# ---- button_input_unit ----
==> button_input_unit/pdn.png <==
(6 px per um) Pins as bars on the die edge. Tap cells in grey.
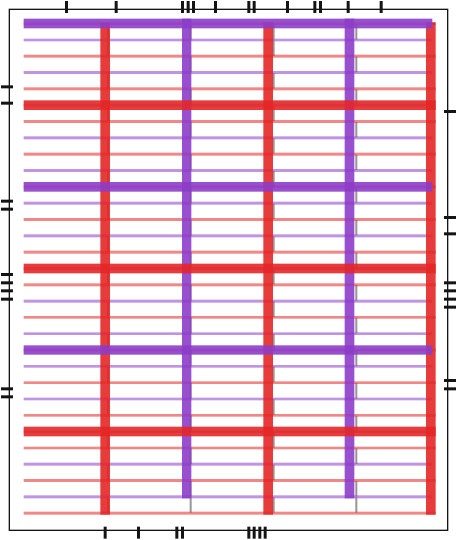
==> button_input_unit/final_congestion.png <==
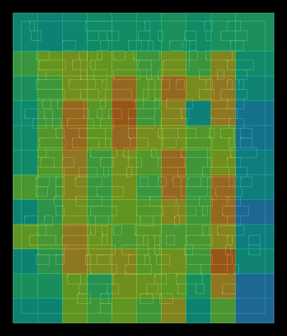
==> button_input_unit/cell_classes.png <==
(6 px per um) Fill, decap, tap and diode cells in grey.
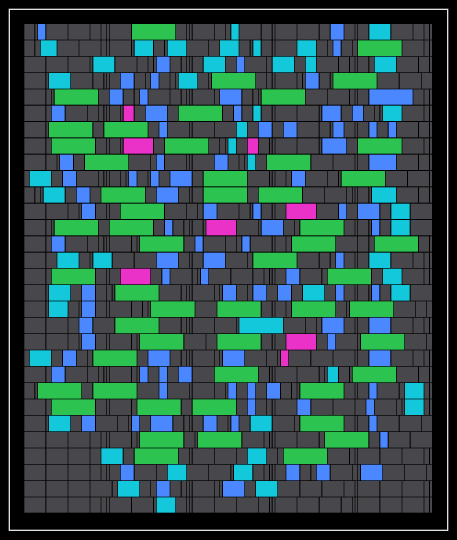
===== src/rtl/button_input_unit.sv =====
// -----------------------------------------------------------------------------
// button_input_unit
//
// Serves the processor's IN instruction. The CPU raises in_req and stalls until
// a debounced button press is seen; the synchronised switch value is then
// returned in in_data together with a one-cycle in_ack.
//
// Optional feature macro: BUTTON_FIFO_EN
//   undefined (default): only a press seen while a request is waiting is
//                        captured; presses at any other time are discarded and
//                        overflow is tied to 0.
//   defined            : every press (in any state) queues the switch value in
//                        a FIFO_DEPTH-entry FIFO; a waiting request pops the
//                        head. A press against a full FIFO is dropped and sets
//                        the sticky overflow flag.
//
// Parameters
//   DATA_W      width of the switch bank and of in_data
//   FIFO_DEPTH  press-buffer entries (power of two, >= 2); BUTTON_FIFO_EN only
//
// Ports
//   clk           system clock, all logic on its rising edge
//   reset_n       synchronous active-low reset
//   button_pulse  debounced press pulse, high for one or more cycles per press
//   switches      raw asynchronous switch inputs
//   in_req        CPU executing IN; held until in_ack, then dropped
//   in_data       captured switch value (registered, holds until next capture)
//   in_ack        one-cycle acknowledge, in_data valid in the same cycle
//   stall         in_req && !in_ack, combinational PC/pipeline hold
//   waiting       registered, high while a request waits for a press
//   overflow      sticky dropped-press flag (0 without BUTTON_FIFO_EN)
// -----------------------------------------------------------------------------
module button_input_unit #(
  parameter int DATA_W     = 16,
  parameter int FIFO_DEPTH = 4
) (
  input  logic              clk,
  input  logic              reset_n,
  input  logic              button_pulse,
  input  logic [DATA_W-1:0] switches,
  input  logic              in_req,
  output logic [DATA_W-1:0] in_data,
  output logic              in_ack,
  output logic              stall,
  output logic              waiting,
  output logic              overflow
);

  // Reject a buffer depth the wrapping pointers cannot handle.
  if (FIFO_DEPTH < 2 || (FIFO_DEPTH & (FIFO_DEPTH - 1)) != 0) begin : g_bad_depth
    $error("FIFO_DEPTH must be a power of two >= 2");
  end

  typedef enum logic [1:0] {
    S_IDLE    = 2'd0,
    S_WAIT    = 2'd1,
    S_ACK     = 2'd2,
    S_RELEASE = 2'd3
  } state_t;

  state_t              state_q, state_d;
  logic [DATA_W-1:0]   sw_meta_q, sw_sync_q;
  logic                pulse_dly_q;
  logic [DATA_W-1:0]   in_data_q, in_data_d;
  logic                ack_q, ack_d;
  logic                waiting_q, waiting_d;

  logic                press;
  logic                capture_ok;   // data available for a waiting request
  logic [DATA_W-1:0]   capture_val;  // value loaded into in_data on capture
  logic                capture;      // WAIT -> ACK transition this cycle

  // Rising edge of the debounced pulse: a long pulse counts as one press.
  assign press   = button_pulse && !pulse_dly_q;

  // Abort (in_req dropped) takes priority over a coincident capture.
  assign capture = (state_q == S_WAIT) && in_req && capture_ok;

  // Input conditioning: switch synchroniser and pulse delay.
  always_ff @(posedge clk) begin
    if (!reset_n) begin
      sw_meta_q   <= '0;
      sw_sync_q   <= '0;
      pulse_dly_q <= 1'b0;
    end else begin
      sw_meta_q   <= switches;
      sw_sync_q   <= sw_meta_q;
      pulse_dly_q <= button_pulse;
    end
  end

`ifdef BUTTON_FIFO_EN
  localparam int PTR_W = $clog2(FIFO_DEPTH);
  localparam int CNT_W = PTR_W + 1;

  logic [DATA_W-1:0] fifo_mem [FIFO_DEPTH];
  logic [PTR_W-1:0]  wr_ptr_q, wr_ptr_d;
  logic [PTR_W-1:0]  rd_ptr_q, rd_ptr_d;
  logic [CNT_W-1:0]  count_q, count_d;
  logic              ovf_q, ovf_d;
  logic              fifo_full;
  logic              push;
  logic              pop;

  assign fifo_full   = (count_q == CNT_W'(FIFO_DEPTH));
  assign push        = press && !fifo_full;
  assign pop         = capture;
  assign capture_ok  = (count_q != '0);
  assign capture_val = fifo_mem[rd_ptr_q];

  // Pointers are exactly log2(depth) wide, so they wrap naturally.
  always_comb begin
    wr_ptr_d = wr_ptr_q;
    rd_ptr_d = rd_ptr_q;
    count_d  = count_q;
    ovf_d    = ovf_q || (press && fifo_full);
    if (push) wr_ptr_d = wr_ptr_q + PTR_W'(1);
    if (pop)  rd_ptr_d = rd_ptr_q + PTR_W'(1);
    case ({push, pop})
      2'b10:   count_d = count_q + CNT_W'(1);
      2'b01:   count_d = count_q - CNT_W'(1);
      default: count_d = count_q;
    endcase
  end

  always_ff @(posedge clk) begin
    if (!reset_n) begin
      wr_ptr_q <= '0;
      rd_ptr_q <= '0;
      count_q  <= '0;
      ovf_q    <= 1'b0;
    end else begin
      wr_ptr_q <= wr_ptr_d;
      rd_ptr_q <= rd_ptr_d;
      count_q  <= count_d;
      ovf_q    <= ovf_d;
    end
  end

  // Storage holds data only; emptiness is tracked by count_q.
  always_ff @(posedge clk) begin
    if (push) fifo_mem[wr_ptr_q] <= sw_sync_q;
  end

  assign overflow = ovf_q;
`else
  assign capture_ok  = press;
  assign capture_val = sw_sync_q;
  assign overflow    = 1'b0;
`endif

  // FSM state register.
  always_ff @(posedge clk) begin
    if (!reset_n) state_q <= S_IDLE;
    else          state_q <= state_d;
  end

  // FSM next state. RELEASE blocks a held request from taking a second press.
  always_comb begin
    state_d = state_q;
    case (state_q)
      S_IDLE:    if (in_req) state_d = S_WAIT;
      S_WAIT: begin
        if (!in_req)      state_d = S_IDLE;
        else if (capture) state_d = S_ACK;
      end
      S_ACK:     state_d = S_RELEASE;
      S_RELEASE: if (!in_req) state_d = S_IDLE;
      default:   state_d = S_IDLE;
    endcase
  end

  // FSM outputs, computed one cycle ahead so they leave the block registered.
  always_comb begin
    ack_d     = (state_d == S_ACK);
    waiting_d = (state_d == S_WAIT);
    in_data_d = capture ? capture_val : in_data_q;
  end

  always_ff @(posedge clk) begin
    if (!reset_n) begin
      in_data_q <= '0;
      ack_q     <= 1'b0;
      waiting_q <= 1'b0;
    end else begin
      in_data_q <= in_data_d;
      ack_q     <= ack_d;
      waiting_q <= waiting_d;
    end
  end

  assign in_data = in_data_q;
  assign in_ack  = ack_q;
  assign waiting = waiting_q;
  assign stall   = in_req && !ack_q;

endmodule

===== config.mk =====
export PLATFORM = sky130hd
export DESIGN_NAME = button_input_unit
export DESIGN_NICKNAME = d
export VERILOG_FILES = /design/src/rtl/button_input_unit.sv
export SDC_FILE = /design/constraint.sdc
export NUM_CORES = 1
export LEC_CHECK = 0
export CELL_PAD_IN_SITES_DETAIL_PLACEMENT = 2
export CELL_PAD_IN_SITES_GLOBAL_PLACEMENT = 2
export CORE_ASPECT_RATIO = 1.2
export CORE_MARGIN = 2
export CORE_UTILIZATION = 30
export DETAILED_ROUTE_END_ITERATION = 10
export GPL_ROUTABILITY_DRIVEN = 0
export GPL_TIMING_DRIVEN = 0
export PLACE_DENSITY_LB_ADDON = 0.1
export SLEW_MARGIN = 20
export SYNTH_ARGS = -nofsm -noshare
export SYNTH_HDL_FRONTEND = slang
export SYNTH_SLANG_ARGS = --single-unit

===== constraint.sdc =====
create_clock -name clk -period 1.6 [get_ports clk]
set_input_delay 0.24 -clock clk [delete_from_list [all_inputs] [get_ports clk]]
set_output_delay 0.24 -clock clk [all_outputs]
set_load 0.05 [all_outputs]

==> impl_metrics.ini <==
; synthesis and place-and-route metrics
[placed_design]
place_area_sq_um = 2160

[layout]
syn_to_final_growth_pct = 29.6

[status]
status = completed

[power]
finalPower_mw = 2.26
clkPwrFrac_pct = 31.5

[drt]
wl_met3_um = 133
met2_length_mm = 1.91

[synth]
yosysWarnings = 0
synth-edff-count = 0
synthCells = 156
adder_share_pct = 0
ys_top_cells_by_count = dfxtp_1 (53), and2_1 (34), nand2_1 (32)

[sta]
setup_ws_ns = 0.157
slew_violations = 0

[worst_setup_path]
cp-start-kind = flip-flop

[global_route]
use_met1_pct = 14.2
grt_pass1_vias = 1278

[clock_tree]
clock_latency_ns = 0.29
About button_input_unit/pdn.png:
red -> VSS
purple -> VDD
signal pins = 40
met1 rails = 31

About button_input_unit/final_congestion.png:
met3 Use GR: 2.91%
final core occ: 39.8%

About button_input_unit/cell_classes.png:
cyan -> other buffers and delay cells  # cells 47, share of their area 19%
magenta -> clock drivers and dummy loads  # cells 8, share of their area 3.9%
green -> flip-flops  # cells 53, share of their area 50%
blue -> all other logic  # cells 93, share of their area 27%
Core Rows: 30
sequential share of cell area: 48.0%
design area: 2210 sq um

-- layout by cell type (no fill, tap or decap), types with 2 or more instances in the layout --
cell type	instances
buf_2	3
clkinv_2	2
clkdlybuf4s50_1	18
inv_1	2
clkbuf_1	6
clkbuf_8	5
dfxtp_1	53
dlygate4sd2_1	18
mux2i_1	16
nand2_1	32
and2_1	34
-- registers in the layout (all words and copies together) (netlist names) --
| name | flops |
|---|---|
| state_q | 2 |
| pulse_dly_q | 1 |
| capture_val | 16 |
| waiting | 1 |
| in_ack | 1 |
| in_data | 16 |
| sw_meta_q | 16 |

# ---- wb_uart_tx ----
==> wb_uart_tx/pdn.png <==
(3 px per um) Pins as bars on the die edge. Tap cells in grey.
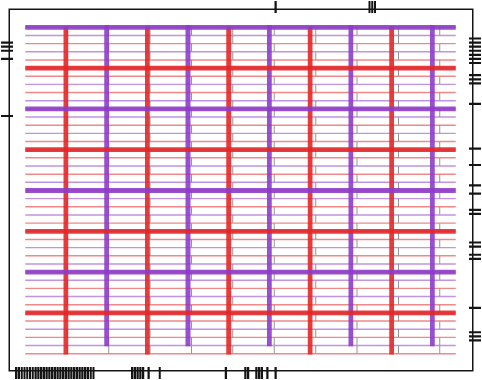
==> wb_uart_tx/cell_classes.png <==
(3 px per um) Fill, decap, tap and diode cells in grey.
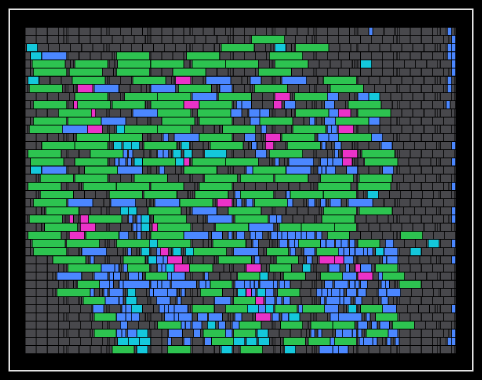
## src/rtl/wb_uart_tx.sv

```systemverilog
// Wishbone classic UART transmitter with a byte FIFO (8N1 by default).
// Define WB_UART_TX_PARITY_EN to insert an even-parity bit before the stop bit (8E1).
module wb_uart_tx #(
  parameter int unsigned CLK_FREQ_HZ = 24000000,
  parameter int unsigned BAUD        = 115200,
  parameter int unsigned FIFO_AW     = 4
) (
  input  logic        clock,
  input  logic        resetn,
  input  logic [2:0]  wb_adr_i,
  input  logic [31:0] wb_dat_i,
  output logic [31:0] wb_dat_o,
  input  logic [3:0]  wb_sel_i,
  input  logic        wb_we_i,
  input  logic        wb_cyc_i,
  input  logic        wb_stb_i,
  output logic        wb_ack_o,
  output logic        tx_o
);

  localparam int unsigned DIV   = CLK_FREQ_HZ / BAUD;
  localparam int unsigned CNT_W = (DIV > 1) ? $clog2(DIV) : 1;
  localparam int unsigned DEPTH = 1 << FIFO_AW;
  localparam int unsigned LVL_W = FIFO_AW + 1;
  localparam logic [CNT_W-1:0] CNT_MAX  = CNT_W'(DIV - 1);
  localparam logic [LVL_W-1:0] FULL_LVL = LVL_W'(DEPTH);

`ifdef WB_UART_TX_PARITY_EN
  typedef enum logic [2:0] {StIdle, StStart, StData, StParity, StStop} state_e;
`else
  typedef enum logic [2:0] {StIdle, StStart, StData, StStop} state_e;
`endif

  logic [7:0]         mem_q [DEPTH];
  logic [FIFO_AW-1:0] wr_ptr_q, rd_ptr_q;
  logic [LVL_W-1:0]   level_q;
  logic               overflow_q;
  logic               ack_q;
  logic [31:0]        dat_o_q;
  logic               tx_q;
  state_e             state_q;
  logic [CNT_W-1:0]   cnt_q;
  logic [2:0]         bit_q;
  logic [7:0]         shift_q;
`ifdef WB_UART_TX_PARITY_EN
  logic               parity_q;
`endif

  logic        access, wr_data, wr_status, rd_status;
  logic        fifo_full, fifo_empty, push, pop, baud_tick;
  logic [31:0] status;

  // Only byte 0 of DATA, bit 3 of STATUS and address bit 2 carry meaning.
  logic unused_ok;
  assign unused_ok = ^{wb_dat_i[31:8], wb_sel_i[3:1], wb_adr_i[1:0]};

  always_comb begin
    access     = wb_cyc_i & wb_stb_i & ~ack_q;
    wr_data    = access & wb_we_i & ~wb_adr_i[2] & wb_sel_i[0];
    wr_status  = access & wb_we_i & wb_adr_i[2];
    rd_status  = access & ~wb_we_i & wb_adr_i[2];
    fifo_full  = (level_q == FULL_LVL);
    fifo_empty = (level_q == '0);
    push       = wr_data & ~fifo_full;
    baud_tick  = (cnt_q == CNT_MAX);
    // Pops happen only when a new frame is launched: from idle, or straight out of stop.
    pop        = ~fifo_empty & ((state_q == StIdle) | ((state_q == StStop) & baud_tick));
    status     = '0;
    status[0]  = (state_q != StIdle);
    status[1]  = fifo_full;
    status[2]  = fifo_empty;
    status[3]  = overflow_q;
    status[8 +: LVL_W] = level_q;
  end

  always_ff @(posedge clock) begin
    if (push) begin
      mem_q[wr_ptr_q] <= wb_dat_i[7:0];
    end
  end

  always_ff @(posedge clock) begin
    if (!resetn) begin
      wr_ptr_q   <= '0;
      rd_ptr_q   <= '0;
      level_q    <= '0;
      overflow_q <= 1'b0;
      ack_q      <= 1'b0;
      dat_o_q    <= '0;
      tx_q       <= 1'b1;
      state_q    <= StIdle;
      cnt_q      <= '0;
      bit_q      <= '0;
      shift_q    <= '0;
`ifdef WB_UART_TX_PARITY_EN
      parity_q   <= 1'b0;
`endif
    end else begin
      ack_q   <= access;
      dat_o_q <= rd_status ? status : '0;

      if (push) begin
        wr_ptr_q <= wr_ptr_q + FIFO_AW'(1);
      end
      if (pop) begin
        rd_ptr_q <= rd_ptr_q + FIFO_AW'(1);
        shift_q  <= mem_q[rd_ptr_q];
`ifdef WB_UART_TX_PARITY_EN
        parity_q <= ^mem_q[rd_ptr_q];
`endif
      end
      level_q <= level_q + LVL_W'(push) - LVL_W'(pop);

      if (wr_status && wb_dat_i[3]) begin
        overflow_q <= 1'b0;
      end else if (wr_data && fifo_full) begin
        overflow_q <= 1'b1;
      end

      cnt_q <= ((state_q == StIdle) || baud_tick) ? '0 : cnt_q + CNT_W'(1);

      // tx_q follows the state one clock late, so every state lasts DIV clocks on the line.
      unique case (state_q)
        StIdle: begin
          tx_q <= 1'b1;
          if (pop) begin
            state_q <= StStart;
          end
        end
        StStart: begin
          tx_q <= 1'b0;
          if (baud_tick) begin
            state_q <= StData;
            bit_q   <= '0;
          end
        end
        StData: begin
          tx_q <= shift_q[0];
          if (baud_tick) begin
            shift_q <= {1'b0, shift_q[7:1]};
            bit_q   <= bit_q + 3'd1;
            if (bit_q == 3'd7) begin
`ifdef WB_UART_TX_PARITY_EN
              state_q <= StParity;
`else
              state_q <= StStop;
`endif
            end
          end
        end
`ifdef WB_UART_TX_PARITY_EN
        StParity: begin
          tx_q <= parity_q;
          if (baud_tick) begin
            state_q <= StStop;
          end
        end
`endif
        StStop: begin
          tx_q <= 1'b1;
          if (baud_tick) begin
            state_q <= pop ? StStart : StIdle;
          end
        end
        default: begin
          tx_q    <= 1'b1;
          state_q <= StIdle;
        end
      endcase
    end
  end

  assign wb_ack_o = ack_q;
  assign wb_dat_o = dat_o_q;
  assign tx_o     = tx_q;

endmodule

```

## config.mk

```make
export PLATFORM = sky130hd
export DESIGN_NAME = wb_uart_tx
export DESIGN_NICKNAME = d
export VERILOG_FILES = /design/src/rtl/wb_uart_tx.sv
export SDC_FILE = /design/constraint.sdc
export NUM_CORES = 1
export LEC_CHECK = 0
export CORE_AREA = 5 5 149 115
export CTS_BUF_LIST = sky130_fd_sc_hd__clkbuf_8
export DETAILED_ROUTE_END_ITERATION = 10
export DIE_AREA = 0 0 154 120
export PLACE_DENSITY_LB_ADDON = 0.3
export SLEW_MARGIN = 5
export SYNTH_ARGS = -nofsm -noshare
export SYNTH_HDL_FRONTEND = slang
export SYNTH_SLANG_ARGS = --single-unit
```

## constraint.sdc

```tcl
create_clock -name clock -period 3 [get_ports clock]
set_input_delay 0.3 -clock clock [delete_from_list [all_inputs] [get_ports clock]]
set_output_delay 0.3 -clock clock [all_outputs]
set_load 0.01 [all_outputs]
```

==> impl_metrics.ini <==
; synthesis and place-and-route metrics
[worst_setup_path]
critPathRequiredTime_ns = 3.40
critical_path_class = reg -> reg
crit_chain = inv_1 > ha_1 > and4bb_2 > nor4b_4 > inv_2 > ha_1 > inv_1 > ha_1 > fa_2 > a21oi_1 > nor2_1 > or3_1 > a21oi_2

[drt]
vias = 3978
routedWlPerCell_um = 18.4

[placed_design]
place_area_sq_um = 7820
gp_congestion = 0.747
dpl.cell_count = 729

[floorplanning]
well_tap_count = 210
rows = 40

[synth]
ys.flops = 178
top_cells_by_area = edfxtp_1 (53%), dfxtp_1 (14%), mux4_2 (7.7%), ha_1 (3.1%), mux2i_1 (2.9%)
aoi_share_pct = 4.34
largest_area_cell = edfxtp_1

[clock_tree]
clk_pin_slew_ns = 0.09
cts_htree_levels = 4
clock_latency_ns = 0.45
cts_tree = done

[sta]
fmax_mhz = 356
setup_ws_ns = 0.194
whs_ns = 0.426
final.setup_skew_ns = 0.0142

[power]
clkPwrFrac_pct = 23.5
p_per_area_nw_per_um2 = 724

[layout]
dominant-cell-class = flip-flops and latches

[status]
status = completed

[min_path]
hold_depth = 3
## Picture notes: wb_uart_tx/pdn.png
red -> VSS
purple -> VDD
tap cells = 210
signal pins = 78
rows = 40
core area: 15600 sq um
Die W: 154 um
worst vdd rail ir drop: 0.000464 V

## Picture notes: wb_uart_tx/cell_classes.png
green -> flip-flops  # cells 178, share of their area 61%
cyan -> other buffers and delay cells  # cells 54, share of their area 6.1%
blue -> all other logic  # cells 288, share of their area 29%
magenta -> clock drivers and dummy loads  # cells 32, share of their area 4.2%

Yosys cell counts, types with 5 or more instances:
library cell  instances
o21ai_1               7
dfxtp_1              50
and2_1               11
nor2_1               37
nand2_1              19
and3_1                9
inv_1                14
nand3_1              16
ha_1                 18
nor3_1               10
a221oi_1              8
xor2_1                5
edfxtp_1            128
mux2i_1              21
mux4_2               25
xnor2_1               9
o21ai_0               8
buf_4                25
clkbuf_1              9
a21oi_1               7
per-layer routing:
layer	global-route usage (%)	vias up	wire length (um)
met5	0	-	0
met4	5.52	0	194
met3	4.54	18	1040
met2	23.6	126	6300
met1	22.5	1961	6490
li1	-	1873	-

# ---- wb_rr_arbiter_2m ----
==> wb_rr_arbiter_2m/pdn.png <==
(4 px per um) Pins as bars on the die edge. Tap cells in grey.
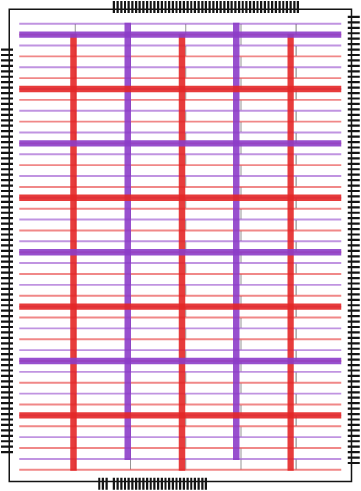
==> wb_rr_arbiter_2m/cell_classes.png <==
(4 px per um) Fill, decap, tap and diode cells in grey.
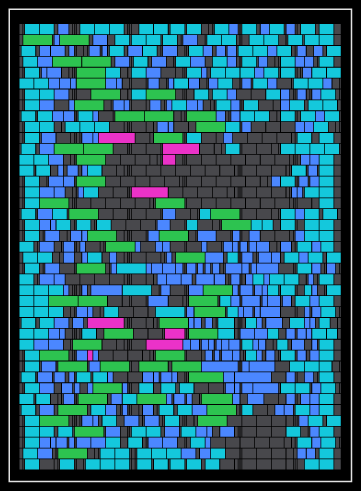
File: config.mk
export PLATFORM = sky130hd
export DESIGN_NAME = wb_rr_arbiter_2m
export DESIGN_NICKNAME = d
export VERILOG_FILES = /design/src/rtl/wb_rr_arbiter_2m.sv
export SDC_FILE = /design/constraint.sdc
export NUM_CORES = 1
export LEC_CHECK = 0
export CAP_MARGIN = 10
export CORE_ASPECT_RATIO = 1.4
export CORE_MARGIN = 2
export CORE_UTILIZATION = 34
export CTS_CLUSTER_DIAMETER = 120
export CTS_CLUSTER_SIZE = 14
export DETAILED_ROUTE_END_ITERATION = 6
export HOLD_SLACK_MARGIN = 0.08
export PLACE_DENSITY = 0.84
export SLEW_MARGIN = 20
export SYNTH_ARGS = -nofsm -noshare
export SYNTH_HDL_FRONTEND = slang
export SYNTH_SLANG_ARGS = --single-unit
File: constraint.sdc
create_clock -name clk_i -period 2.5 [get_ports clk_i]
set_clock_uncertainty 0.1 [all_clocks]
set_input_delay 0.5 -clock clk_i [delete_from_list [all_inputs] [get_ports clk_i]]
set_output_delay 0.5 -clock clk_i [all_outputs]
set_load 0.02 [all_outputs]
File: src/rtl/wb_rr_arbiter_2m.sv
// Two-master, one-slave pipelined Wishbone arbiter with round-robin fairness.
// Each grant carries exactly one transaction: the winner's request is latched
// and presented on the slave port. A watchdog turns a hung slave cycle into an
// error back to the owning master.
module wb_rr_arbiter_2m #(
  parameter int ADDR_W  = 4,
  parameter int DATA_W  = 32,
  parameter int TIMEOUT = 15
) (
  input  logic                clk_i,
  input  logic                rst_i,

  input  logic                m0_cyc_i,
  input  logic                m0_stb_i,
  input  logic                m0_we_i,
  input  logic [ADDR_W-1:0]   m0_adr_i,
  input  logic [DATA_W/8-1:0] m0_sel_i,
  input  logic [DATA_W-1:0]   m0_dat_i,
  output logic                m0_ack_o,
  output logic                m0_err_o,
  output logic                m0_stall_o,
  output logic [DATA_W-1:0]   m0_dat_o,

  input  logic                m1_cyc_i,
  input  logic                m1_stb_i,
  input  logic                m1_we_i,
  input  logic [ADDR_W-1:0]   m1_adr_i,
  input  logic [DATA_W/8-1:0] m1_sel_i,
  input  logic [DATA_W-1:0]   m1_dat_i,
  output logic                m1_ack_o,
  output logic                m1_err_o,
  output logic                m1_stall_o,
  output logic [DATA_W-1:0]   m1_dat_o,

  output logic                s_cyc_o,
  output logic                s_stb_o,
  output logic                s_we_o,
  output logic [ADDR_W-1:0]   s_adr_o,
  output logic [DATA_W/8-1:0] s_sel_o,
  output logic [DATA_W-1:0]   s_dat_o,
  input  logic                s_ack_i,
  input  logic                s_err_i,
  input  logic                s_stall_i,
  input  logic [DATA_W-1:0]   s_dat_i,

  output logic [1:0]          grant_o
);

  localparam int SEL_W = DATA_W / 8;

  localparam logic [1:0] ST_IDLE  = 2'd0;
  localparam logic [1:0] ST_ISSUE = 2'd1;
  localparam logic [1:0] ST_WAIT  = 2'd2;

  // Cycles waited are counted from zero, so the limit is hit when count+1
  // equals TIMEOUT; nine bits keep that sum from wrapping at TIMEOUT=255.
  localparam logic [8:0] TIMEOUT_V = 9'(TIMEOUT);

  logic [1:0]        state;
  logic [1:0]        grant;
  logic              last_m1;
  logic [7:0]        wait_cnt;
  logic              we_q;
  logic [ADDR_W-1:0] adr_q;
  logic [SEL_W-1:0]  sel_q;
  logic [DATA_W-1:0] dat_q;

  logic req0;
  logic req1;
  logic pick_m1;
  logic slave_done;
  logic timeout_hit;
  logic timeout_err;
  logic in_wait;
  logic issuing;

  // Arbitration and watchdog decode for the current cycle.
  always_comb begin
    req0        = m0_cyc_i & m0_stb_i;
    req1        = m1_cyc_i & m1_stb_i;
    pick_m1     = req1 & (~req0 | ~last_m1);
    slave_done  = s_ack_i | s_err_i;
    timeout_hit = (({1'b0, wait_cnt} + 9'd1) == TIMEOUT_V);
    timeout_err = timeout_hit & ~slave_done;
    in_wait     = (state == ST_WAIT) & ~rst_i;
    issuing     = (state == ST_ISSUE);
  end

  // Transaction sequencing: arbitrate, present the strobe, wait for the reply.
  always_ff @(posedge clk_i) begin
    if (rst_i) begin
      state    <= ST_IDLE;
      grant    <= 2'b00;
      last_m1  <= 1'b1;
      wait_cnt <= 8'd0;
      we_q     <= 1'b0;
      adr_q    <= '0;
      sel_q    <= '0;
      dat_q    <= '0;
    end else begin
      case (state)
        ST_IDLE: begin
          if (req0 | req1) begin
            state   <= ST_ISSUE;
            grant   <= pick_m1 ? 2'b10 : 2'b01;
            last_m1 <= pick_m1;
            we_q    <= pick_m1 ? m1_we_i  : m0_we_i;
            adr_q   <= pick_m1 ? m1_adr_i : m0_adr_i;
            sel_q   <= pick_m1 ? m1_sel_i : m0_sel_i;
            dat_q   <= pick_m1 ? m1_dat_i : m0_dat_i;
          end
        end
        ST_ISSUE: begin
          if (!s_stall_i) begin
            state    <= ST_WAIT;
            wait_cnt <= 8'd0;
          end
        end
        ST_WAIT: begin
          if (slave_done | timeout_hit) begin
            state    <= ST_IDLE;
            grant    <= 2'b00;
            wait_cnt <= 8'd0;
          end else begin
            wait_cnt <= wait_cnt + 8'd1;
          end
        end
        default: begin
          state <= ST_IDLE;
          grant <= 2'b00;
        end
      endcase
    end
  end

  // Slave port mirrors the latched request while a cycle is open.
  always_comb begin
    s_cyc_o = (state == ST_ISSUE) | (state == ST_WAIT);
    s_stb_o = issuing;
    s_we_o  = we_q;
    s_adr_o = adr_q;
    s_sel_o = sel_q;
    s_dat_o = dat_q;
    grant_o = grant;
  end

  // Responses reach only the owner; replies outside the wait phase are dropped.
  always_comb begin
    m0_stall_o = (issuing & grant[0]) ? s_stall_i : 1'b1;
    m1_stall_o = (issuing & grant[1]) ? s_stall_i : 1'b1;
    m0_ack_o   = in_wait & grant[0] & s_ack_i;
    m1_ack_o   = in_wait & grant[1] & s_ack_i;
    m0_err_o   = in_wait & grant[0] & (s_err_i | timeout_err);
    m1_err_o   = in_wait & grant[1] & (s_err_i | timeout_err);
    m0_dat_o   = grant[0] ? s_dat_i : '0;
    m1_dat_o   = grant[1] ? s_dat_i : '0;
  end

endmodule

==> impl_metrics.ini <==
; synthesis and place-and-route metrics
[global_route]
grt_pass1_vias = 3359
top_usage_layer = met2
gr-usage-met2_pct = 36.2

[clock_tree]
holdBufCountCts = 0

[worst_setup_path]
cp_num_buf_inv = 2
critPathRequiredTime_ns = 1.90

[synth]
top_cells_by_area = dfxtp_1 (34%), mux2i_1 (14%), and2_1 (14%), a211oi_1 (9.8%), nor2_1 (6.0%)
top_cell = and2_1
synthesis.nets = 503

[power]
p_leak_nw = 2.19
clkPwrFrac_pct = 17.6
powerClk_mw = 0.701

[status]
status = completed

[layout]
comb_share_pct = 33.6
layout.cells.non_filler = 720
syn_to_final_growth_pct = 89.6
Notes on wb_rr_arbiter_2m/pdn.png above:
purple -> VDD
red -> VSS
met1 rails = 42
tap cells = 107
met4 straps = 5

Notes on wb_rr_arbiter_2m/cell_classes.png above:
green -> flip-flops  # cells 54, share of their area 19%
magenta -> clock drivers and dummy loads  # cells 8, share of their area 2.6%
cyan -> other buffers and delay cells  # cells 257, share of their area 44%
blue -> all other logic  # cells 294, share of their area 35%

-- cell families after synthesis --
logic type | after synthesis | synth area share [%]
adders and majority gates | 5 | 1.99
and+or+nand+nor | 174 | 30.1
buffers and inverters | 32 | 4.67
AOI/OAI and AO/OA | 66 | 14.8
DFF | 54 | 34.4
muxes | 43 | 13.7
xor gates and xnor gates | 1 | 0.279
-- tightest hold or removal path, stage by stage, from the launching register on --
cell and delay (ns):
dfxtp_1 0.31, nor2_1 0.09, a211oi_1 0.05

# ---- riscv_v_permutation_ctrl ----
File: src/rtl/riscv_v_permutation_ctrl.sv
// Sequencing controller for the vector permutation ALU (vmv.x.s / vmv.s.x).
// Takes one request at a time, holds the ALU inputs for ALU_LAT cycles,
// captures the result and presents it on the integer or vector writeback
// channel until that channel accepts it.
//
// Handshake rule: a transfer happens on a rising clock edge where both valid
// and ready are high. A valid, once raised, stays high with stable data until
// that transfer. A ready seen while valid is low does nothing.
//
// Optional build macro RISCV_V_PERM_PERF_EN adds three 32-bit wrapping
// performance counters: v2i completions, i2v completions, writeback stalls.
module riscv_v_permutation_ctrl #(
    parameter int INT_W   = 32,
    parameter int VEC_W   = 128,
    parameter int ALU_LAT = 1
) (
    input  logic             clk,
    input  logic             rst_n,
    input  logic             req_valid,
    output logic             req_ready,
    input  logic             req_is_v2i,
    input  logic             req_is_i2v,
    input  logic [INT_W-1:0] req_int_data,
    input  logic [VEC_W-1:0] req_vec_data,
    output logic             alu_is_v2i,
    output logic             alu_is_i2v,
    output logic [INT_W-1:0] alu_int_data,
    output logic [VEC_W-1:0] alu_vec_data,
    input  logic [INT_W-1:0] alu_int_result,
    input  logic [VEC_W-1:0] alu_vec_result,
    output logic             int_wb_valid,
    input  logic             int_wb_ready,
    output logic [INT_W-1:0] int_wb_data,
    output logic             vec_wb_valid,
    input  logic             vec_wb_ready,
    output logic [VEC_W-1:0] vec_wb_data,
    output logic             illegal_req,
    output logic [1:0]       fsm_state
`ifdef RISCV_V_PERM_PERF_EN
    ,
    output logic [31:0]      perf_v2i_cnt,
    output logic [31:0]      perf_i2v_cnt,
    output logic [31:0]      perf_stall_cnt
`endif
);

    localparam logic [1:0] IDLE = 2'd0;
    localparam logic [1:0] EXEC = 2'd1;
    localparam logic [1:0] WB   = 2'd2;

    // The counter counts down from ALU_LAT-1, so the ALU inputs are held for
    // exactly ALU_LAT cycles (ALU_LAT is limited to 1..15).
    localparam logic [3:0] LAT_M1 = 4'(ALU_LAT - 1);

    logic [1:0]       state;
    logic [3:0]       cnt;
    logic             lat_v2i;
    logic             lat_i2v;
    logic [INT_W-1:0] lat_int;
    logic [VEC_W-1:0] lat_vec;
    logic [INT_W-1:0] wb_int;
    logic [VEC_W-1:0] wb_vec;
    logic             illegal_q;
    logic             accept;
    logic             legal;
    logic             wb_done;
    logic             in_exec;

    assign req_ready = (state == IDLE);
    assign accept    = req_valid & req_ready;
    assign legal     = req_is_v2i ^ req_is_i2v;
    assign in_exec   = (state == EXEC);

    assign alu_is_v2i   = in_exec & lat_v2i;
    assign alu_is_i2v   = in_exec & lat_i2v;
    assign alu_int_data = in_exec ? lat_int : '0;
    assign alu_vec_data = in_exec ? lat_vec : '0;

    // Only one of the latched flags can be set, so the valids are exclusive.
    assign int_wb_valid = (state == WB) & lat_v2i;
    assign vec_wb_valid = (state == WB) & lat_i2v;
    assign int_wb_data  = wb_int;
    assign vec_wb_data  = wb_vec;
    assign wb_done      = (int_wb_valid & int_wb_ready) | (vec_wb_valid & vec_wb_ready);

    assign illegal_req = illegal_q;
    assign fsm_state   = state;

    // Main sequencer: accept, hold ALU inputs, capture result, write back.
    always_ff @(posedge clk) begin
        if (!rst_n) begin
            state     <= IDLE;
            cnt       <= '0;
            lat_v2i   <= 1'b0;
            lat_i2v   <= 1'b0;
            lat_int   <= '0;
            lat_vec   <= '0;
            wb_int    <= '0;
            wb_vec    <= '0;
            illegal_q <= 1'b0;
        end else begin
            // Illegal requests are consumed in IDLE and flagged one cycle later.
            illegal_q <= accept & ~legal;
            case (state)
                IDLE: begin
                    if (accept && legal) begin
                        lat_v2i <= req_is_v2i;
                        lat_i2v <= req_is_i2v;
                        lat_int <= req_int_data;
                        lat_vec <= req_vec_data;
                        cnt     <= LAT_M1;
                        state   <= EXEC;
                    end
                end
                EXEC: begin
                    if (cnt == 4'd0) begin
                        if (lat_v2i) wb_int <= alu_int_result;
                        else         wb_vec <= alu_vec_result;
                        state <= WB;
                    end else begin
                        cnt <= cnt - 4'd1;
                    end
                end
                WB: begin
                    if (wb_done) state <= IDLE;
                end
                default: state <= IDLE;
            endcase
        end
    end

`ifdef RISCV_V_PERM_PERF_EN
    logic stall;
    assign stall = (int_wb_valid & ~int_wb_ready) | (vec_wb_valid & ~vec_wb_ready);

    // Performance counters; natural 32-bit wrap.
    always_ff @(posedge clk) begin
        if (!rst_n) begin
            perf_v2i_cnt   <= '0;
            perf_i2v_cnt   <= '0;
            perf_stall_cnt <= '0;
        end else begin
            if (int_wb_valid & int_wb_ready) perf_v2i_cnt   <= perf_v2i_cnt + 32'd1;
            if (vec_wb_valid & vec_wb_ready) perf_i2v_cnt   <= perf_i2v_cnt + 32'd1;
            if (stall)                       perf_stall_cnt <= perf_stall_cnt + 32'd1;
        end
    end
`endif

endmodule

File: config.mk
export PLATFORM = sky130hd
export DESIGN_NAME = riscv_v_permutation_ctrl
export DESIGN_NICKNAME = d
export VERILOG_FILES = /design/src/rtl/riscv_v_permutation_ctrl.sv
export SDC_FILE = /design/constraint.sdc
export NUM_CORES = 1
export LEC_CHECK = 0
export CAP_MARGIN = 40
export CORE_AREA = 2 2 252 254
export CTS_CLUSTER_DIAMETER = 30
export DETAILED_ROUTE_END_ITERATION = 6
export DIE_AREA = 0 0 254 256
export GPL_TIMING_DRIVEN = 0
export PLACE_DENSITY = 0.58
export SLEW_MARGIN = 20
export SYNTH_ARGS = -nofsm -noshare
export SYNTH_HDL_FRONTEND = slang
export SYNTH_SLANG_ARGS = --single-unit
File: constraint.sdc
create_clock -name clk -period 4.5 [get_ports clk]
set_input_delay 1.35 -clock clk [delete_from_list [all_inputs] [get_ports clk]]
set_output_delay 1.35 -clock clk [all_outputs]
set_load 0.02 [all_outputs]
==> riscv_v_permutation_ctrl/pdn.png <==
(2 px per um) Pins as bars on the die edge. Tap cells in grey.
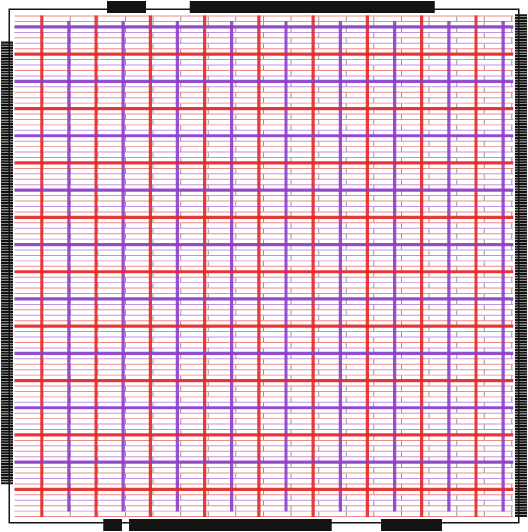
purple -> VDD
red -> VSS
tap cells = 846
signal pins = 655
met1 rails = 93
rows = 92
met5 straps = 18
Die W: 254 um
die height: 256 um

==> riscv_v_permutation_ctrl/cell_classes.png <==
(2 px per um) Fill, decap, tap and diode cells in grey.
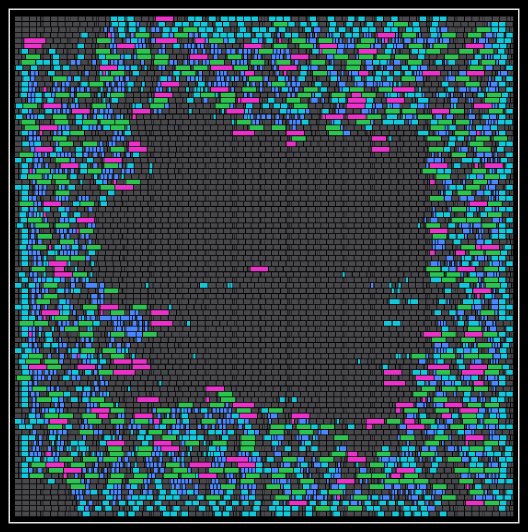
cyan -> other buffers and delay cells  # cells 818, share of their area 31%
green -> flip-flops  # cells 329, share of their area 28%
blue -> all other logic  # cells 1171, share of their area 28%
magenta -> clock drivers and dummy loads  # cells 152, share of their area 13%
design area: 24500 sq um
Core Rows: 92

==> riscv_v_permutation_ctrl/clock_map.png <==
(1.5 px per um)
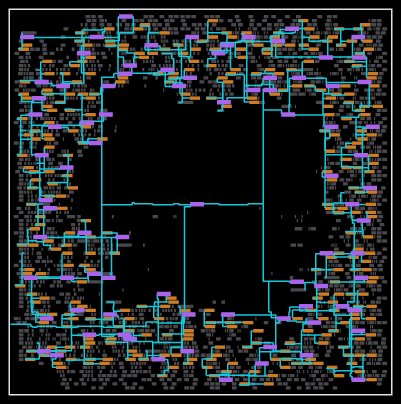
orange -> flip-flops  # count 329
purple -> cells driving clock nets  # count 84
cyan -> clock wires  # length 5700 um
routed clock nets = 85
flops lie = spread over the die

==> impl_metrics.ini <==
; synthesis and place-and-route metrics
[synth]
aoi_share_pct = 12.2
yosysWarnings = 0
synth_chip_area_sq_um = 13900
adder_share_pct = 0.180
ys_sh_simple_pct = 22.8
synth.logic.top_family = simple AND/OR/NAND/NOR gates

[sta]
finalCritPeriodShare_pct = 96.4
maxSlewHeadroom_pct = 42.4
hold_viol_final = 0

[worst_setup_path]
crit_end = alu_int_data[1]
endpoint_kind = output pin

[status]
status = completed

[clock_tree]
post_cts_buffers = 0
cts_sinks = 329
clock_latency_ns = 0.61
cts.path.max_buffers = 3

[floorplanning]
well_tap_count = 846
dieArea_sq_um = 65000

[drt]
routedWlPerCell_um = 18.3
vias = 14800

[layout]
nNetsFinal = 2733
nClkBuffers = 112

[global_route]
grt_overflow = 0
-- through the flow --
stage / hold WS (ns) / std cells / utilization [%] / setup slack [ns] / area [sq um]
finish: 0.450 / 3318 / 39.3 / 0.161 / 24500
detailed placement: 0.448 / 3163 / 34.5 / 0.329 / 21500
floorplan: 0.449 / 1662 / - / 1.70 / 13900
global placement: 0.442 / 3160 / 34.5 / 0.346 / 21500
global route: 0.460 / 3317 / 39.3 / 0.000282 / 24500
CTS: 0.453 / 3315 / 39.3 / 0.0730 / 24500
-- worst min-delay path, stage by stage, from the launching register on --
cell	delay, ns
dfxtp_1	0.30
nand2_1	0.05
mux2i_1	0.05

# ---- ff_argmax ----
==> config.mk <==
export PLATFORM = sky130hd
export DESIGN_NAME = ff_argmax
export DESIGN_NICKNAME = d
export VERILOG_FILES = /design/src/rtl/ff_argmax.sv
export SDC_FILE = /design/constraint.sdc
export NUM_CORES = 1
export LEC_CHECK = 0
export ABC_AREA = 1
export CAP_MARGIN = 10
export CORE_UTILIZATION = 36
export DETAILED_ROUTE_END_ITERATION = 6
export GPL_ROUTABILITY_DRIVEN = 0
export PLACE_DENSITY_LB_ADDON = 0.08
export SKIP_LAST_GASP = 1
export SLEW_MARGIN = 20
export SYNTH_ARGS = -nofsm -noshare
export SYNTH_HDL_FRONTEND = slang
export SYNTH_SLANG_ARGS = --single-unit
==> constraint.sdc <==
create_clock -name clk -period 2.6 [get_ports clk]
set_input_delay 0.52 -clock clk [delete_from_list [all_inputs] [get_ports clk]]
set_output_delay 0.52 -clock clk [all_outputs]
set_load 0.01 [all_outputs]
==> src/rtl/ff_argmax.sv <==
// ff_argmax: classifier stage that follows feed_forward.
// Consumes num_classes IEEE-754 binary32 words, one per accepted beat, and
// reports the arrival index and bit-exact value of the largest one. Ordering
// is done purely on the bit patterns: no arithmetic and no normalisation.
// NaN inputs are flagged, they still count toward N, and they never win.
module ff_argmax #(
    parameter int DATA_W = 32,
    parameter int IDX_W  = 4
) (
    input  logic              clk,
    input  logic              rst,
    input  logic              start,
    input  logic [IDX_W-1:0]  num_classes,
    input  logic [DATA_W-1:0] data_in,
    input  logic              data_valid,
    output logic              busy,
    output logic              done,
    output logic [IDX_W-1:0]  class_idx,
    output logic [DATA_W-1:0] max_value,
    output logic              nan_seen,
    output logic              empty
);

    // Result reported when every word of the inference was a NaN.
    localparam logic [DATA_W-1:0] CANON_QNAN = DATA_W'(32'h7FC0_0000);

    typedef enum logic [1:0] {
        S_IDLE    = 2'd0,
        S_COLLECT = 2'd1,
        S_DONE    = 2'd2
    } state_t;

    state_t            state_q, state_d;
    logic [IDX_W-1:0]  n_q;          // class count latched at start
    logic [IDX_W-1:0]  cnt_q;        // index of the next word to accept
    logic [DATA_W-1:0] best_q;       // running maximum
    logic [IDX_W-1:0]  best_idx_q;   // index of the running maximum
    logic              have_best_q;  // a non-NaN word has been seen
    logic              nan_q;
    logic              empty_q;

    logic accept;
    logic word_nan;
    logic take;
    logic last_word;

    // Exponent all ones with a non-zero mantissa.
    function automatic logic is_nan(input logic [DATA_W-1:0] w);
        return (w[30:23] == 8'hFF) && (w[22:0] != 23'd0);
    endfunction

    // +0 and -0 both have zero magnitude.
    function automatic logic is_zero(input logic [DATA_W-1:0] w);
        return (w[30:0] == 31'd0);
    endfunction

    // Strict "a > b" for two non-NaN binary32 words, done on the raw bits.
    // Sign-magnitude ordering: positives ascend with magnitude, negatives
    // descend with magnitude, and any positive beats any negative except
    // for the signed-zero pair, which compares equal.
    function automatic logic is_greater(input logic [DATA_W-1:0] a,
                                        input logic [DATA_W-1:0] b);
        logic gt;
        gt = 1'b0;
        if (is_zero(a) && is_zero(b)) begin
            gt = 1'b0;
        end else begin
            case ({a[31], b[31]})
                2'b00:   gt = (a[30:0] > b[30:0]);
                2'b11:   gt = (a[30:0] < b[30:0]);
                2'b01:   gt = 1'b1;
                default: gt = 1'b0;
            endcase
        end
        return gt;
    endfunction

    // Qualify the incoming beat and decide whether it displaces the current best.
    always_comb begin
        accept    = (state_q == S_COLLECT) && data_valid;
        word_nan  = is_nan(data_in);
        take      = accept && !word_nan &&
                    (!have_best_q || is_greater(data_in, best_q));
        last_word = accept && (cnt_q == n_q - IDX_W'(1));
    end

    // State register.
    always_ff @(posedge clk) begin
        if (!rst) begin
            state_q <= S_IDLE;
        end else begin
            state_q <= state_d;
        end
    end

    // Next-state logic and the status outputs decoded from the state.
    always_comb begin
        state_d = state_q;
        busy    = 1'b0;
        done    = 1'b0;
        case (state_q)
            S_IDLE: begin
                if (start) begin
                    state_d = (num_classes == '0) ? S_DONE : S_COLLECT;
                end
            end
            S_COLLECT: begin
                busy = 1'b1;
                if (last_word) begin
                    state_d = S_DONE;
                end
            end
            S_DONE: begin
                done    = 1'b1;
                state_d = S_IDLE;
            end
            default: begin
                state_d = S_IDLE;
            end
        endcase
    end

    // Inference bookkeeping: latch N on start, track the running maximum and
    // NaN flag while collecting. Results then hold until the next start.
    always_ff @(posedge clk) begin
        if (!rst) begin
            n_q         <= '0;
            cnt_q       <= '0;
            best_q      <= '0;
            best_idx_q  <= '0;
            have_best_q <= 1'b0;
            nan_q       <= 1'b0;
            empty_q     <= 1'b0;
        end else begin
            case (state_q)
                S_IDLE: begin
                    if (start) begin
                        n_q         <= num_classes;
                        cnt_q       <= '0;
                        best_q      <= '0;
                        best_idx_q  <= '0;
                        have_best_q <= 1'b0;
                        nan_q       <= 1'b0;
                        empty_q     <= (num_classes == '0);
                    end
                end
                S_COLLECT: begin
                    if (accept) begin
                        cnt_q <= cnt_q + IDX_W'(1);
                        if (word_nan) begin
                            nan_q <= 1'b1;
                        end
                        if (take) begin
                            best_q      <= data_in;
                            best_idx_q  <= cnt_q;
                            have_best_q <= 1'b1;
                        end else if (last_word && !have_best_q) begin
                            // Every word was a NaN: report the canonical quiet NaN.
                            best_q     <= CANON_QNAN;
                            best_idx_q <= '0;
                        end
                    end
                end
                default: begin
                end
            endcase
        end
    end

    assign class_idx = best_idx_q;
    assign max_value = best_q;
    assign nan_seen  = nan_q;
    assign empty     = empty_q;

endmodule

==> ff_argmax/pdn.png <==
(4 px per um) Pins as bars on the die edge. Tap cells in grey.
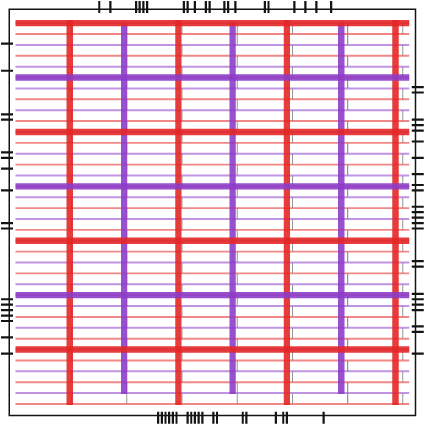
red -> VSS
purple -> VDD
met4 straps = 7
met5 straps = 7
rows = 35
signal pins = 80
Die W: 101 um
die height: 101 um

==> impl_metrics.ini <==
; synthesis and place-and-route metrics
[synth]
top_cells_by_area = dfxtp_1 (28%), nand2_1 (12%), ha_1 (12%), nand3_1 (11%), inv_1 (9.3%)
muxShareOfSynthArea_pct = 0
aoi_share_pct = 5.47
synth_top_area_share_pct = 27.7

[clock_tree]
cts.path.max_buffers = 2

[sta]
fin_crit_ns = 2.46
timing.setup.tns_ns = 0

[worst_setup_path]
crit_chain = clkdlybuf4s50_1 > ha_1 > nand2_2 > inv_1 > a21oi_1 > nand2_1 > nand2_1 > nand2_1 > nand2_1 > nand2_2 > nand2_1 > nand2_1 > nand2_2 > nand2_4 > nand2_4 > nand2_8 > buf_12 > inv_4 > a21oi_1
r2r_setup_slack_ns = 0.33
crit_path_top_delay_cell = clkdlybuf4s50_1

[global_route]
grt_max_degree = 28
track_usage_pct = 20.2

[layout]
nClkBuffers = 6
inv_count = 103
logic_gates = 379
largest_register_ffs = 32
mostFrequentLayoutCell = nand2_1

[power]
powerClk_mw = 0.599
pwr.group.combinational_mw = 1.06
p_switching_mw = 0.901
maxPowerGroup = combinational cells

[status]
status = completed

[min_path]
hold_depth = 2
hp-start = nan_seen

[flow_run]
warning_count = 26

[placed_design]
place_area_sq_um = 4750
==> ff_argmax/cell_classes.png <==
(4 px per um) Fill, decap, tap and diode cells in grey.
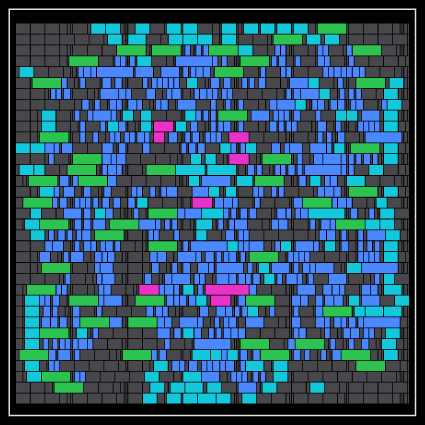
green -> flip-flops  # cells 49, share of their area 20%
magenta -> clock drivers and dummy loads  # cells 8, share of their area 2.4%
blue -> all other logic  # cells 482, share of their area 53%
cyan -> other buffers and delay cells  # cells 127, share of their area 25%
sequential share of cell area: 19.2%
final core occ: 54.5%
core area: 9370 sq um
design area: 5110 sq um
Core Rows: 35

## worst register-to-register path: cells and delay by family (launching register included)
| family | cells | cell delay [ns] |
|---|---|---|
| buffers and inverters | 3 | 0.34 |
| adder cells (fa/ha/maj) | 1 | 0.31 |
| AND-OR/OR-AND | 3 | 0.41 |
| flip-flops | 1 | 0.38 |
| AND/OR/NAND/NOR | 9 | 0.73 |
## metal layers
layer	wire length, um	part of all wire [%]	vias to the layer above	GRT usage [%]
met5	0	0	-	0
met4	73	0.73	0	4.46
met1	4650	47	1709	25.2
li1	-	-	1958	-
met3	319	3.2	5	2.62
met2	4940	49	65	36.9

# ---- dwt_analysis_stage ----
<file path="config.mk">
export PLATFORM = sky130hd
export DESIGN_NAME = dwt_analysis_stage
export DESIGN_NICKNAME = d
export VERILOG_FILES = /design/src/rtl/dwt_analysis_stage.sv
export SDC_FILE = /design/constraint.sdc
export NUM_CORES = 1
export LEC_CHECK = 0
export ABC_AREA = 0
export CAP_MARGIN = 25
export CELL_PAD_IN_SITES_DETAIL_PLACEMENT = 1
export CELL_PAD_IN_SITES_GLOBAL_PLACEMENT = 1
export CORE_MARGIN = 2
export CORE_UTILIZATION = 51
export DETAILED_ROUTE_END_ITERATION = 10
export PLACE_DENSITY_LB_ADDON = 0.1
export SETUP_SLACK_MARGIN = 0.3
export SLEW_MARGIN = 20
export SYNTH_ARGS = -nofsm -noshare
export SYNTH_HDL_FRONTEND = slang
export SYNTH_SLANG_ARGS = --single-unit
</file>
<file path="constraint.sdc">
create_clock -name clk -period 5.18 [get_ports clk]
set_clock_uncertainty 0.2 [all_clocks]
set_input_delay 1.554 -clock clk [delete_from_list [all_inputs] [get_ports clk]]
set_output_delay 1.554 -clock clk [all_outputs]
set_load 0.03 [all_outputs]
</file>
<file path="src/rtl/dwt_analysis_stage.sv">
// dwt_analysis_stage: one-level db2 analysis bank, Lo_D/Hi_D filters, decimate by 2.
// Optional DWT_ANALYSIS_ROUND_EN: rescale Q8 sums with round-half-up.
module dwt_analysis_stage #(
  parameter int w_in  = 9,
  parameter int y_out = 25,
  parameter int c_in  = 9
) (
  input  logic                    clk,
  input  logic                    rstn,
  input  logic                    sync,
  input  logic                    in_valid,
  input  logic signed [w_in-1:0]  x_in,
  output logic signed [y_out-1:0] a_out,
  output logic signed [y_out-1:0] d_out,
  output logic                    out_valid
);

  localparam int pw = w_in + c_in;
  localparam int sw = pw + 2;

  localparam logic signed [c_in-1:0] lo_c [4] = '{
    c_in'(-34), c_in'(57), c_in'(214), c_in'(123)
  };
  localparam logic signed [c_in-1:0] hi_c [4] = '{
    c_in'(-123), c_in'(214), c_in'(-57), c_in'(-34)
  };

  logic signed [w_in-1:0] tap [4];
  logic                   phase;
  logic                   v1;
  logic                   v2;
  logic signed [pw-1:0]   p_lo [4];
  logic signed [pw-1:0]   p_hi [4];
  logic signed [sw-1:0]   s_lo;
  logic signed [sw-1:0]   s_hi;
  logic signed [sw-1:0]   r_lo;
  logic signed [sw-1:0]   r_hi;

  // v1 marks an accepted sample taken while phase=1 (odd n)
  always_ff @(posedge clk or negedge rstn) begin
    if (!rstn) begin
      for (int i = 0; i < 4; i++) tap[i] <= '0;
      phase <= 1'b0;
      v1    <= 1'b0;
    end else if (sync) begin
      tap[0] <= in_valid ? x_in : '0;
      for (int i = 1; i < 4; i++) tap[i] <= '0;
      phase <= in_valid;
      v1    <= 1'b0;
    end else if (in_valid) begin
      tap[0] <= x_in;
      for (int i = 1; i < 4; i++) tap[i] <= tap[i-1];
      phase <= ~phase;
      v1    <= phase;
    end else begin
      v1 <= 1'b0;
    end
  end

  always_ff @(posedge clk or negedge rstn) begin
    if (!rstn) begin
      for (int i = 0; i < 4; i++) begin
        p_lo[i] <= '0;
        p_hi[i] <= '0;
      end
      v2 <= 1'b0;
    end else begin
      for (int i = 0; i < 4; i++) begin
        p_lo[i] <= pw'(tap[i]) * pw'(lo_c[i]);
        p_hi[i] <= pw'(tap[i]) * pw'(hi_c[i]);
      end
      v2 <= v1;
    end
  end

  always_comb begin
    s_lo = '0;
    s_hi = '0;
    for (int i = 0; i < 4; i++) begin
      s_lo = s_lo + sw'(p_lo[i]);
      s_hi = s_hi + sw'(p_hi[i]);
    end
  end

`ifdef DWT_ANALYSIS_ROUND_EN
  assign r_lo = (s_lo + sw'(128)) >>> 8;
  assign r_hi = (s_hi + sw'(128)) >>> 8;
`else
  assign r_lo = s_lo;
  assign r_hi = s_hi;
`endif

  always_ff @(posedge clk or negedge rstn) begin
    if (!rstn) begin
      a_out     <= '0;
      d_out     <= '0;
      out_valid <= 1'b0;
    end else begin
      out_valid <= v2;
      if (v2) begin
        a_out <= y_out'(r_lo);
        d_out <= y_out'(r_hi);
      end
    end
  end

endmodule

</file>
==> dwt_analysis_stage/pdn.png <==
(2 px per um) Pins as bars on the die edge. Tap cells in grey.
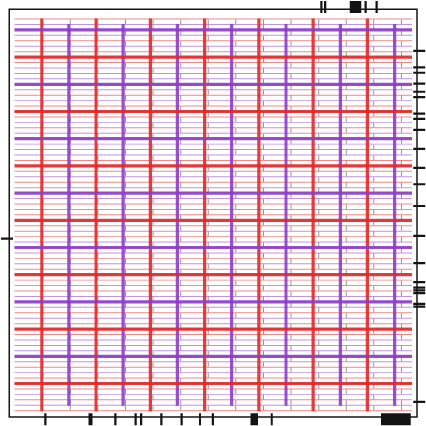
red -> VSS
purple -> VDD
met4 straps = 14
met5 straps = 14
Die W: 203 um
die height: 203 um
core area: 38900 sq um
worst vdd rail ir drop: 0.000757 V

==> dwt_analysis_stage/cell_classes.png <==
(2 px per um) Fill, decap, tap and diode cells in grey.
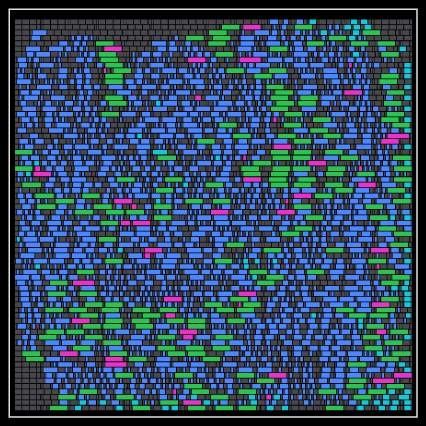
blue -> all other logic  # cells 1783, share of their area 68%
cyan -> other buffers and delay cells  # cells 84, share of their area 3.7%
magenta -> clock drivers and dummy loads  # cells 50, share of their area 4.4%
green -> flip-flops  # cells 204, share of their area 23%

==> impl_metrics.ini <==
; synthesis and place-and-route metrics
[status]
status = completed

[synth]
syn_area_sq_um = 20200
ys.flop_type = dfrtp_1
avgSynthCellArea_sq_um = 10.0

[sta]
maxSlewHeadroom_pct = 43.4
slew_violations = 0
rsz0062_at_grt = true

[worst_setup_path]
crit_end = p_hi[14]
path_depth = 14
critical_path_class = reg -> reg

[drt]
drt_iter0_drc = 647

[clock_tree]
clock_latency_ns = 0.56

[global_route]
antenna_found_initial = 3
met3_usage_pct = 2.60

[min_path]
hp-start = v1
hold_depth = 0

[layout]
drive_gt1_share_pct = 5.94
layout.cells.non_filler = 2640
buffers_excl_clock = 84
comb_area_sq_um = 13100
sh_seq_area_pct = 22.8
logic_gates = 1296
==> dwt_analysis_stage/clock_map.png <==
(2 px per um)
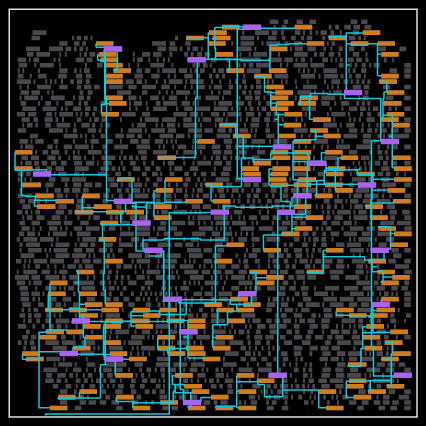
purple -> cells driving clock nets  # count 27
orange -> flip-flops  # count 204
cyan -> clock wires  # length 3440 um
flops lie = spread over the die
routed clock nets = 28

[where the power goes]
| group | internal (mW) | switching (mW) |
|---|---|---|
| Combinational | 2.91 | 4.09 |
| Sequential | 2.00 | 0.235 |
| Clock | 1.26 | 0.778 |
[what timing repair did]
| item | CTS | global route |
|---|---|---|
| hold endpoints to repair | 0 | 0 |
| buffers inserted | 0 | 1 |
| setup endpoints to repair | 0 | 7 |
| resized | 0 | 11 |
[registers in the layout, indices dropped and copies added, names as in the netlist]
signal	count
v2	1
p_lo	62
tap	36
v1	1
d_out	20
phase	1
out_valid	1
p_hi	62
a_out	20

# ---- ba_pkt_mux4 ----
==> ba_pkt_mux4/pdn.png <==
(4 px per um) Pins as bars on the die edge. Tap cells in grey.
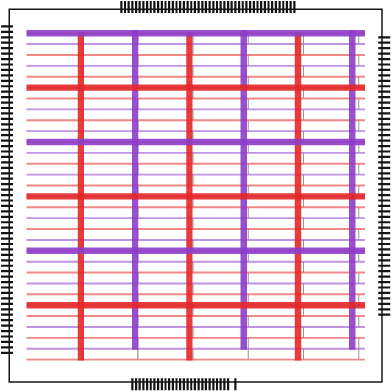
==> ba_pkt_mux4/cell_classes.png <==
(4 px per um) Fill, decap, tap and diode cells in grey.
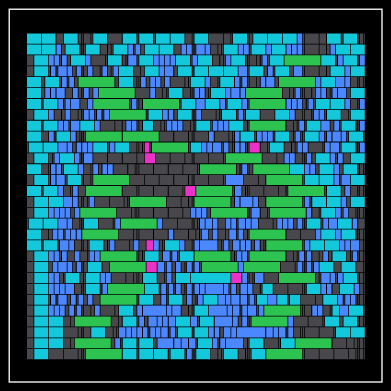
==> ba_pkt_mux4/clock_map.png <==
(4 px per um)
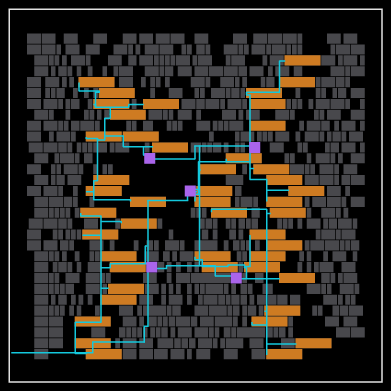
--- src/rtl/ba_pkg.sv ---
// rtl/ba_pkg.sv - shared types for the arbiter-adjacent packet blocks
package ba_pkg;
  localparam int BA_NPORTS = 4;

  typedef logic [1:0] ba_src_t;

  typedef enum logic [1:0] {
    IDLE,
    LOCK,
    ACK
  } ba_mux_state_e;
endpackage

--- src/rtl/ba_oh2idx.sv ---
// rtl/ba_oh2idx.sv - one-hot to index encoder with a one-hot validity flag
module ba_oh2idx
  import ba_pkg::*;
(
  input  logic [BA_NPORTS-1:0] onehot,
  output ba_src_t              idx,
  output logic                 onehot_ok
);

  always_comb begin
    idx = '0;
    for (int i = 0; i < BA_NPORTS; i++) begin
      if (onehot[i]) idx = ba_src_t'(i);
    end
    onehot_ok = $onehot(onehot);
  end

endmodule

--- src/rtl/ba_pkt_mux4.sv ---
// rtl/ba_pkt_mux4.sv - packet-locked 4:1 stream mux behind a round-robin arbiter
module ba_pkt_mux4
  import ba_pkg::*;
#(
  parameter int DATA_W    = 32,
  parameter int MAX_BEATS = 16,
  parameter int CNT_W     = $clog2(MAX_BEATS + 1)
) (
  input  logic                 clk,
  input  logic                 rst_n,
  input  logic [BA_NPORTS-1:0] s_valid,
  input  logic [BA_NPORTS-1:0] s_last,
  input  logic [DATA_W-1:0]    s_data [BA_NPORTS],
  output logic [BA_NPORTS-1:0] s_ready,
  output logic [BA_NPORTS-1:0] arb_req,
  input  logic [BA_NPORTS-1:0] arb_grant,
  output logic                 arb_ack,
  output logic                 m_valid,
  output logic [DATA_W-1:0]    m_data,
  output logic                 m_last,
  output logic [1:0]           m_src,
  input  logic                 m_ready,
  output logic                 err_trunc
);

  ba_mux_state_e     state_q, state_d;
  ba_src_t           sel_q, sel_d;
  logic [CNT_W-1:0]  cnt_q, cnt_d;
  logic              m_valid_q, m_valid_d;
  logic [DATA_W-1:0] m_data_q, m_data_d;
  logic              m_last_q, m_last_d;
  ba_src_t           m_src_q, m_src_d;
  logic              arb_ack_q, arb_ack_d;
  logic              err_trunc_q, err_trunc_d;

  ba_src_t grant_idx;
  logic    grant_ok;
  logic    slice_ready;
  logic    accept;
  logic    trunc;

  ba_oh2idx u_grant_enc (
    .onehot    (arb_grant),
    .idx       (grant_idx),
    .onehot_ok (grant_ok)
  );

  always_comb begin
    slice_ready = ~m_valid_q | m_ready;
    accept      = (state_q == LOCK) && s_valid[sel_q] && slice_ready;
    trunc       = accept && !s_last[sel_q] && (cnt_q == CNT_W'(MAX_BEATS - 1));

    state_d     = state_q;
    sel_d       = sel_q;
    cnt_d       = cnt_q;
    arb_ack_d   = 1'b0;
    err_trunc_d = 1'b0;
    s_ready     = '0;
    // Requests are masked while reset is held so the arbiter sees nothing.
    arb_req     = (state_q == IDLE && rst_n) ? s_valid : '0;

    unique case (state_q)
      IDLE: begin
        if (grant_ok && ((arb_grant & s_valid) != '0)) begin
          sel_d   = grant_idx;
          cnt_d   = '0;
          state_d = LOCK;
        end
      end
      LOCK: begin
        s_ready[sel_q] = slice_ready;
        if (accept) begin
          cnt_d = cnt_q + CNT_W'(1);
          if (s_last[sel_q] || trunc) begin
            state_d     = ACK;
            arb_ack_d   = 1'b1;
            err_trunc_d = trunc;
          end
        end
      end
      ACK: begin
        state_d = IDLE;
      end
      default: state_d = IDLE;
    endcase

    m_valid_d = m_valid_q;
    m_data_d  = m_data_q;
    m_last_d  = m_last_q;
    m_src_d   = m_src_q;
    if (accept) begin
      m_valid_d = 1'b1;
      m_data_d  = s_data[sel_q];
      m_last_d  = s_last[sel_q] | trunc;
      m_src_d   = sel_q;
    end else if (m_ready) begin
      m_valid_d = 1'b0;
    end
  end

  always_ff @(posedge clk or negedge rst_n) begin
    if (!rst_n) begin
      state_q     <= IDLE;
      sel_q       <= '0;
      cnt_q       <= '0;
      m_valid_q   <= 1'b0;
      m_data_q    <= '0;
      m_last_q    <= 1'b0;
      m_src_q     <= '0;
      arb_ack_q   <= 1'b0;
      err_trunc_q <= 1'b0;
    end else begin
      state_q     <= state_d;
      sel_q       <= sel_d;
      cnt_q       <= cnt_d;
      m_valid_q   <= m_valid_d;
      m_data_q    <= m_data_d;
      m_last_q    <= m_last_d;
      m_src_q     <= m_src_d;
      arb_ack_q   <= arb_ack_d;
      err_trunc_q <= err_trunc_d;
    end
  end

  assign m_valid   = m_valid_q;
  assign m_data    = m_data_q;
  assign m_last    = m_last_q;
  assign m_src     = m_src_q;
  assign arb_ack   = arb_ack_q;
  assign err_trunc = err_trunc_q;

endmodule

--- config.mk ---
export PLATFORM = sky130hd
export DESIGN_NAME = ba_pkt_mux4
export DESIGN_NICKNAME = d
export VERILOG_FILES = /design/src/rtl/ba_pkg.sv /design/src/rtl/ba_oh2idx.sv /design/src/rtl/ba_pkt_mux4.sv
export SDC_FILE = /design/constraint.sdc
export NUM_CORES = 1
export LEC_CHECK = 0
export ABC_AREA = 1
export CAP_MARGIN = 20
export CORE_MARGIN = 4
export CORE_UTILIZATION = 40
export CTS_BUF_LIST = sky130_fd_sc_hd__clkbuf_4
export DETAILED_ROUTE_END_ITERATION = 6
export PLACE_DENSITY = 0.87
export SYNTH_ARGS = -nofsm -noshare
export SYNTH_HDL_FRONTEND = slang
export SYNTH_SLANG_ARGS = --single-unit
export TNS_END_PERCENT = 5
--- constraint.sdc ---
create_clock -name clk -period 3.8 [get_ports clk]
set_input_delay 0.38 -clock clk [delete_from_list [all_inputs] [get_ports clk]]
set_output_delay 0.38 -clock clk [all_outputs]
set_load 0.03 [all_outputs]
==> impl_metrics.ini <==
; synthesis and place-and-route metrics
[drt]
met2_length_mm = 5.07
wl_met3_mm = 1.09

[global_route]
track_usage_pct = 23.7

[power]
p_leak_nw = 2.29
p_switching_mw = 1.61
p_per_area_nw_per_um2 = 656

[layout]
nClkBuffers = 5
n_antenna_cell = 0
nNetsFinal = 768

[synth]
avgSynthCellArea_sq_um = 6.57
synthCells = 438

[sta]
maxSlewHeadroom_pct = 52.2
slew_violations = 0

[status]
status = completed

[worst_setup_path]
r2r-end = m_valid
endpoint_kind = output pin

[floorplanning]
fp.dieW_um = 92.8
About ba_pkt_mux4/pdn.png:
red -> VSS
purple -> VDD
tap cells = 96
met5 straps = 6
signal pins = 189
met4 straps = 6

About ba_pkt_mux4/cell_classes.png:
magenta -> clock drivers and dummy loads  # cells 7, share of their area 0.97%
blue -> all other logic  # cells 369, share of their area 34%
cyan -> other buffers and delay cells  # cells 195, share of their area 41%
green -> flip-flops  # cells 47, share of their area 25%
final core occ: 70.9%
core area: 6910 sq um
sequential share of cell area: 24.0%

About ba_pkt_mux4/clock_map.png:
orange -> flip-flops  # count 47
purple -> cells driving clock nets  # count 5
cyan -> clock wires  # length 523 um
routed clock nets = 6

[placed cells by master, fill, tap and decap left out, types with 2 or more instances in the layout]
master           synthesis  layout
o21ai_0                  2       2
clkbuf_4                 0       5
nand2_1                265     265
inv_1                   20      20
inv_2                    2       2
nand4_1                 33      33
ha_1                     6       6
o21ai_1                  3       3
nor2_1                  11      10
nand3_1                 11      11
nor2_2                   3       4
a21oi_1                  2       2
clkdlybuf4s50_1          0     187
nor3_1                   5       5
dfrtp_1                 47      47
buf_4                    1       6

# ---- counter_updown_mod ----
==> counter_updown_mod/pdn.png <==
(10 px per um) Pins as bars on the die edge. Tap cells in grey.
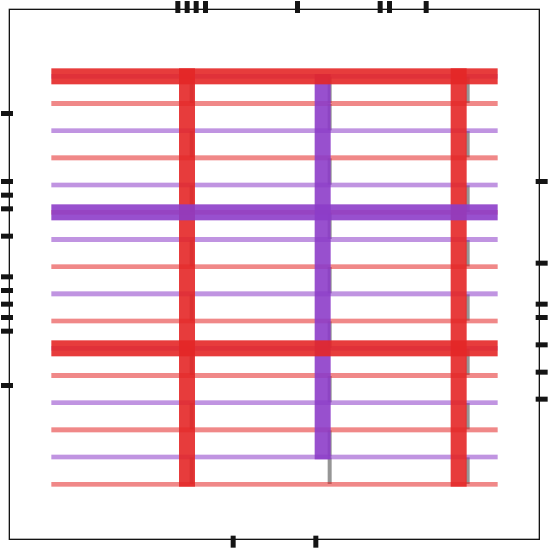
==> counter_updown_mod/cell_classes.png <==
(10 px per um) Fill, decap, tap and diode cells in grey.
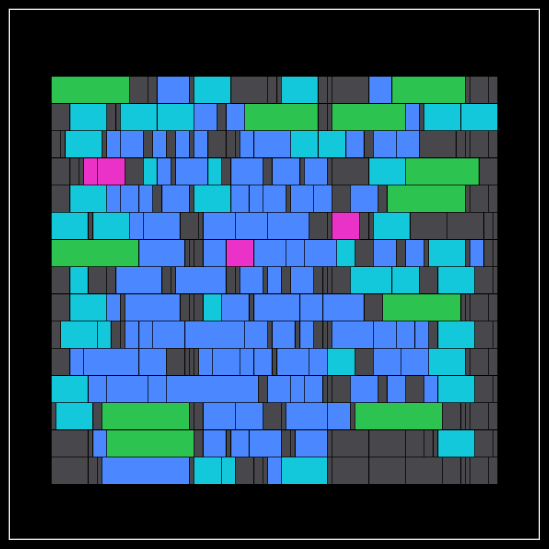
<file path="src/rtl/counter_updown_mod.sv">
// counter_updown_mod: parametrised up/down modulo counter with parallel load,
// wrap or saturate behaviour at the boundaries, a registered terminal-count
// pulse and sticky overflow/underflow flags.
//
// Qualifier semantics: a count step happens on a rising edge only when
// enable && counter_valid are both high in that cycle and neither reset nor
// load is asserted. There is no back-pressure; the counter accepts every
// qualified step. If either qualifier is low, out holds its value.
//
// Legal parameter range: 1 <= MAX_VALUE <= 2^WIDTH-1 and
// RESET_VALUE <= MAX_VALUE.
module counter_updown_mod #(
   parameter int unsigned WIDTH       = 8,
   parameter int unsigned MAX_VALUE   = 255,
   parameter int unsigned SATURATE    = 0,
   parameter int unsigned RESET_VALUE = 0
) (
   input  logic             clk,
   input  logic             reset,
   input  logic             enable,
   input  logic             counter_valid,
   input  logic             up_down,
   input  logic             load,
   input  logic [WIDTH-1:0] load_value,
   input  logic             clear_flags,
   output logic [WIDTH-1:0] out,
   output logic             terminal,
   output logic             overflow,
   output logic             underflow,
   output logic             at_max,
   output logic             at_min
);

   // All compares and arithmetic stay at WIDTH bits; with
   // MAX_VALUE = 2^WIDTH-1 the wrap is plain binary rollover.
   localparam logic [WIDTH-1:0] MAX_V = WIDTH'(MAX_VALUE);
   localparam logic [WIDTH-1:0] RST_V = WIDTH'(RESET_VALUE);
   localparam logic [WIDTH-1:0] ONE   = WIDTH'(1);
   localparam logic             SAT   = (SATURATE != 0);

   logic [WIDTH-1:0] count_q;
   logic             term_q;
   logic             ovf_q;
   logic             unf_q;

   logic             step;
   logic             is_max;
   logic             is_min;
   logic             up_event;
   logic             down_event;
   logic [WIDTH-1:0] load_clamped;
   logic [WIDTH-1:0] step_value;
   logic [WIDTH-1:0] next_count;
   logic             next_term;
   logic             next_ovf;
   logic             next_unf;

   // Qualified step and boundary detection; load suppresses stepping.
   always_comb begin
      is_max     = (count_q == MAX_V);
      is_min     = (count_q == '0);
      step       = enable && counter_valid && !load;
      up_event   = step && up_down && is_max;
      down_event = step && !up_down && is_min;
   end

   // Load values above MAX_VALUE are clamped to MAX_VALUE.
   always_comb begin
      load_clamped = load_value;
      if (load_value > MAX_V) begin
         load_clamped = MAX_V;
      end
   end

   // Value after one step in the sampled direction, including the
   // wrap/hold choice at the boundaries.
   always_comb begin
      step_value = count_q;
      if (up_down) begin
         if (is_max) begin
            step_value = SAT ? MAX_V : '0;
         end else begin
            step_value = count_q + ONE;
         end
      end else begin
         if (is_min) begin
            step_value = SAT ? '0 : MAX_V;
         end else begin
            step_value = count_q - ONE;
         end
      end
   end

   // Next-state selection: load over step over hold; a boundary event
   // setting a flag wins over a coincident clear of that flag.
   always_comb begin
      next_count = count_q;
      if (load) begin
         next_count = load_clamped;
      end else if (step) begin
         next_count = step_value;
      end
      next_term = up_event || down_event;
      next_ovf  = up_event || (ovf_q && !clear_flags);
      next_unf  = down_event || (unf_q && !clear_flags);
   end

   // State registers with synchronous, highest-priority reset.
   always_ff @(posedge clk) begin
      if (reset) begin
         count_q <= RST_V;
         term_q  <= 1'b0;
         ovf_q   <= 1'b0;
         unf_q   <= 1'b0;
      end else begin
         count_q <= next_count;
         term_q  <= next_term;
         ovf_q   <= next_ovf;
         unf_q   <= next_unf;
      end
   end

   // Registered outputs plus zero-delay boundary indicators.
   assign out       = count_q;
   assign terminal  = term_q;
   assign overflow  = ovf_q;
   assign underflow = unf_q;
   assign at_max    = (count_q == MAX_V);
   assign at_min    = (count_q == '0);

endmodule

</file>
<file path="config.mk">
export PLATFORM = sky130hd
export DESIGN_NAME = counter_updown_mod
export DESIGN_NICKNAME = d
export VERILOG_FILES = /design/src/rtl/counter_updown_mod.sv
export SDC_FILE = /design/constraint.sdc
export NUM_CORES = 1
export LEC_CHECK = 0
export CAP_MARGIN = 15
export CORE_MARGIN = 4
export CORE_UTILIZATION = 46
export DETAILED_ROUTE_END_ITERATION = 10
export GPL_TIMING_DRIVEN = 0
export HOLD_SLACK_MARGIN = 0.02
export PLACE_DENSITY = 0.79
export SYNTH_ARGS = -nofsm -noshare
export SYNTH_HDL_FRONTEND = slang
export SYNTH_SLANG_ARGS = --single-unit
</file>
<file path="constraint.sdc">
create_clock -name clk -period 2.28 [get_ports clk]
set_clock_uncertainty 0.15 [all_clocks]
set_input_delay 0.456 -clock clk [delete_from_list [all_inputs] [get_ports clk]]
set_output_delay 0.456 -clock clk [all_outputs]
set_load 0.01 [all_outputs]
</file>
==> impl_metrics.ini <==
; synthesis and place-and-route metrics
[status]
status = completed

[global_route]
grt_pass1_vias = 1020

[worst_setup_path]
reg2reg_from = out[0]
critical_path.startpoint = out[3]
critical_path_class = reg -> out

[min_path]
hold_depth = 2
hp-class = reg -> reg

[placed_design]
gp_congestion = 0.880

[layout]
register_area_sq_um = 239
drive_gt1_share_pct = 18.7
dominant-cell-class = logic gates
syn_to_final_growth_pct = 42.4

[clock_tree]
cts_htree_levels = 1
cts_tree = done

[synth]
avgSynthCellArea_sq_um = 7.85
muxShareOfSynthArea_pct = 1.08
ys_top_cells_by_count = inv_1 (14), dfxtp_1 (11), a21oi_1 (9)

[floorplanning]
fp.dieW_um = 52.9
dieArea_sq_um = 2790

[drt]
wl_met1_mm = 1.11

[sta]
maxSlewHeadroom_pct = 67.7
Notes on counter_updown_mod/pdn.png above:
red -> VSS
purple -> VDD
met4 straps = 3
met1 rails = 16
worst vdd rail ir drop: 0.000347 V
die height: 52.9 um

Notes on counter_updown_mod/cell_classes.png above:
cyan -> other buffers and delay cells  # cells 38, share of their area 26%
magenta -> clock drivers and dummy loads  # cells 4, share of their area 2.0%
blue -> all other logic  # cells 97, share of their area 54%
green -> flip-flops  # cells 11, share of their area 19%

==> timing repair <==
action | in CTS | in global routing
gates cloned | 0 | 0
endpoints found under the setup margin | 2 | 2
resized | 20 | 4
pin swaps | 1 | 2
setup buffers | 2 | 2
hold buffers | 0 | 0
==> sequential cells by signal, summed over array words and instances (netlist names) <==
| signal | cells |
|---|---|
| terminal | 1 |
| out | 8 |
| overflow | 1 |
| underflow | 1 |
==> worst register-to-register path: stages, from the launching register on <==
cell and delay [ns]:
dfxtp_4 0.39, inv_1 0.12, ha_1 0.23, or4b_4 0.49, o21ai_4 0.21, o2111ai_1 0.14
a31oi_1 0.17

# ---- sample_loader ----
==> sample_loader/final_congestion.png <==
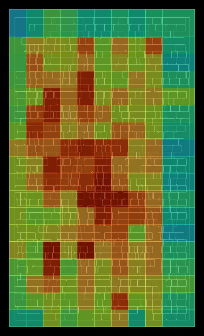
==> sample_loader/pdn.png <==
(4 px per um) Pins as bars on the die edge. Tap cells in grey.
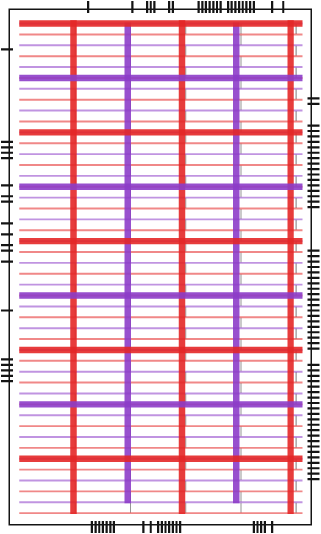
==> sample_loader/clock_map.png <==
(4 px per um)
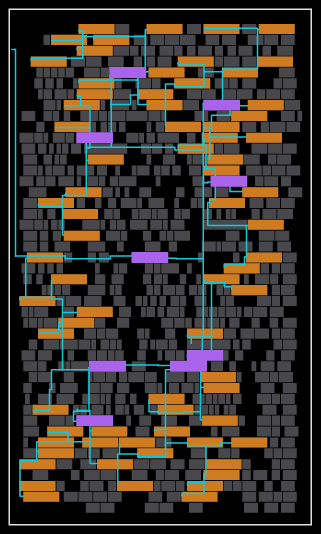
$ cat config.mk
export PLATFORM = sky130hd
export DESIGN_NAME = sample_loader
export DESIGN_NICKNAME = d
export VERILOG_FILES = /design/src/rtl/sample_loader.sv
export SDC_FILE = /design/constraint.sdc
export NUM_CORES = 1
export LEC_CHECK = 0
export CORE_ASPECT_RATIO = 1.75
export CORE_MARGIN = 2
export CORE_UTILIZATION = 54
export CTS_CLUSTER_DIAMETER = 40
export DETAILED_ROUTE_END_ITERATION = 8
export PLACE_DENSITY_LB_ADDON = 0.08
export SYNTH_ARGS = -nofsm -noshare
export SYNTH_HDL_FRONTEND = slang
export SYNTH_SLANG_ARGS = --single-unit
$ cat constraint.sdc
create_clock -name clk -period 7.9 [get_ports clk]
set_input_delay 1.58 -clock clk [delete_from_list [all_inputs] [get_ports clk]]
set_output_delay 1.58 -clock clk [all_outputs]
set_load 0.05 [all_outputs]
$ cat src/rtl/sample_loader.sv
// sample_loader: buffers an N-sample frame, then copies it into the cache.
// Optional stall counter output: define SAMPLE_LOADER_STALL_CNT_EN.
module sample_loader (
  input  logic        clk,
  input  logic        rst,
  input  logic        ce,
  input  logic [11:0] sample_num,
  input  logic        load_nCompute,
  input  logic        load_to_cache,
  input  logic        s_valid,
  input  logic [15:0] s_data,
  output logic        s_ready,
  output logic        buf_we,
  output logic [11:0] buf_addr,
  output logic [15:0] buf_wdata,
  output logic [11:0] buf_raddr,
  input  logic [15:0] buf_rdata,
  output logic        cache_we,
  output logic [11:0] cache_addr,
  output logic [15:0] cache_wdata,
  output logic        data_loaded,
  output logic        data_to_cache_loaded
`ifdef SAMPLE_LOADER_STALL_CNT_EN
  ,
  output logic [7:0]  stall_cnt
`endif
);

  typedef enum logic [2:0] {
    IDLE,
    FILL,
    FULL,
    COPY,
    DONE
  } state_t;

  state_t      state;
  state_t      state_nx;
  logic [12:0] n_len;
  logic [12:0] wcnt;
  logic [12:0] rcnt;
  logic [11:0] caddr_q;
  logic        pend;
  logic        rd_q;
  logic [15:0] rdata_q;
  logic        start;
  logic        xfer;
  logic        rd_go;
  logic        rd_left;

  assign rd_left = (rcnt < n_len);

  // Next-state and handshake decode.
  always_comb begin
    state_nx = state;
    start    = 1'b0;
    xfer     = 1'b0;
    rd_go    = 1'b0;
    s_ready  = 1'b0;
    unique case (state)
      IDLE: begin
        if (ce && load_nCompute) begin
          start    = 1'b1;
          state_nx = FILL;
        end
      end
      FILL: begin
        s_ready = ce;
        xfer    = ce && s_valid;
        if (xfer && (wcnt == n_len - 13'd1))
          state_nx = FULL;
      end
      FULL: begin
        if (ce && load_to_cache)
          state_nx = COPY;
      end
      COPY: begin
        rd_go = ce && rd_left;
        if (ce && pend &&
            ({1'b0, caddr_q} == n_len - 13'd1))
          state_nx = DONE;
      end
      DONE: begin
        if (ce && !load_to_cache)
          state_nx = IDLE;
      end
      default: state_nx = IDLE;
    endcase
  end

  assign buf_we    = xfer;
  assign buf_addr  = xfer ? wcnt[11:0] : 12'h0;
  assign buf_wdata = xfer ? s_data : 16'h0;
  assign buf_raddr = (state == COPY && rd_left) ?
                     rcnt[11:0] : 12'h0;

  assign cache_we    = pend && ce && (state == COPY);
  assign cache_addr  = cache_we ? caddr_q : 12'h0;
  assign cache_wdata = !cache_we ? 16'h0 :
                       rd_q ? buf_rdata : rdata_q;

  assign data_loaded          = (state == FULL);
  assign data_to_cache_loaded = (state == DONE);

  // State, frame length and address counters; all gated by ce.
  always_ff @(posedge clk or posedge rst) begin
    if (rst) begin
      state   <= IDLE;
      n_len   <= 13'd0;
      wcnt    <= 13'd0;
      rcnt    <= 13'd0;
      caddr_q <= 12'h0;
      pend    <= 1'b0;
    end else if (ce) begin
      state <= state_nx;
      pend  <= rd_go;
      if (start) begin
        n_len <= (sample_num == 12'h0) ?
                 13'd4096 : {1'b0, sample_num};
        wcnt  <= 13'd0;
      end
      if (xfer)
        wcnt <= wcnt + 13'd1;
      if (state == FULL)
        rcnt <= 13'd0;
      if (rd_go) begin
        rcnt    <= rcnt + 13'd1;
        caddr_q <= rcnt[11:0];
      end
    end
  end

  // Hold read data across ce=0 gaps so the cache sees the addressed word.
  always_ff @(posedge clk or posedge rst) begin
    if (rst) begin
      rd_q    <= 1'b0;
      rdata_q <= 16'h0;
    end else begin
      rd_q <= rd_go;
      if (rd_q)
        rdata_q <= buf_rdata;
    end
  end

`ifdef SAMPLE_LOADER_STALL_CNT_EN
  // Saturating count of refused samples outside IDLE.
  always_ff @(posedge clk or posedge rst) begin
    if (rst) begin
      stall_cnt <= 8'h0;
    end else if (ce) begin
      if (start)
        stall_cnt <= 8'h0;
      else if (s_valid && !s_ready &&
               state != IDLE &&
               stall_cnt != 8'hff)
        stall_cnt <= stall_cnt + 8'h1;
    end
  end
`endif

endmodule
==> impl_metrics.ini <==
; synthesis and place-and-route metrics
[status]
status = completed

[synth]
syn_area_sq_um = 4780
muxShareOfSynthArea_pct = 12.2
top_cells_by_area = dfrtp_1 (38%), mux2_2 (9.9%), and2_1 (8.8%), ha_1 (3.9%), nand2_1 (2.7%)

[clock_tree]
cts.path.max_buffers = 2

[worst_setup_path]
cp_common_cell = inv_1
critical_path_class = in -> out
cp-start-kind = input port
worst_ep_arrival_time_ns = 4.48

[layout]
layout.cells.non_filler = 743
final_core_util_pct = 73.7

[power]
peakVddDrop_v = 0.000191
finalPower_mw = 1.65
maxPowerGroup = registers

[drt]
wl_met1_mm = 4.69
Notes on sample_loader/final_congestion.png above:
met3 Use GR: 5.01%
Routed wire per std cell: 17.7 um

Notes on sample_loader/pdn.png above:
purple -> VDD
red -> VSS
rows = 45
tap cells = 117

Notes on sample_loader/clock_map.png above:
orange -> flip-flops  # count 72
purple -> cells driving clock nets  # count 9
cyan -> clock wires  # length 935 um
flops lie = spread over the die
routed clock nets = 10

## worst min-delay path by stage
stage                     cells after the start          end  slack [ns]
after floorplan                               1     wcnt[12]        0.47
after global placement                        1   rdata_q[0]        0.47
after detailed placement                      1  rdata_q[13]        0.48
after CTS                                     1  rdata_q[13]        0.49
after global routing                          1   rdata_q[5]        0.50
final                                         1   rdata_q[7]        0.49
## worst max-delay path: cells and delay by family
family,cells,cell delay (ns)
buf+inv,5,2.14
simple gates,4,0.76
## flip-flops by register name, summed over array words and instances, names as in the netlist
name     count
wcnt        13
rdata_q     16
caddr_q     12
pend         1
n_len       13
rd_q         1
rcnt        13
state        3

# ---- jk_excitation_driver ----
==> jk_excitation_driver/pdn.png <==
(8 px per um) Pins as bars on the die edge. Tap cells in grey.
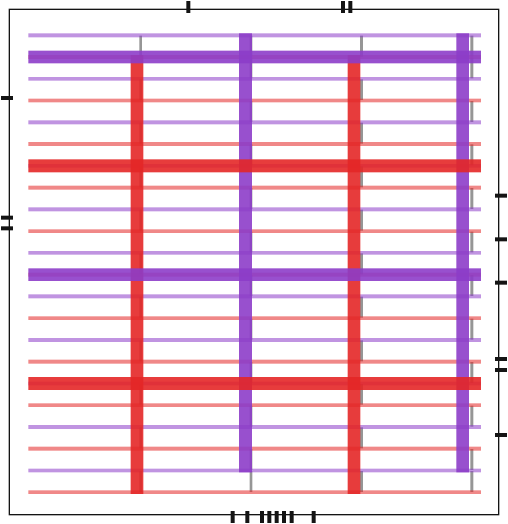
==> jk_excitation_driver/cell_classes.png <==
(8 px per um) Fill, decap, tap and diode cells in grey.
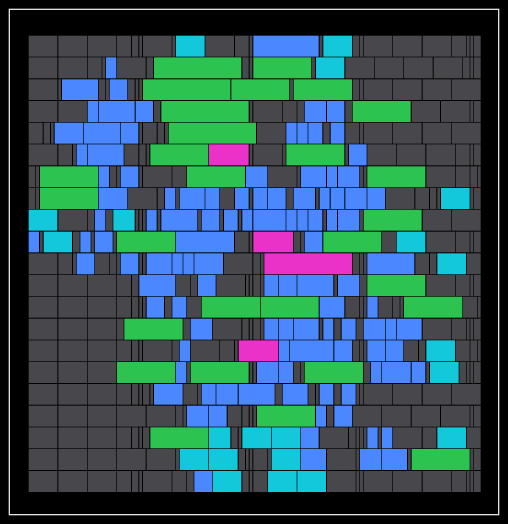
==> jk_excitation_driver/clock_map.png <==
(6 px per um)
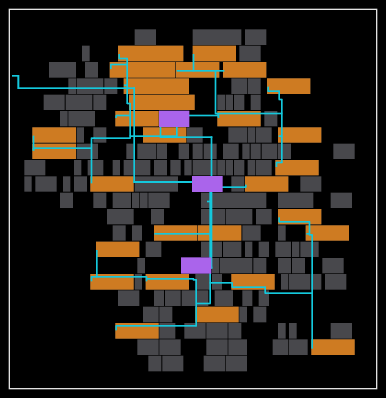
$ cat config.mk
export PLATFORM = sky130hd
export DESIGN_NAME = jk_excitation_driver
export DESIGN_NICKNAME = d
export VERILOG_FILES = /design/src/rtl/jk_drv_pkg.sv /design/src/rtl/jk_drv_fifo.sv /design/src/rtl/jk_excitation_driver.sv
export SDC_FILE = /design/constraint.sdc
export NUM_CORES = 1
export LEC_CHECK = 0
export CORE_AREA = 2 2 59 61
export CTS_BUF_LIST = sky130_fd_sc_hd__clkbuf_8
export CTS_CLUSTER_DIAMETER = 100
export DETAILED_ROUTE_END_ITERATION = 8
export DIE_AREA = 0 0 61 63
export PLACE_DENSITY = 0.75
export SYNTH_ARGS = -nofsm -noshare
export SYNTH_HDL_FRONTEND = slang
export SYNTH_HIERARCHICAL = 1
export SYNTH_SLANG_ARGS = --single-unit
$ cat constraint.sdc
create_clock -name clk -period 2.8 [get_ports clk]
set_input_delay 0.28 -clock clk [delete_from_list [all_inputs] [get_ports clk]]
set_output_delay 0.28 -clock clk [all_outputs]
set_load 0.01 [all_outputs]
$ cat src/rtl/jk_drv_pkg.sv
// Shared types for the JK excitation driver: FSM states, JK excitation codes
// and the per-bit excitation lookup.
package jk_drv_pkg;

  typedef enum logic [1:0] {
    INIT  = 2'd0,
    IDLE  = 2'd1,
    DRIVE = 2'd2,
    CHECK = 2'd3
  } state_t;

  localparam logic [1:0] JK_HOLD = 2'b00;
  localparam logic [1:0] JK_RST  = 2'b01;
  localparam logic [1:0] JK_SET  = 2'b10;
  localparam logic [1:0] JK_TGL  = 2'b11;

  // Excitation {J,K} that moves one cell from q to t without using toggle.
  function automatic logic [1:0] jk_code(input logic q, input logic t);
    case ({q, t})
      2'b01:   jk_code = JK_SET;
      2'b10:   jk_code = JK_RST;
      default: jk_code = JK_HOLD;
    endcase
  endfunction

endpackage

$ cat src/rtl/jk_drv_fifo.sv
// Synchronous show-ahead target FIFO; DEPTH is a power of two so the
// pointers wrap naturally.
module jk_drv_fifo
  import jk_drv_pkg::*;
#(
  parameter int unsigned WIDTH = 1,
  parameter int unsigned DEPTH = 4
) (
  input  logic             clk,
  input  logic             rst_n,
  input  logic             push,
  input  logic [WIDTH-1:0] push_data,
  input  logic             pop,
  output logic [WIDTH-1:0] pop_data,
  output logic             full,
  output logic             empty
);

  localparam int unsigned AW = (DEPTH > 1) ? $clog2(DEPTH) : 1;
  localparam int unsigned CW = AW + 1;

  logic [WIDTH-1:0] mem [DEPTH];
  logic [AW-1:0]    wr_ptr;
  logic [AW-1:0]    rd_ptr;
  logic [CW-1:0]    count;
  logic             push_ok;
  logic             pop_ok;

  assign full     = (count == CW'(DEPTH));
  assign empty    = (count == '0);
  assign push_ok  = push && !full;
  assign pop_ok   = pop && !empty;
  assign pop_data = mem[rd_ptr];

  always_ff @(posedge clk) begin
    if (!rst_n) begin
      wr_ptr <= '0;
      rd_ptr <= '0;
      count  <= '0;
    end else begin
      if (push_ok) wr_ptr <= wr_ptr + AW'(1);
      if (pop_ok)  rd_ptr <= rd_ptr + AW'(1);
      case ({push_ok, pop_ok})
        2'b10:   count <= count + CW'(1);
        2'b01:   count <= count - CW'(1);
        default: count <= count;
      endcase
    end
  end

  // Storage carries no reset; only the pointers define validity.
  always_ff @(posedge clk) begin
    if (push_ok) mem[wr_ptr] <= push_data;
  end

endmodule

$ cat src/rtl/jk_excitation_driver.sv
// Drives a bank of JK cells to a stream of target vectors, one target per
// drive pulse, and checks the cell feedback against a model of the bank.
module jk_excitation_driver
  import jk_drv_pkg::*;
#(
  parameter int unsigned WIDTH    = 1,
  parameter int unsigned DEPTH    = 4,
  parameter int unsigned CNT_W    = 8,
  parameter bit          CHECK_EN = 1'b1
) (
  input  logic             clk,
  input  logic             rst_n,
  input  logic             in_valid,
  input  logic [WIDTH-1:0] in_target,
  output logic             in_ready,
  output logic [WIDTH-1:0] j,
  output logic [WIDTH-1:0] k,
  output logic             drive_vld,
  input  logic [WIDTH-1:0] q_fb,
  input  logic             clear_err,
  output logic             err,
  output logic [CNT_W-1:0] err_cnt,
  output logic             busy
);

  state_t           state;
  logic [WIDTH-1:0] q_model;
  logic [WIDTH-1:0] head;
  logic [WIDTH-1:0] j_nxt;
  logic [WIDTH-1:0] k_nxt;
  logic             full;
  logic             empty;
  logic             pop;
  logic             mismatch;

  assign in_ready = !full;
  assign pop      = (state == IDLE) && !empty;
  assign busy     = (state != IDLE) || !empty;
  assign mismatch = CHECK_EN && (state == CHECK) && (q_fb != q_model);

  jk_drv_fifo #(
    .WIDTH (WIDTH),
    .DEPTH (DEPTH)
  ) u_fifo (
    .clk       (clk),
    .rst_n     (rst_n),
    .push      (in_valid && !full),
    .push_data (in_target),
    .pop       (pop),
    .pop_data  (head),
    .full      (full),
    .empty     (empty)
  );

  for (genvar i = 0; i < WIDTH; i++) begin : g_exc
    logic [1:0] code;
    assign code     = jk_code(q_model[i], head[i]);
    assign j_nxt[i] = code[1];
    assign k_nxt[i] = code[0];
  end

  always_ff @(posedge clk) begin
    if (!rst_n) begin
      state     <= INIT;
      j         <= '0;
      k         <= '0;
      drive_vld <= 1'b0;
      q_model   <= '0;
      err       <= 1'b0;
      err_cnt   <= '0;
    end else begin
      case (state)
        // Force every cell to 0 so the model starts from a known value.
        INIT: begin
          j         <= '0;
          k         <= '1;
          drive_vld <= 1'b1;
          q_model   <= '0;
          state     <= DRIVE;
        end
        IDLE: begin
          if (!empty) begin
            j         <= j_nxt;
            k         <= k_nxt;
            drive_vld <= 1'b1;
            q_model   <= head;
            state     <= DRIVE;
          end else begin
            j         <= '0;
            k         <= '0;
            drive_vld <= 1'b0;
          end
        end
        DRIVE: begin
          j         <= '0;
          k         <= '0;
          drive_vld <= 1'b0;
          state     <= CHECK_EN ? CHECK : IDLE;
        end
        CHECK: begin
          state <= IDLE;
        end
        default: begin
          state <= INIT;
        end
      endcase

      // A mismatch on the same edge as clear_err restarts the count at 1.
      if (mismatch) begin
        err <= 1'b1;
        if (clear_err)          err_cnt <= CNT_W'(1);
        else if (err_cnt != '1) err_cnt <= err_cnt + CNT_W'(1);
      end else if (clear_err) begin
        err     <= 1'b0;
        err_cnt <= '0;
      end
    end
  end

endmodule
==> impl_metrics.ini <==
; synthesis and place-and-route metrics
[status]
status = completed

[global_route]
grt_pass1_wl_mm = 4.57
grt_pass1_vias = 1038

[floorplanning]
dieHeight_um = 63

[synth]
synth-edff-count = 4
top_cell = dfxtp_1
ys_cells = 144
synth.logic.top_family = simple AND/OR/NAND/NOR gates

[worst_setup_path]
crit_chain = nor3_2 > nor3b_1 > nor2b_1 > ha_1 > inv_1 > fa_1 > xor2_1 > or3_1 > a21boi_0
endpoint_kind = flip-flop
critical_path_class = reg -> reg

[clock_tree]
clk_pin_slew_ns = 0.10

[sta]
fmax_mhz = 397
setup_ws_ns = 0.281
hold_viol_final = 0

[drt]
ant_nets = 0

[layout]
stdcell_area_sq_um = 1690

[power]
p_comb_share_pct = 13.3

[placed_design]
pre_cts_slack_ns = 0.278
## Picture notes: jk_excitation_driver/pdn.png
red -> VSS
purple -> VDD
met5 straps = 4
tap cells = 46

## Picture notes: jk_excitation_driver/cell_classes.png
green -> flip-flops  # cells 28, share of their area 37%
blue -> all other logic  # cells 110, share of their area 46%
magenta -> clock drivers and dummy loads  # cells 4, share of their area 4.4%
cyan -> other buffers and delay cells  # cells 21, share of their area 13%

## Picture notes: jk_excitation_driver/clock_map.png
orange -> flip-flops  # count 28
purple -> cells driving clock nets  # count 3
cyan -> clock wires  # length 331 um
routed clock nets = 4

-- sequential cells by signal, summed over array words and instances, names as in the netlist, named ones only --
register,count
drive_vld,1
err,1
err_cnt,8
j,1
k,1
q_model,1
state,2
u_fifo/count,3
u_fifo/mem,4
u_fifo/rd_ptr,2
u_fifo/wr_ptr,2
-- layer usage --
layer	up-vias	global-route usage (%)	part of all wire (%)
li1	539	-	-
met1	493	20.5	46
met2	14	23.9	49
met3	5	3.11	3.5
met4	0	5.71	1.5
met5	-	0	0

# ---- key_message_buffer ----
**config.mk**
```make
export PLATFORM = sky130hd
export DESIGN_NAME = key_message_buffer
export DESIGN_NICKNAME = d
export VERILOG_FILES = /design/src/rtl/key_message_buffer.sv
export SDC_FILE = /design/constraint.sdc
export NUM_CORES = 1
export LEC_CHECK = 0
export CAP_MARGIN = 15
export CORE_ASPECT_RATIO = 1.75
export CORE_MARGIN = 1
export CORE_UTILIZATION = 50
export CTS_BUF_LIST = sky130_fd_sc_hd__clkbuf_4 sky130_fd_sc_hd__clkbuf_8
export DETAILED_ROUTE_END_ITERATION = 10
export PLACE_DENSITY = 0.88
export SYNTH_ARGS = -nofsm -noshare
export SYNTH_HDL_FRONTEND = slang
export SYNTH_SLANG_ARGS = --single-unit
```
**constraint.sdc**
```tcl
create_clock -name clock -period 2.99 [get_ports clock]
set_input_delay 0.598 -clock clock [delete_from_list [all_inputs] [get_ports clock]]
set_output_delay 0.598 -clock clock [all_outputs]
set_load 0.1 [all_outputs]
```
**src/rtl/key_message_buffer.sv**
```systemverilog
// key_message_buffer
// Collects keyboard characters into a fixed-size message and hands the
// closed message to a consumer with a valid/ready handshake.
//
// Optional feature macro: KMB_BACKSPACE_EN (DEL = 127 erases the last char).
//
// Ports:
//   clock      - single clock, rising edge
//   RESETN     - asynchronous active-low reset
//   key_valid  - one-cycle strobe, new character on key_char
//   key_char   - character value (0 is ignored)
//   send_req   - one-cycle strobe, close a non-empty message early
//   msg_ready  - consumer accepts the held message
//   msg_valid  - a closed message is being held
//   message    - slot 0 in the MSBs, unused slots zero
//   msg_len    - number of characters stored
//   full       - msg_len == DEPTH
//   drop_cnt   - saturating count of discarded characters
module key_message_buffer #(
    parameter int unsigned DEPTH  = 16,
    parameter int unsigned CHAR_W = 8,
    parameter int unsigned CNT_W  = 5
) (
    input  logic                      clock,
    input  logic                      RESETN,
    input  logic                      key_valid,
    input  logic [CHAR_W-1:0]         key_char,
    input  logic                      send_req,
    input  logic                      msg_ready,
    output logic                      msg_valid,
    output logic [DEPTH*CHAR_W-1:0]   message,
    output logic [CNT_W-1:0]          msg_len,
    output logic                      full,
    output logic [7:0]                drop_cnt
);

    localparam int unsigned      MSG_W   = DEPTH * CHAR_W;
    localparam logic [CNT_W-1:0] LEN_MAX = CNT_W'(DEPTH);
`ifdef KMB_BACKSPACE_EN
    localparam logic [CHAR_W-1:0] DEL_CHAR = CHAR_W'(127);
`endif

    typedef enum logic {COLLECT = 1'b0, HOLD = 1'b1} state_t;

    state_t             state_q, state_d;
    logic [MSG_W-1:0]   msg_q, msg_d;
    logic [CNT_W-1:0]   len_q, len_d;
    logic               full_q, full_d;
    logic [7:0]         drop_q, drop_d;
    logic               char_live;

    // State and datapath registers
    always_ff @(posedge clock or negedge RESETN) begin
        if (!RESETN) begin
            state_q <= COLLECT;
            msg_q   <= '0;
            len_q   <= '0;
            full_q  <= 1'b0;
            drop_q  <= '0;
        end else begin
            state_q <= state_d;
            msg_q   <= msg_d;
            len_q   <= len_d;
            full_q  <= full_d;
            drop_q  <= drop_d;
        end
    end

    // Next-state and datapath update
    always_comb begin
        state_d   = state_q;
        msg_d     = msg_q;
        len_d     = len_q;
        drop_d    = drop_q;
        char_live = key_valid && (key_char != '0);

        case (state_q)
            COLLECT: begin
                if (char_live) begin
`ifdef KMB_BACKSPACE_EN
                    if (key_char == DEL_CHAR) begin
                        if (len_q != '0) begin
                            len_d = len_q - CNT_W'(1);
                            for (int i = 0; i < DEPTH; i++) begin
                                if (CNT_W'(i) == len_d)
                                    msg_d[(DEPTH-1-i)*CHAR_W +: CHAR_W] = '0;
                            end
                        end
                    end else
`endif
                    begin
                        for (int i = 0; i < DEPTH; i++) begin
                            if (CNT_W'(i) == len_q)
                                msg_d[(DEPTH-1-i)*CHAR_W +: CHAR_W] = key_char;
                        end
                        len_d = len_q + CNT_W'(1);
                    end
                end
                // Close on reaching capacity, or on request once the (post-write) length is non-zero
                if (len_d == LEN_MAX)
                    state_d = HOLD;
                else if (send_req && (len_d != '0))
                    state_d = HOLD;
            end
            HOLD: begin
                // Any character while holding (including one coinciding with a transfer) is dropped
                if (char_live && (drop_q != 8'hFF))
                    drop_d = drop_q + 8'd1;
                if (msg_ready) begin
                    msg_d   = '0;
                    len_d   = '0;
                    state_d = COLLECT;
                end
            end
        endcase

        full_d = (len_d == LEN_MAX);
    end

    assign msg_valid = (state_q == HOLD);
    assign message   = msg_q;
    assign msg_len   = len_q;
    assign full      = full_q;
    assign drop_cnt  = drop_q;

endmodule

```
==> key_message_buffer/pdn.png <==
(4 px per um) Pins as bars on the die edge. Tap cells in grey.
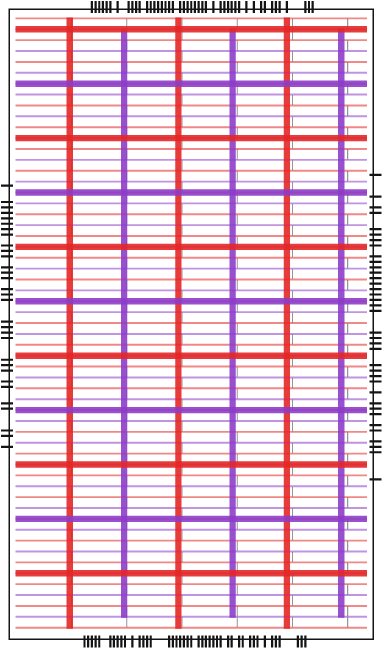
purple -> VDD
red -> VSS
rows = 56
met1 rails = 57

==> key_message_buffer/cell_classes.png <==
(4 px per um) Fill, decap, tap and diode cells in grey.
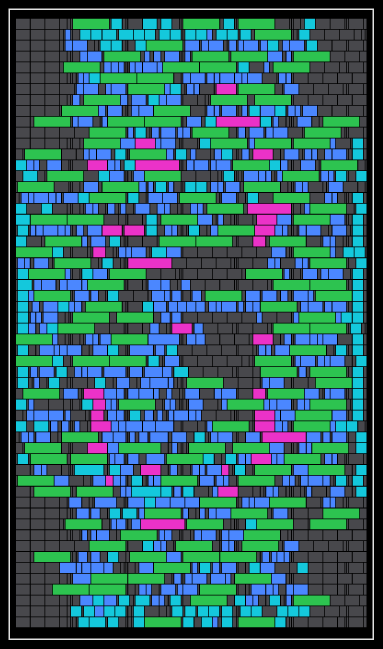
green -> flip-flops  # cells 143, share of their area 42%
blue -> all other logic  # cells 477, share of their area 36%
cyan -> other buffers and delay cells  # cells 173, share of their area 16%
magenta -> clock drivers and dummy loads  # cells 31, share of their area 5.7%

## metrics by stage
step | cells | instance area [sq um] | setup slack, ns | total power, mW
2_1_floorplan | 670 | 6880 | 0.216 | 5.57
3_3_place_gp | 967 | 8240 | 0.133 | 6.46
3_5_place_dp | 967 | 8240 | 0.0786 | 6.51
4_1_cts | 998 | 8720 | 0.552 | 8.39
5_1_grt | 999 | 8720 | 0.444 | 8.65
6_report | 999 | 8720 | 0.508 | 8.35
## registers in the layout, indices dropped and copies added, names as in the netlist
name       count
drop_cnt       8
full           1
message      128
msg_len        5
msg_valid      1
==> impl_metrics.ini <==
; synthesis and place-and-route metrics
[status]
status = completed

[layout]
comb_area_sq_um = 3070
nNetsFinal = 831
layout.nonclk_buf_share_pct = 15.5
drive_gt1_share_pct = 26.8
n_antenna_cell = 1

[placed_design]
gp_congestion = 0.922

[worst_setup_path]
endpoint_kind = flip-flop
ff2ff_path_depth = 7
critical_path_class = in -> reg

[clock_tree]
cts_htree_levels = 4

[synth]
synth_top_area_share_pct = 52.0
synth-edff-count = 0

[floorplanning]
dieArea_sq_um = 14200

[global_route]
gr-usage-met2_pct = 46.5

[sta]
fmax_mhz = 403

# ---- mult_rs_flat ----
### src/rtl/mult_rs_pkg.sv
// Shared types and widths for the multiply reservation station.
package rs_pkg;

  localparam int TAG_W  = 4;
  localparam int DATA_W = 8;

  // One reservation-station slot: the op payload plus per-source wakeup state.
  typedef struct packed {
    logic                   valid;
    logic [DATA_W-1:0]      operand;
    logic [1:0]             rdy;
    logic [1:0][TAG_W-1:0]  tag;
    logic [1:0][DATA_W-1:0] val;
    logic [DATA_W-1:0]      wbs;
    logic [DATA_W-1:0]      flags;
    logic [TAG_W-1:0]       robid;
  } rs_entry_t;

endpackage

### src/rtl/mult_rs_if.sv
// Dispatch, CDB snoop, and FU issue bundle for mult_rs.
// master = the surrounding core (dispatch/CDB/FU side), slave = the station.
interface mult_rs_if
  import rs_pkg::*;
#(
  parameter int DEPTH = 4
);
  localparam int OCC_W = $clog2(DEPTH) + 1;

  logic                   dispatch_transmit;
  logic                   dispatch_ready;
  logic [DATA_W-1:0]      disp_operand;
  logic [1:0]             disp_src_ready;
  logic [1:0][TAG_W-1:0]  disp_src_tag;
  logic [1:0][DATA_W-1:0] disp_src_val;
  logic [DATA_W-1:0]      disp_wbs;
  logic [DATA_W-1:0]      disp_flags;
  logic [TAG_W-1:0]       disp_robid;

  logic                   cdb_valid;
  logic [TAG_W-1:0]       cdb_id;
  logic [DATA_W-1:0]      cdb_val;

  logic                   fu_busy;
  logic                   issue_transmit;
  logic [DATA_W-1:0]      issue_operand;
  logic [1:0][DATA_W-1:0] issue_depvals;
  logic [DATA_W-1:0]      issue_wbs;
  logic [DATA_W-1:0]      issue_flags;
  logic [TAG_W-1:0]       issue_robid;
  logic [OCC_W-1:0]       occupancy;

  modport master (
    output dispatch_transmit, disp_operand, disp_src_ready, disp_src_tag,
           disp_src_val, disp_wbs, disp_flags, disp_robid,
           cdb_valid, cdb_id, cdb_val, fu_busy,
    input  dispatch_ready, issue_transmit, issue_operand, issue_depvals,
           issue_wbs, issue_flags, issue_robid, occupancy
  );

  modport slave (
    input  dispatch_transmit, disp_operand, disp_src_ready, disp_src_tag,
           disp_src_val, disp_wbs, disp_flags, disp_robid,
           cdb_valid, cdb_id, cdb_val, fu_busy,
    output dispatch_ready, issue_transmit, issue_operand, issue_depvals,
           issue_wbs, issue_flags, issue_robid, occupancy
  );

endinterface

### src/rtl/mult_rs_oldest_pick.sv
// Oldest-first selector: grants the eligible entry that no other eligible
// entry is older than. The age matrix is a strict order, so the grant is one-hot.
module rs_oldest_pick #(
  parameter int DEPTH = 4
) (
  input  logic [DEPTH-1:0]            elig,
  input  logic [DEPTH-1:0][DEPTH-1:0] older,
  output logic [DEPTH-1:0]            grant,
  output logic                        any_grant
);

  // An entry wins unless some other eligible entry predates it.
  always_comb begin
    grant = elig;
    for (int i = 0; i < DEPTH; i++) begin
      for (int j = 0; j < DEPTH; j++) begin
        if (j != i && elig[j] && older[j][i]) grant[i] = 1'b0;
      end
    end
    any_grant = |elig;
  end

endmodule

### src/rtl/mult_rs.sv
// Reservation station in front of the multiply FU. Holds dispatched ops until
// both sources are resolved (snooping the CDB), then issues the oldest ready
// op as a registered one-cycle pulse while the FU is idle.
// Optional: define MULT_RS_FLUSH_EN to add a synchronous flush input.
module mult_rs
  import rs_pkg::*;
#(
  parameter int DEPTH = 4
) (
  input  logic     clk,
  input  logic     rst,
`ifdef MULT_RS_FLUSH_EN
  input  logic     flush,
`endif
  mult_rs_if.slave bus
);

  localparam int OCC_W = $clog2(DEPTH) + 1;

  rs_entry_t                   ent [DEPTH];
  logic [DEPTH-1:0][DEPTH-1:0] older;
  logic [DEPTH-1:0][DEPTH-1:0] older_nxt;
  logic [OCC_W-1:0]            occ;

  logic                        tx;
  logic [DATA_W-1:0]           out_operand;
  logic [1:0][DATA_W-1:0]      out_depvals;
  logic [DATA_W-1:0]           out_wbs;
  logic [DATA_W-1:0]           out_flags;
  logic [TAG_W-1:0]            out_robid;

  logic [DEPTH-1:0]            vld;
  logic [DEPTH-1:0]            elig;
  logic [DEPTH-1:0]            grant;
  logic [DEPTH-1:0]            free_oh;
  logic                        any_grant;
  logic                        issue_fire;
  logic                        disp_fire;
  logic                        flush_now;
  rs_entry_t                   sel;
  rs_entry_t                   new_ent;

`ifdef MULT_RS_FLUSH_EN
  assign flush_now = flush;
`else
  assign flush_now = 1'b0;
`endif

  // Readiness is taken from registered rdy bits only, so a CDB wakeup is
  // visible to the picker one cycle later.
  always_comb begin
    for (int i = 0; i < DEPTH; i++) begin
      vld[i]  = ent[i].valid;
      elig[i] = ent[i].valid & (&ent[i].rdy);
    end
  end

  rs_oldest_pick #(.DEPTH(DEPTH)) u_pick (
    .elig      (elig),
    .older     (older),
    .grant     (grant),
    .any_grant (any_grant)
  );

  // Fullness comes from current state; a same-cycle issue does not help.
  assign bus.dispatch_ready = (occ < OCC_W'(DEPTH));
  assign disp_fire  = bus.dispatch_transmit & bus.dispatch_ready;
  // The FU raises busy only after latching, so our own pulse blocks back-to-back issue.
  assign issue_fire = ~bus.fu_busy & ~tx & any_grant;

  // Lowest-index free slot, one-hot.
  always_comb begin : free_pick
    logic found;
    found   = 1'b0;
    free_oh = '0;
    for (int i = 0; i < DEPTH; i++) begin
      if (!vld[i] && !found) begin
        free_oh[i] = 1'b1;
        found      = 1'b1;
      end
    end
  end

  // Grant-selected entry payload.
  always_comb begin
    sel = '0;
    for (int i = 0; i < DEPTH; i++) begin
      if (grant[i]) sel = ent[i];
    end
  end

  // Incoming entry, forwarding a same-cycle CDB broadcast into unresolved sources.
  always_comb begin
    new_ent         = '0;
    new_ent.valid   = 1'b1;
    new_ent.operand = bus.disp_operand;
    new_ent.wbs     = bus.disp_wbs;
    new_ent.flags   = bus.disp_flags;
    new_ent.robid   = bus.disp_robid;
    for (int s = 0; s < 2; s++) begin
      new_ent.tag[s] = bus.disp_src_tag[s];
      new_ent.val[s] = bus.disp_src_val[s];
      new_ent.rdy[s] = bus.disp_src_ready[s];
      if (!bus.disp_src_ready[s] && bus.cdb_valid && bus.disp_src_tag[s] == bus.cdb_id) begin
        new_ent.rdy[s] = 1'b1;
        new_ent.val[s] = bus.cdb_val;
      end
    end
  end

  // Age matrix update: drop the issued entry's row/column, make the new entry
  // younger than every entry that survives this edge.
  always_comb begin
    older_nxt = older;
    for (int i = 0; i < DEPTH; i++) begin
      for (int j = 0; j < DEPTH; j++) begin
        if (issue_fire && (grant[i] || grant[j])) older_nxt[i][j] = 1'b0;
        if (disp_fire && free_oh[j]) older_nxt[i][j] = vld[i] & ~(issue_fire & grant[i]);
        if (disp_fire && free_oh[i]) older_nxt[i][j] = 1'b0;
      end
    end
  end

  // Entry storage, age matrix, occupancy and the registered issue stage.
  always_ff @(posedge clk or negedge rst) begin
    if (!rst) begin
      for (int i = 0; i < DEPTH; i++) ent[i] <= '0;
      older       <= '0;
      occ         <= '0;
      tx          <= 1'b0;
      out_operand <= '0;
      out_depvals <= '0;
      out_wbs     <= '0;
      out_flags   <= '0;
      out_robid   <= '0;
    end else if (flush_now) begin
      for (int i = 0; i < DEPTH; i++) ent[i].valid <= 1'b0;
      older <= '0;
      occ   <= '0;
      tx    <= 1'b0;
    end else begin
      tx <= issue_fire;
      if (issue_fire) begin
        out_operand <= sel.operand;
        out_depvals <= sel.val;
        out_wbs     <= sel.wbs;
        out_flags   <= sel.flags;
        out_robid   <= sel.robid;
      end
      for (int i = 0; i < DEPTH; i++) begin
        if (ent[i].valid && bus.cdb_valid) begin
          for (int s = 0; s < 2; s++) begin
            if (!ent[i].rdy[s] && ent[i].tag[s] == bus.cdb_id) begin
              ent[i].rdy[s] <= 1'b1;
              ent[i].val[s] <= bus.cdb_val;
            end
          end
        end
        if (issue_fire && grant[i]) ent[i].valid <= 1'b0;
        if (disp_fire && free_oh[i]) ent[i] <= new_ent;
      end
      older <= older_nxt;
      case ({disp_fire, issue_fire})
        2'b10:   occ <= occ + 1'b1;
        2'b01:   occ <= occ - 1'b1;
        default: occ <= occ;
      endcase
    end
  end

  assign bus.issue_transmit = tx;
  assign bus.issue_operand  = out_operand;
  assign bus.issue_depvals  = out_depvals;
  assign bus.issue_wbs      = out_wbs;
  assign bus.issue_flags    = out_flags;
  assign bus.issue_robid    = out_robid;
  assign bus.occupancy      = occ;

endmodule

### src/flat_wrapper.sv
// flat-port wrapper written by rule: the top's interface ports become plain ports
module mult_rs_flat import rs_pkg::*;
#(
  parameter int DEPTH = 4
)
  (clk, rst, bus_dispatch_transmit, bus_disp_operand, bus_disp_src_ready, bus_disp_src_tag, bus_disp_src_val, bus_disp_wbs, bus_disp_flags, bus_disp_robid, bus_cdb_valid, bus_cdb_id, bus_cdb_val, bus_fu_busy, bus_dispatch_ready, bus_issue_transmit, bus_issue_operand, bus_issue_depvals, bus_issue_wbs, bus_issue_flags, bus_issue_robid, bus_occupancy);
  mult_rs_if #(.DEPTH(DEPTH)) bus_i ();
  input  logic clk;
  input  logic rst;
  input wire logic [$bits(bus_i.dispatch_transmit)-1:0] bus_dispatch_transmit;
  input wire logic [$bits(bus_i.disp_operand)-1:0] bus_disp_operand;
  input wire logic [$bits(bus_i.disp_src_ready)-1:0] bus_disp_src_ready;
  input wire logic [$bits(bus_i.disp_src_tag)-1:0] bus_disp_src_tag;
  input wire logic [$bits(bus_i.disp_src_val)-1:0] bus_disp_src_val;
  input wire logic [$bits(bus_i.disp_wbs)-1:0] bus_disp_wbs;
  input wire logic [$bits(bus_i.disp_flags)-1:0] bus_disp_flags;
  input wire logic [$bits(bus_i.disp_robid)-1:0] bus_disp_robid;
  input wire logic [$bits(bus_i.cdb_valid)-1:0] bus_cdb_valid;
  input wire logic [$bits(bus_i.cdb_id)-1:0] bus_cdb_id;
  input wire logic [$bits(bus_i.cdb_val)-1:0] bus_cdb_val;
  input wire logic [$bits(bus_i.fu_busy)-1:0] bus_fu_busy;
  output wire logic [$bits(bus_i.dispatch_ready)-1:0] bus_dispatch_ready;
  output wire logic [$bits(bus_i.issue_transmit)-1:0] bus_issue_transmit;
  output wire logic [$bits(bus_i.issue_operand)-1:0] bus_issue_operand;
  output wire logic [$bits(bus_i.issue_depvals)-1:0] bus_issue_depvals;
  output wire logic [$bits(bus_i.issue_wbs)-1:0] bus_issue_wbs;
  output wire logic [$bits(bus_i.issue_flags)-1:0] bus_issue_flags;
  output wire logic [$bits(bus_i.issue_robid)-1:0] bus_issue_robid;
  output wire logic [$bits(bus_i.occupancy)-1:0] bus_occupancy;
  assign bus_i.dispatch_transmit = bus_dispatch_transmit;
  assign bus_i.disp_operand = bus_disp_operand;
  assign bus_i.disp_src_ready = bus_disp_src_ready;
  assign bus_i.disp_src_tag = bus_disp_src_tag;
  assign bus_i.disp_src_val = bus_disp_src_val;
  assign bus_i.disp_wbs = bus_disp_wbs;
  assign bus_i.disp_flags = bus_disp_flags;
  assign bus_i.disp_robid = bus_disp_robid;
  assign bus_i.cdb_valid = bus_cdb_valid;
  assign bus_i.cdb_id = bus_cdb_id;
  assign bus_i.cdb_val = bus_cdb_val;
  assign bus_i.fu_busy = bus_fu_busy;
  assign bus_dispatch_ready = bus_i.dispatch_ready;
  assign bus_issue_transmit = bus_i.issue_transmit;
  assign bus_issue_operand = bus_i.issue_operand;
  assign bus_issue_depvals = bus_i.issue_depvals;
  assign bus_issue_wbs = bus_i.issue_wbs;
  assign bus_issue_flags = bus_i.issue_flags;
  assign bus_issue_robid = bus_i.issue_robid;
  assign bus_occupancy = bus_i.occupancy;
  mult_rs #(.DEPTH(DEPTH)) u_core (.clk(clk), .rst(rst), .bus(bus_i));
endmodule
### config.mk
export PLATFORM = sky130hd
export DESIGN_NAME = mult_rs_flat
export DESIGN_NICKNAME = d
export VERILOG_FILES = /design/src/rtl/mult_rs_pkg.sv /design/src/rtl/mult_rs_if.sv /design/src/rtl/mult_rs_oldest_pick.sv /design/src/rtl/mult_rs.sv /design/src/flat_wrapper.sv
export SDC_FILE = /design/constraint.sdc
export NUM_CORES = 1
export LEC_CHECK = 0
export ABC_AREA = 1
export ABC_CLOCK_PERIOD_IN_PS = 4160
export CAP_MARGIN = 20
export CELL_PAD_IN_SITES_DETAIL_PLACEMENT = 1
export CELL_PAD_IN_SITES_GLOBAL_PLACEMENT = 1
export CORE_MARGIN = 5
export CORE_UTILIZATION = 44
export CTS_CLUSTER_SIZE = 30
export DETAILED_ROUTE_END_ITERATION = 12
export PLACE_DENSITY = 0.82
export SLEW_MARGIN = 30
export SYNTH_ARGS = -nofsm -noshare
export SYNTH_HDL_FRONTEND = slang
export SYNTH_HIERARCHICAL = 1
export SYNTH_SLANG_ARGS = --single-unit
### constraint.sdc
create_clock -name clk -period 4.16 [get_ports clk]
set_clock_uncertainty 0.15 [all_clocks]
set_input_delay 0.624 -clock clk [delete_from_list [all_inputs] [get_ports clk]]
set_output_delay 0.624 -clock clk [all_outputs]
set_load 0.05 [all_outputs]
==> mult_rs_flat/clock_map.png <==
(2 px per um)
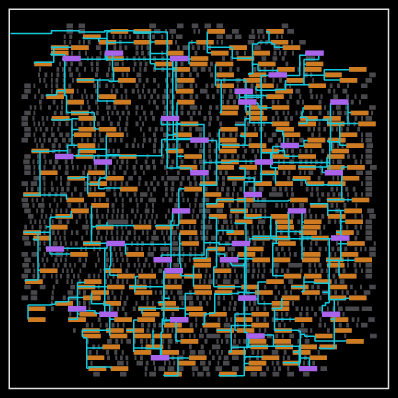
cyan -> clock wires  # length 3820 um
orange -> flip-flops  # count 280
purple -> cells driving clock nets  # count 34
routed clock nets = 35
flops lie = spread over the die

==> mult_rs_flat/cell_classes.png <==
(2 px per um) Fill, decap, tap and diode cells in grey.
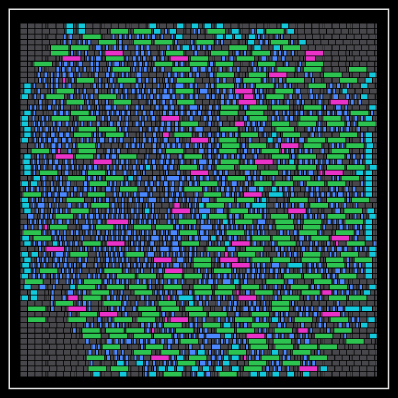
green -> flip-flops  # cells 280, share of their area 43%
blue -> all other logic  # cells 1410, share of their area 41%
cyan -> other buffers and delay cells  # cells 145, share of their area 9.0%
magenta -> clock drivers and dummy loads  # cells 56, share of their area 6.5%
Core Rows: 65
final core occ: 52.7%
core area: 31600 sq um

==> impl_metrics.ini <==
; synthesis and place-and-route metrics
[layout]
nClkBuffers = 51
layout.cells.non_filler = 2293

[synth]
synthesis.nets = 1859

[worst_setup_path]
crit_family = simple AND/OR/NAND/NOR gates
crit_end = u_core/bus.issue_operand[7]

[placed_design]
gp_congestion = 0.921
dpl.cell_count = 2236

[sta]
fin_crit_ns = 3.31
timing.setup.tns_ns = 0

[global_route]
met3_usage_pct = 4.06
track_usage_pct = 27.2

[status]
status = completed

[drt]
drt_iter0_drc = 988
drcViolationCount = 0
ant_nets = 0

[power]
powerSeq_mw = 2.72
powerClk_mw = 2.86
p_leak_nw = 8.15

[clock_tree]
cts_tree = done
numCtsBuffers = 34

[floorplanning]
dieArea_sq_um = 35700

[min_path]
hold_depth = 2
[metrics by stage]
stage / hold slack (ns) / instance area (sq um) / utilization (%) / setup WS, ns / power (mW)
after floorplan: 0.178 / 14100 / - / 1.25 / 2.88
after global placement: 0.316 / 15600 / 49.4 / 0.989 / 3.06
after detailed placement: 0.323 / 15600 / 49.4 / 0.911 / 3.06
after CTS: 0.338 / 16600 / 52.7 / 0.907 / 5.92
after global routing: 0.351 / 16600 / 52.7 / 0.698 / 6.07
final: 0.333 / 16600 / 52.7 / 0.854 / 5.87

# ---- rnd_sequencer ----
==> rnd_sequencer/pdn.png <==
(8 px per um) Pins as bars on the die edge. Tap cells in grey.
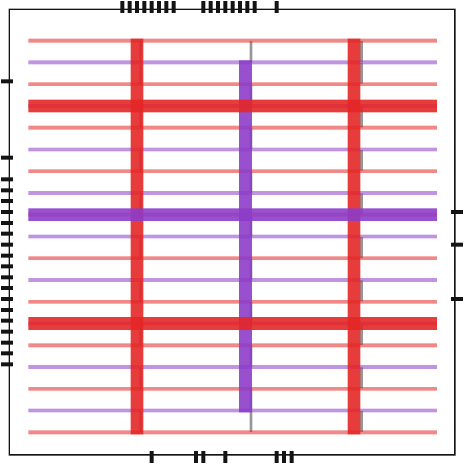
==> rnd_sequencer/cell_classes.png <==
(8 px per um) Fill, decap, tap and diode cells in grey.
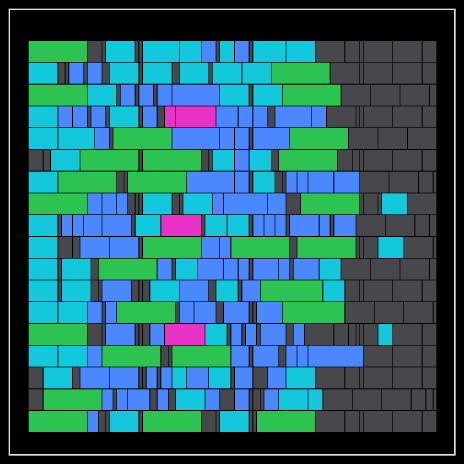
==> src/rtl/rnd_sequencer.sv <==
// Seeds, clocks and arbitrates the hash generator's 8-bit LFSR between two
// requesters; the shift register itself lives outside and is driven via sr_*.
module rnd_sequencer #(
   parameter int               WIDTH    = 8,
   parameter logic [WIDTH-1:0] TAPS     = 8'hB8,
   parameter int               SHIFTS   = 8,
   parameter logic [WIDTH-1:0] SEED_DEF = 8'h01
) (
   input  logic             clk,
   input  logic             rst,
   input  logic             start,
   input  logic [WIDTH-1:0] seed_in,
   input  logic             req0,
   input  logic             req1,
   output logic             ack0,
   output logic             ack1,
   output logic [WIDTH-1:0] rnd_data,
   output logic             seeded,
   output logic             busy,
   output logic [WIDTH-1:0] sr_seed,
   output logic             sr_init,
   output logic             sr_en,
   output logic             sr_fb,
   input  logic [WIDTH-1:0] sr_out,
   output logic [2:0]       fsm_state
);

   // Handshake: reqN is held high until ackN; ackN is a one-cycle pulse and
   // rnd_data is valid in that cycle. A granted word always completes.
   typedef enum logic [2:0] {
      S_IDLE    = 3'd0,
      S_LOAD    = 3'd1,
      S_READY   = 3'd2,
      S_SHIFT   = 3'd3,
      S_DELIVER = 3'd4
   } state_t;

   localparam int             CW       = $clog2(SHIFTS + 1);
   localparam logic [CW-1:0]  LAST_CNT = CW'(SHIFTS - 1);

   state_t           state, state_nxt;
   logic [CW-1:0]    cnt;
   logic [WIDTH-1:0] seed_reg;
   logic             pending;
   logic             last;
   logic             gnt;
   logic             pick;

   assign sr_fb = ^(sr_out & TAPS);

   // Tie goes to the requester not served last; a lone requester always wins.
   assign pick = (req0 && req1) ? ~last : req1;

   always_ff @(posedge clk) begin
      if (rst) state <= S_IDLE;
      else     state <= state_nxt;
   end

   always_comb begin
      state_nxt = state;
      case (state)
         S_IDLE:    if (start) state_nxt = S_LOAD;
         S_LOAD:    state_nxt = S_READY;
         S_READY: begin
            if (start || pending)  state_nxt = S_LOAD;
            else if (req0 || req1) state_nxt = S_SHIFT;
         end
         S_SHIFT:   if (cnt == LAST_CNT) state_nxt = S_DELIVER;
         S_DELIVER: state_nxt = S_READY;
         default:   state_nxt = S_IDLE;
      endcase
   end

   always_comb begin
      sr_init   = (state == S_LOAD);
      sr_en     = (state == S_SHIFT);
      busy      = (state == S_LOAD) || (state == S_SHIFT) || (state == S_DELIVER);
      ack0      = (state == S_DELIVER) && !gnt;
      ack1      = (state == S_DELIVER) && gnt;
      sr_seed   = seed_reg;
      fsm_state = state;
   end

   always_ff @(posedge clk) begin
      if (rst) begin
         cnt      <= '0;
         seed_reg <= '0;
         pending  <= 1'b0;
         last     <= 1'b1;
         gnt      <= 1'b0;
         seeded   <= 1'b0;
         rnd_data <= '0;
      end else begin
         // Zero would lock the LFSR, so it is swapped for SEED_DEF on capture.
         if (start) seed_reg <= (seed_in == '0) ? SEED_DEF : seed_in;

         if (start && busy)          pending <= 1'b1;
         else if (state == S_READY)  pending <= 1'b0;

         if (state == S_LOAD) seeded <= 1'b1;

         if (state == S_SHIFT) cnt <= cnt + 1'b1;
         else                  cnt <= '0;

         if (state == S_READY && state_nxt == S_SHIFT) begin
            gnt  <= pick;
            last <= pick;
         end

         // The register takes its final shift on this same edge, so capture
         // the value it is about to hold rather than its current contents.
         if (state == S_SHIFT && state_nxt == S_DELIVER)
            rnd_data <= {sr_out[WIDTH-2:0], sr_fb};
      end
   end

endmodule
==> config.mk <==
export PLATFORM = sky130hd
export DESIGN_NAME = rnd_sequencer
export DESIGN_NICKNAME = d
export VERILOG_FILES = /design/src/rtl/rnd_sequencer.sv
export SDC_FILE = /design/constraint.sdc
export NUM_CORES = 1
export LEC_CHECK = 0
export CAP_MARGIN = 20
export CORE_MARGIN = 2
export CORE_UTILIZATION = 44
export CTS_BUF_LIST = sky130_fd_sc_hd__clkbuf_8
export CTS_CLUSTER_SIZE = 12
export DETAILED_ROUTE_END_ITERATION = 6
export HOLD_SLACK_MARGIN = 0.05
export PLACE_DENSITY = 0.91
export SLEW_MARGIN = 20
export SYNTH_ARGS = -nofsm -noshare
export SYNTH_HDL_FRONTEND = slang
export SYNTH_SLANG_ARGS = --single-unit
==> constraint.sdc <==
create_clock -name clk -period 1.7 [get_ports clk]
set_input_delay 0.34 -clock clk [delete_from_list [all_inputs] [get_ports clk]]
set_output_delay 0.34 -clock clk [all_outputs]
set_load 0.02 [all_outputs]
==> impl_metrics.ini <==
; synthesis and place-and-route metrics
[status]
status = finished with violations
violations = negative setup slack

[synth]
synth_top_area_share_pct = 46.3
ys_sh_simple_pct = 21.9
adder_share_pct = 1.07
synthArstFlopShare_pct = 0
aoi_share_pct = 15.5

[drt]
wirelength_mm = 3.43

[sta]
setup_violations = 1
setup_ws_ns = -0.00214
finalCritPeriodShare_pct = 100

[worst_setup_path]
critPathRequiredTime_ns = 1.36
cp-start-kind = input port
reg2reg_from = cnt[0]

[placed_design]
dp.final_hpwl_mm = 2.53

[global_route]
grt_pass1_vias = 1153
antenna_found_initial = 0

[clock_tree]
cts_tree = done
cts-root-buf = clkbuf_8
cts_resized = 22
post_cts_buffers = 0

[flow_run]
warning_count = 28

[power]
maxPowerGroup = registers

[layout]
nNetsFinal = 203
About rnd_sequencer/pdn.png:
purple -> VDD
red -> VSS
met4 straps = 3
met1 rails = 19
tap cells = 30

About rnd_sequencer/cell_classes.png:
blue -> all other logic  # cells 92, share of their area 35%
magenta -> clock drivers and dummy loads  # cells 4, share of their area 2.6%
cyan -> other buffers and delay cells  # cells 57, share of their area 31%
green -> flip-flops  # cells 27, share of their area 32%
sequential share of cell area: 31.0%
Core Rows: 18
final core occ: 70.0%
core area: 2500 sq um

[state kept, by name, indices dropped and copies added (netlist names)]
signal,flops
rnd_data,8
sr_seed,8
cnt,4
fsm_state,3
gnt,1
last,1
pending,1
seeded,1
[routing by layer]
layer	GRT usage, %	wire [um]	part of all wire, %	vias up
li1	-	-	-	555
met1	22.1	1300	38	554
met2	39.6	1810	53	64
met3	3.51	204	5.9	16
met4	9.41	118	3.4	0
met5	0	0	0	-
[worst max-delay path, cell delays in order]
cell and delay, ns:
clkdlybuf4s50_1 0.46, xnor2_2 0.22, xnor2_2 0.16, buf_4 0.18


==> gallery <==
Signal wires by layer.
shot_01.png
(2 px per um)
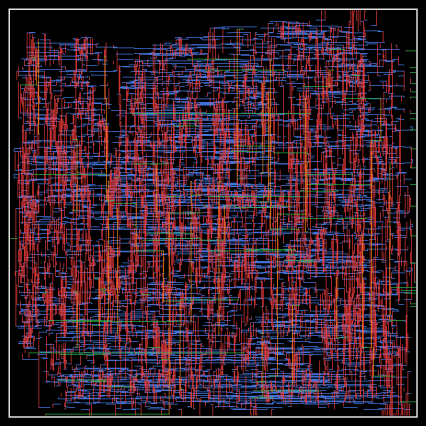
shot_02.png
(3 px per um)
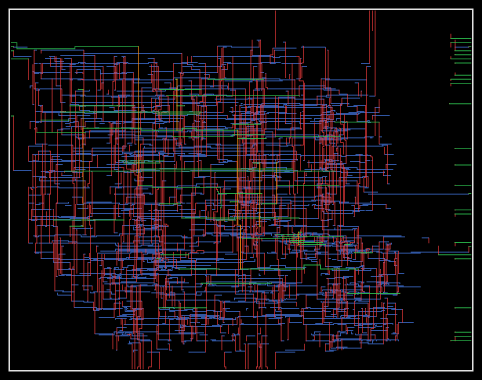
shot_03.png
(8 px per um)
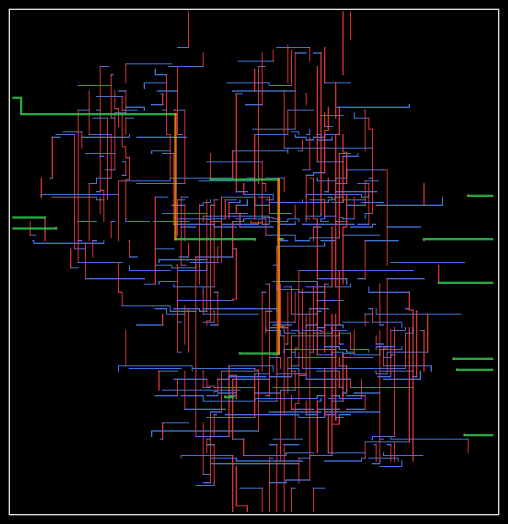
shot_04.png
(4 px per um)
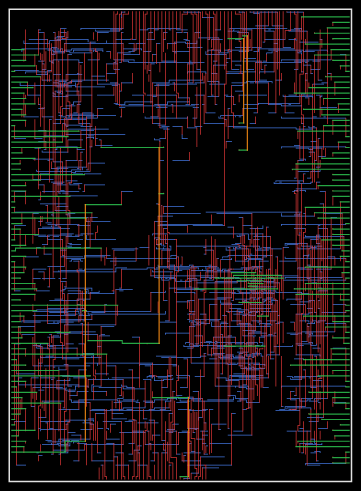
shot_05.png
(4 px per um)
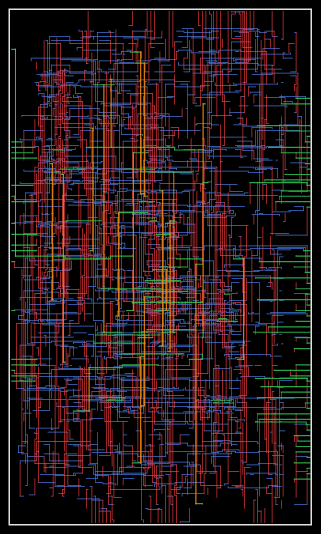
shot_06.png
(2 px per um)
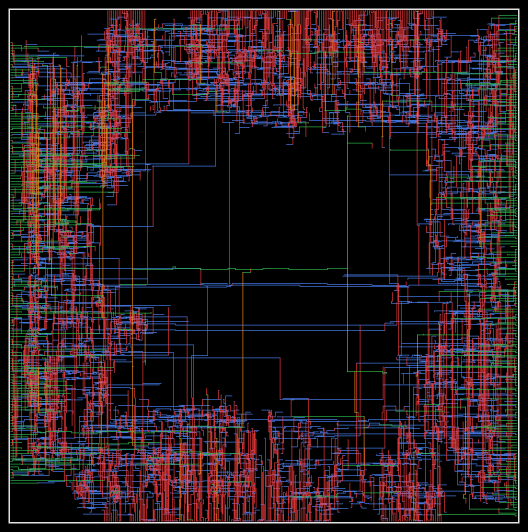
For wb_uart_tx, see shot_02.png.
For sample_loader, see shot_05.png.
For jk_excitation_driver, see shot_03.png.
For dwt_analysis_stage, see shot_01.png.
For wb_rr_arbiter_2m, see shot_04.png.
For riscv_v_permutation_ctrl, see shot_06.png.


==> layout pictures side by side <==
Track usage over the die.
Plate I
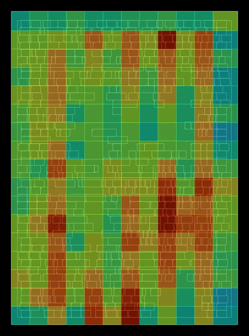
Plate II
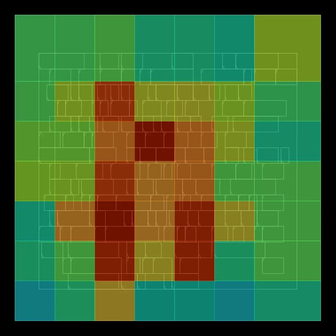
Plate III
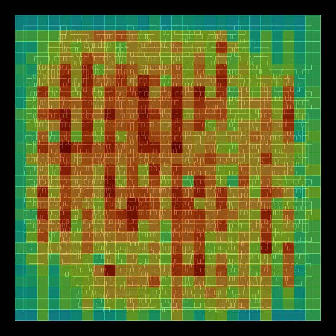
Plate IV
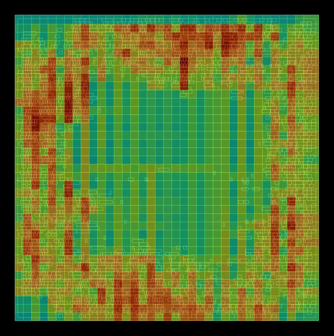
Plate V
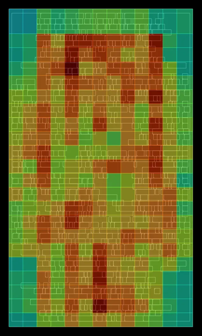
Plate VI
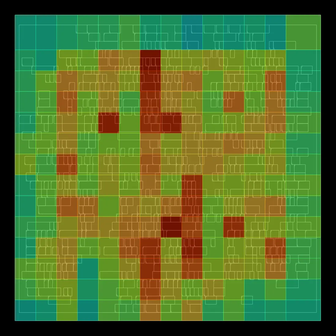
Plate VI: ff_argmax
Plate I: wb_rr_arbiter_2m
Plate V: key_message_buffer
Plate II: counter_updown_mod
Plate III: mult_rs_flat
Plate IV: riscv_v_permutation_ctrl

Power is estimated from default activity; no workload was simulated.
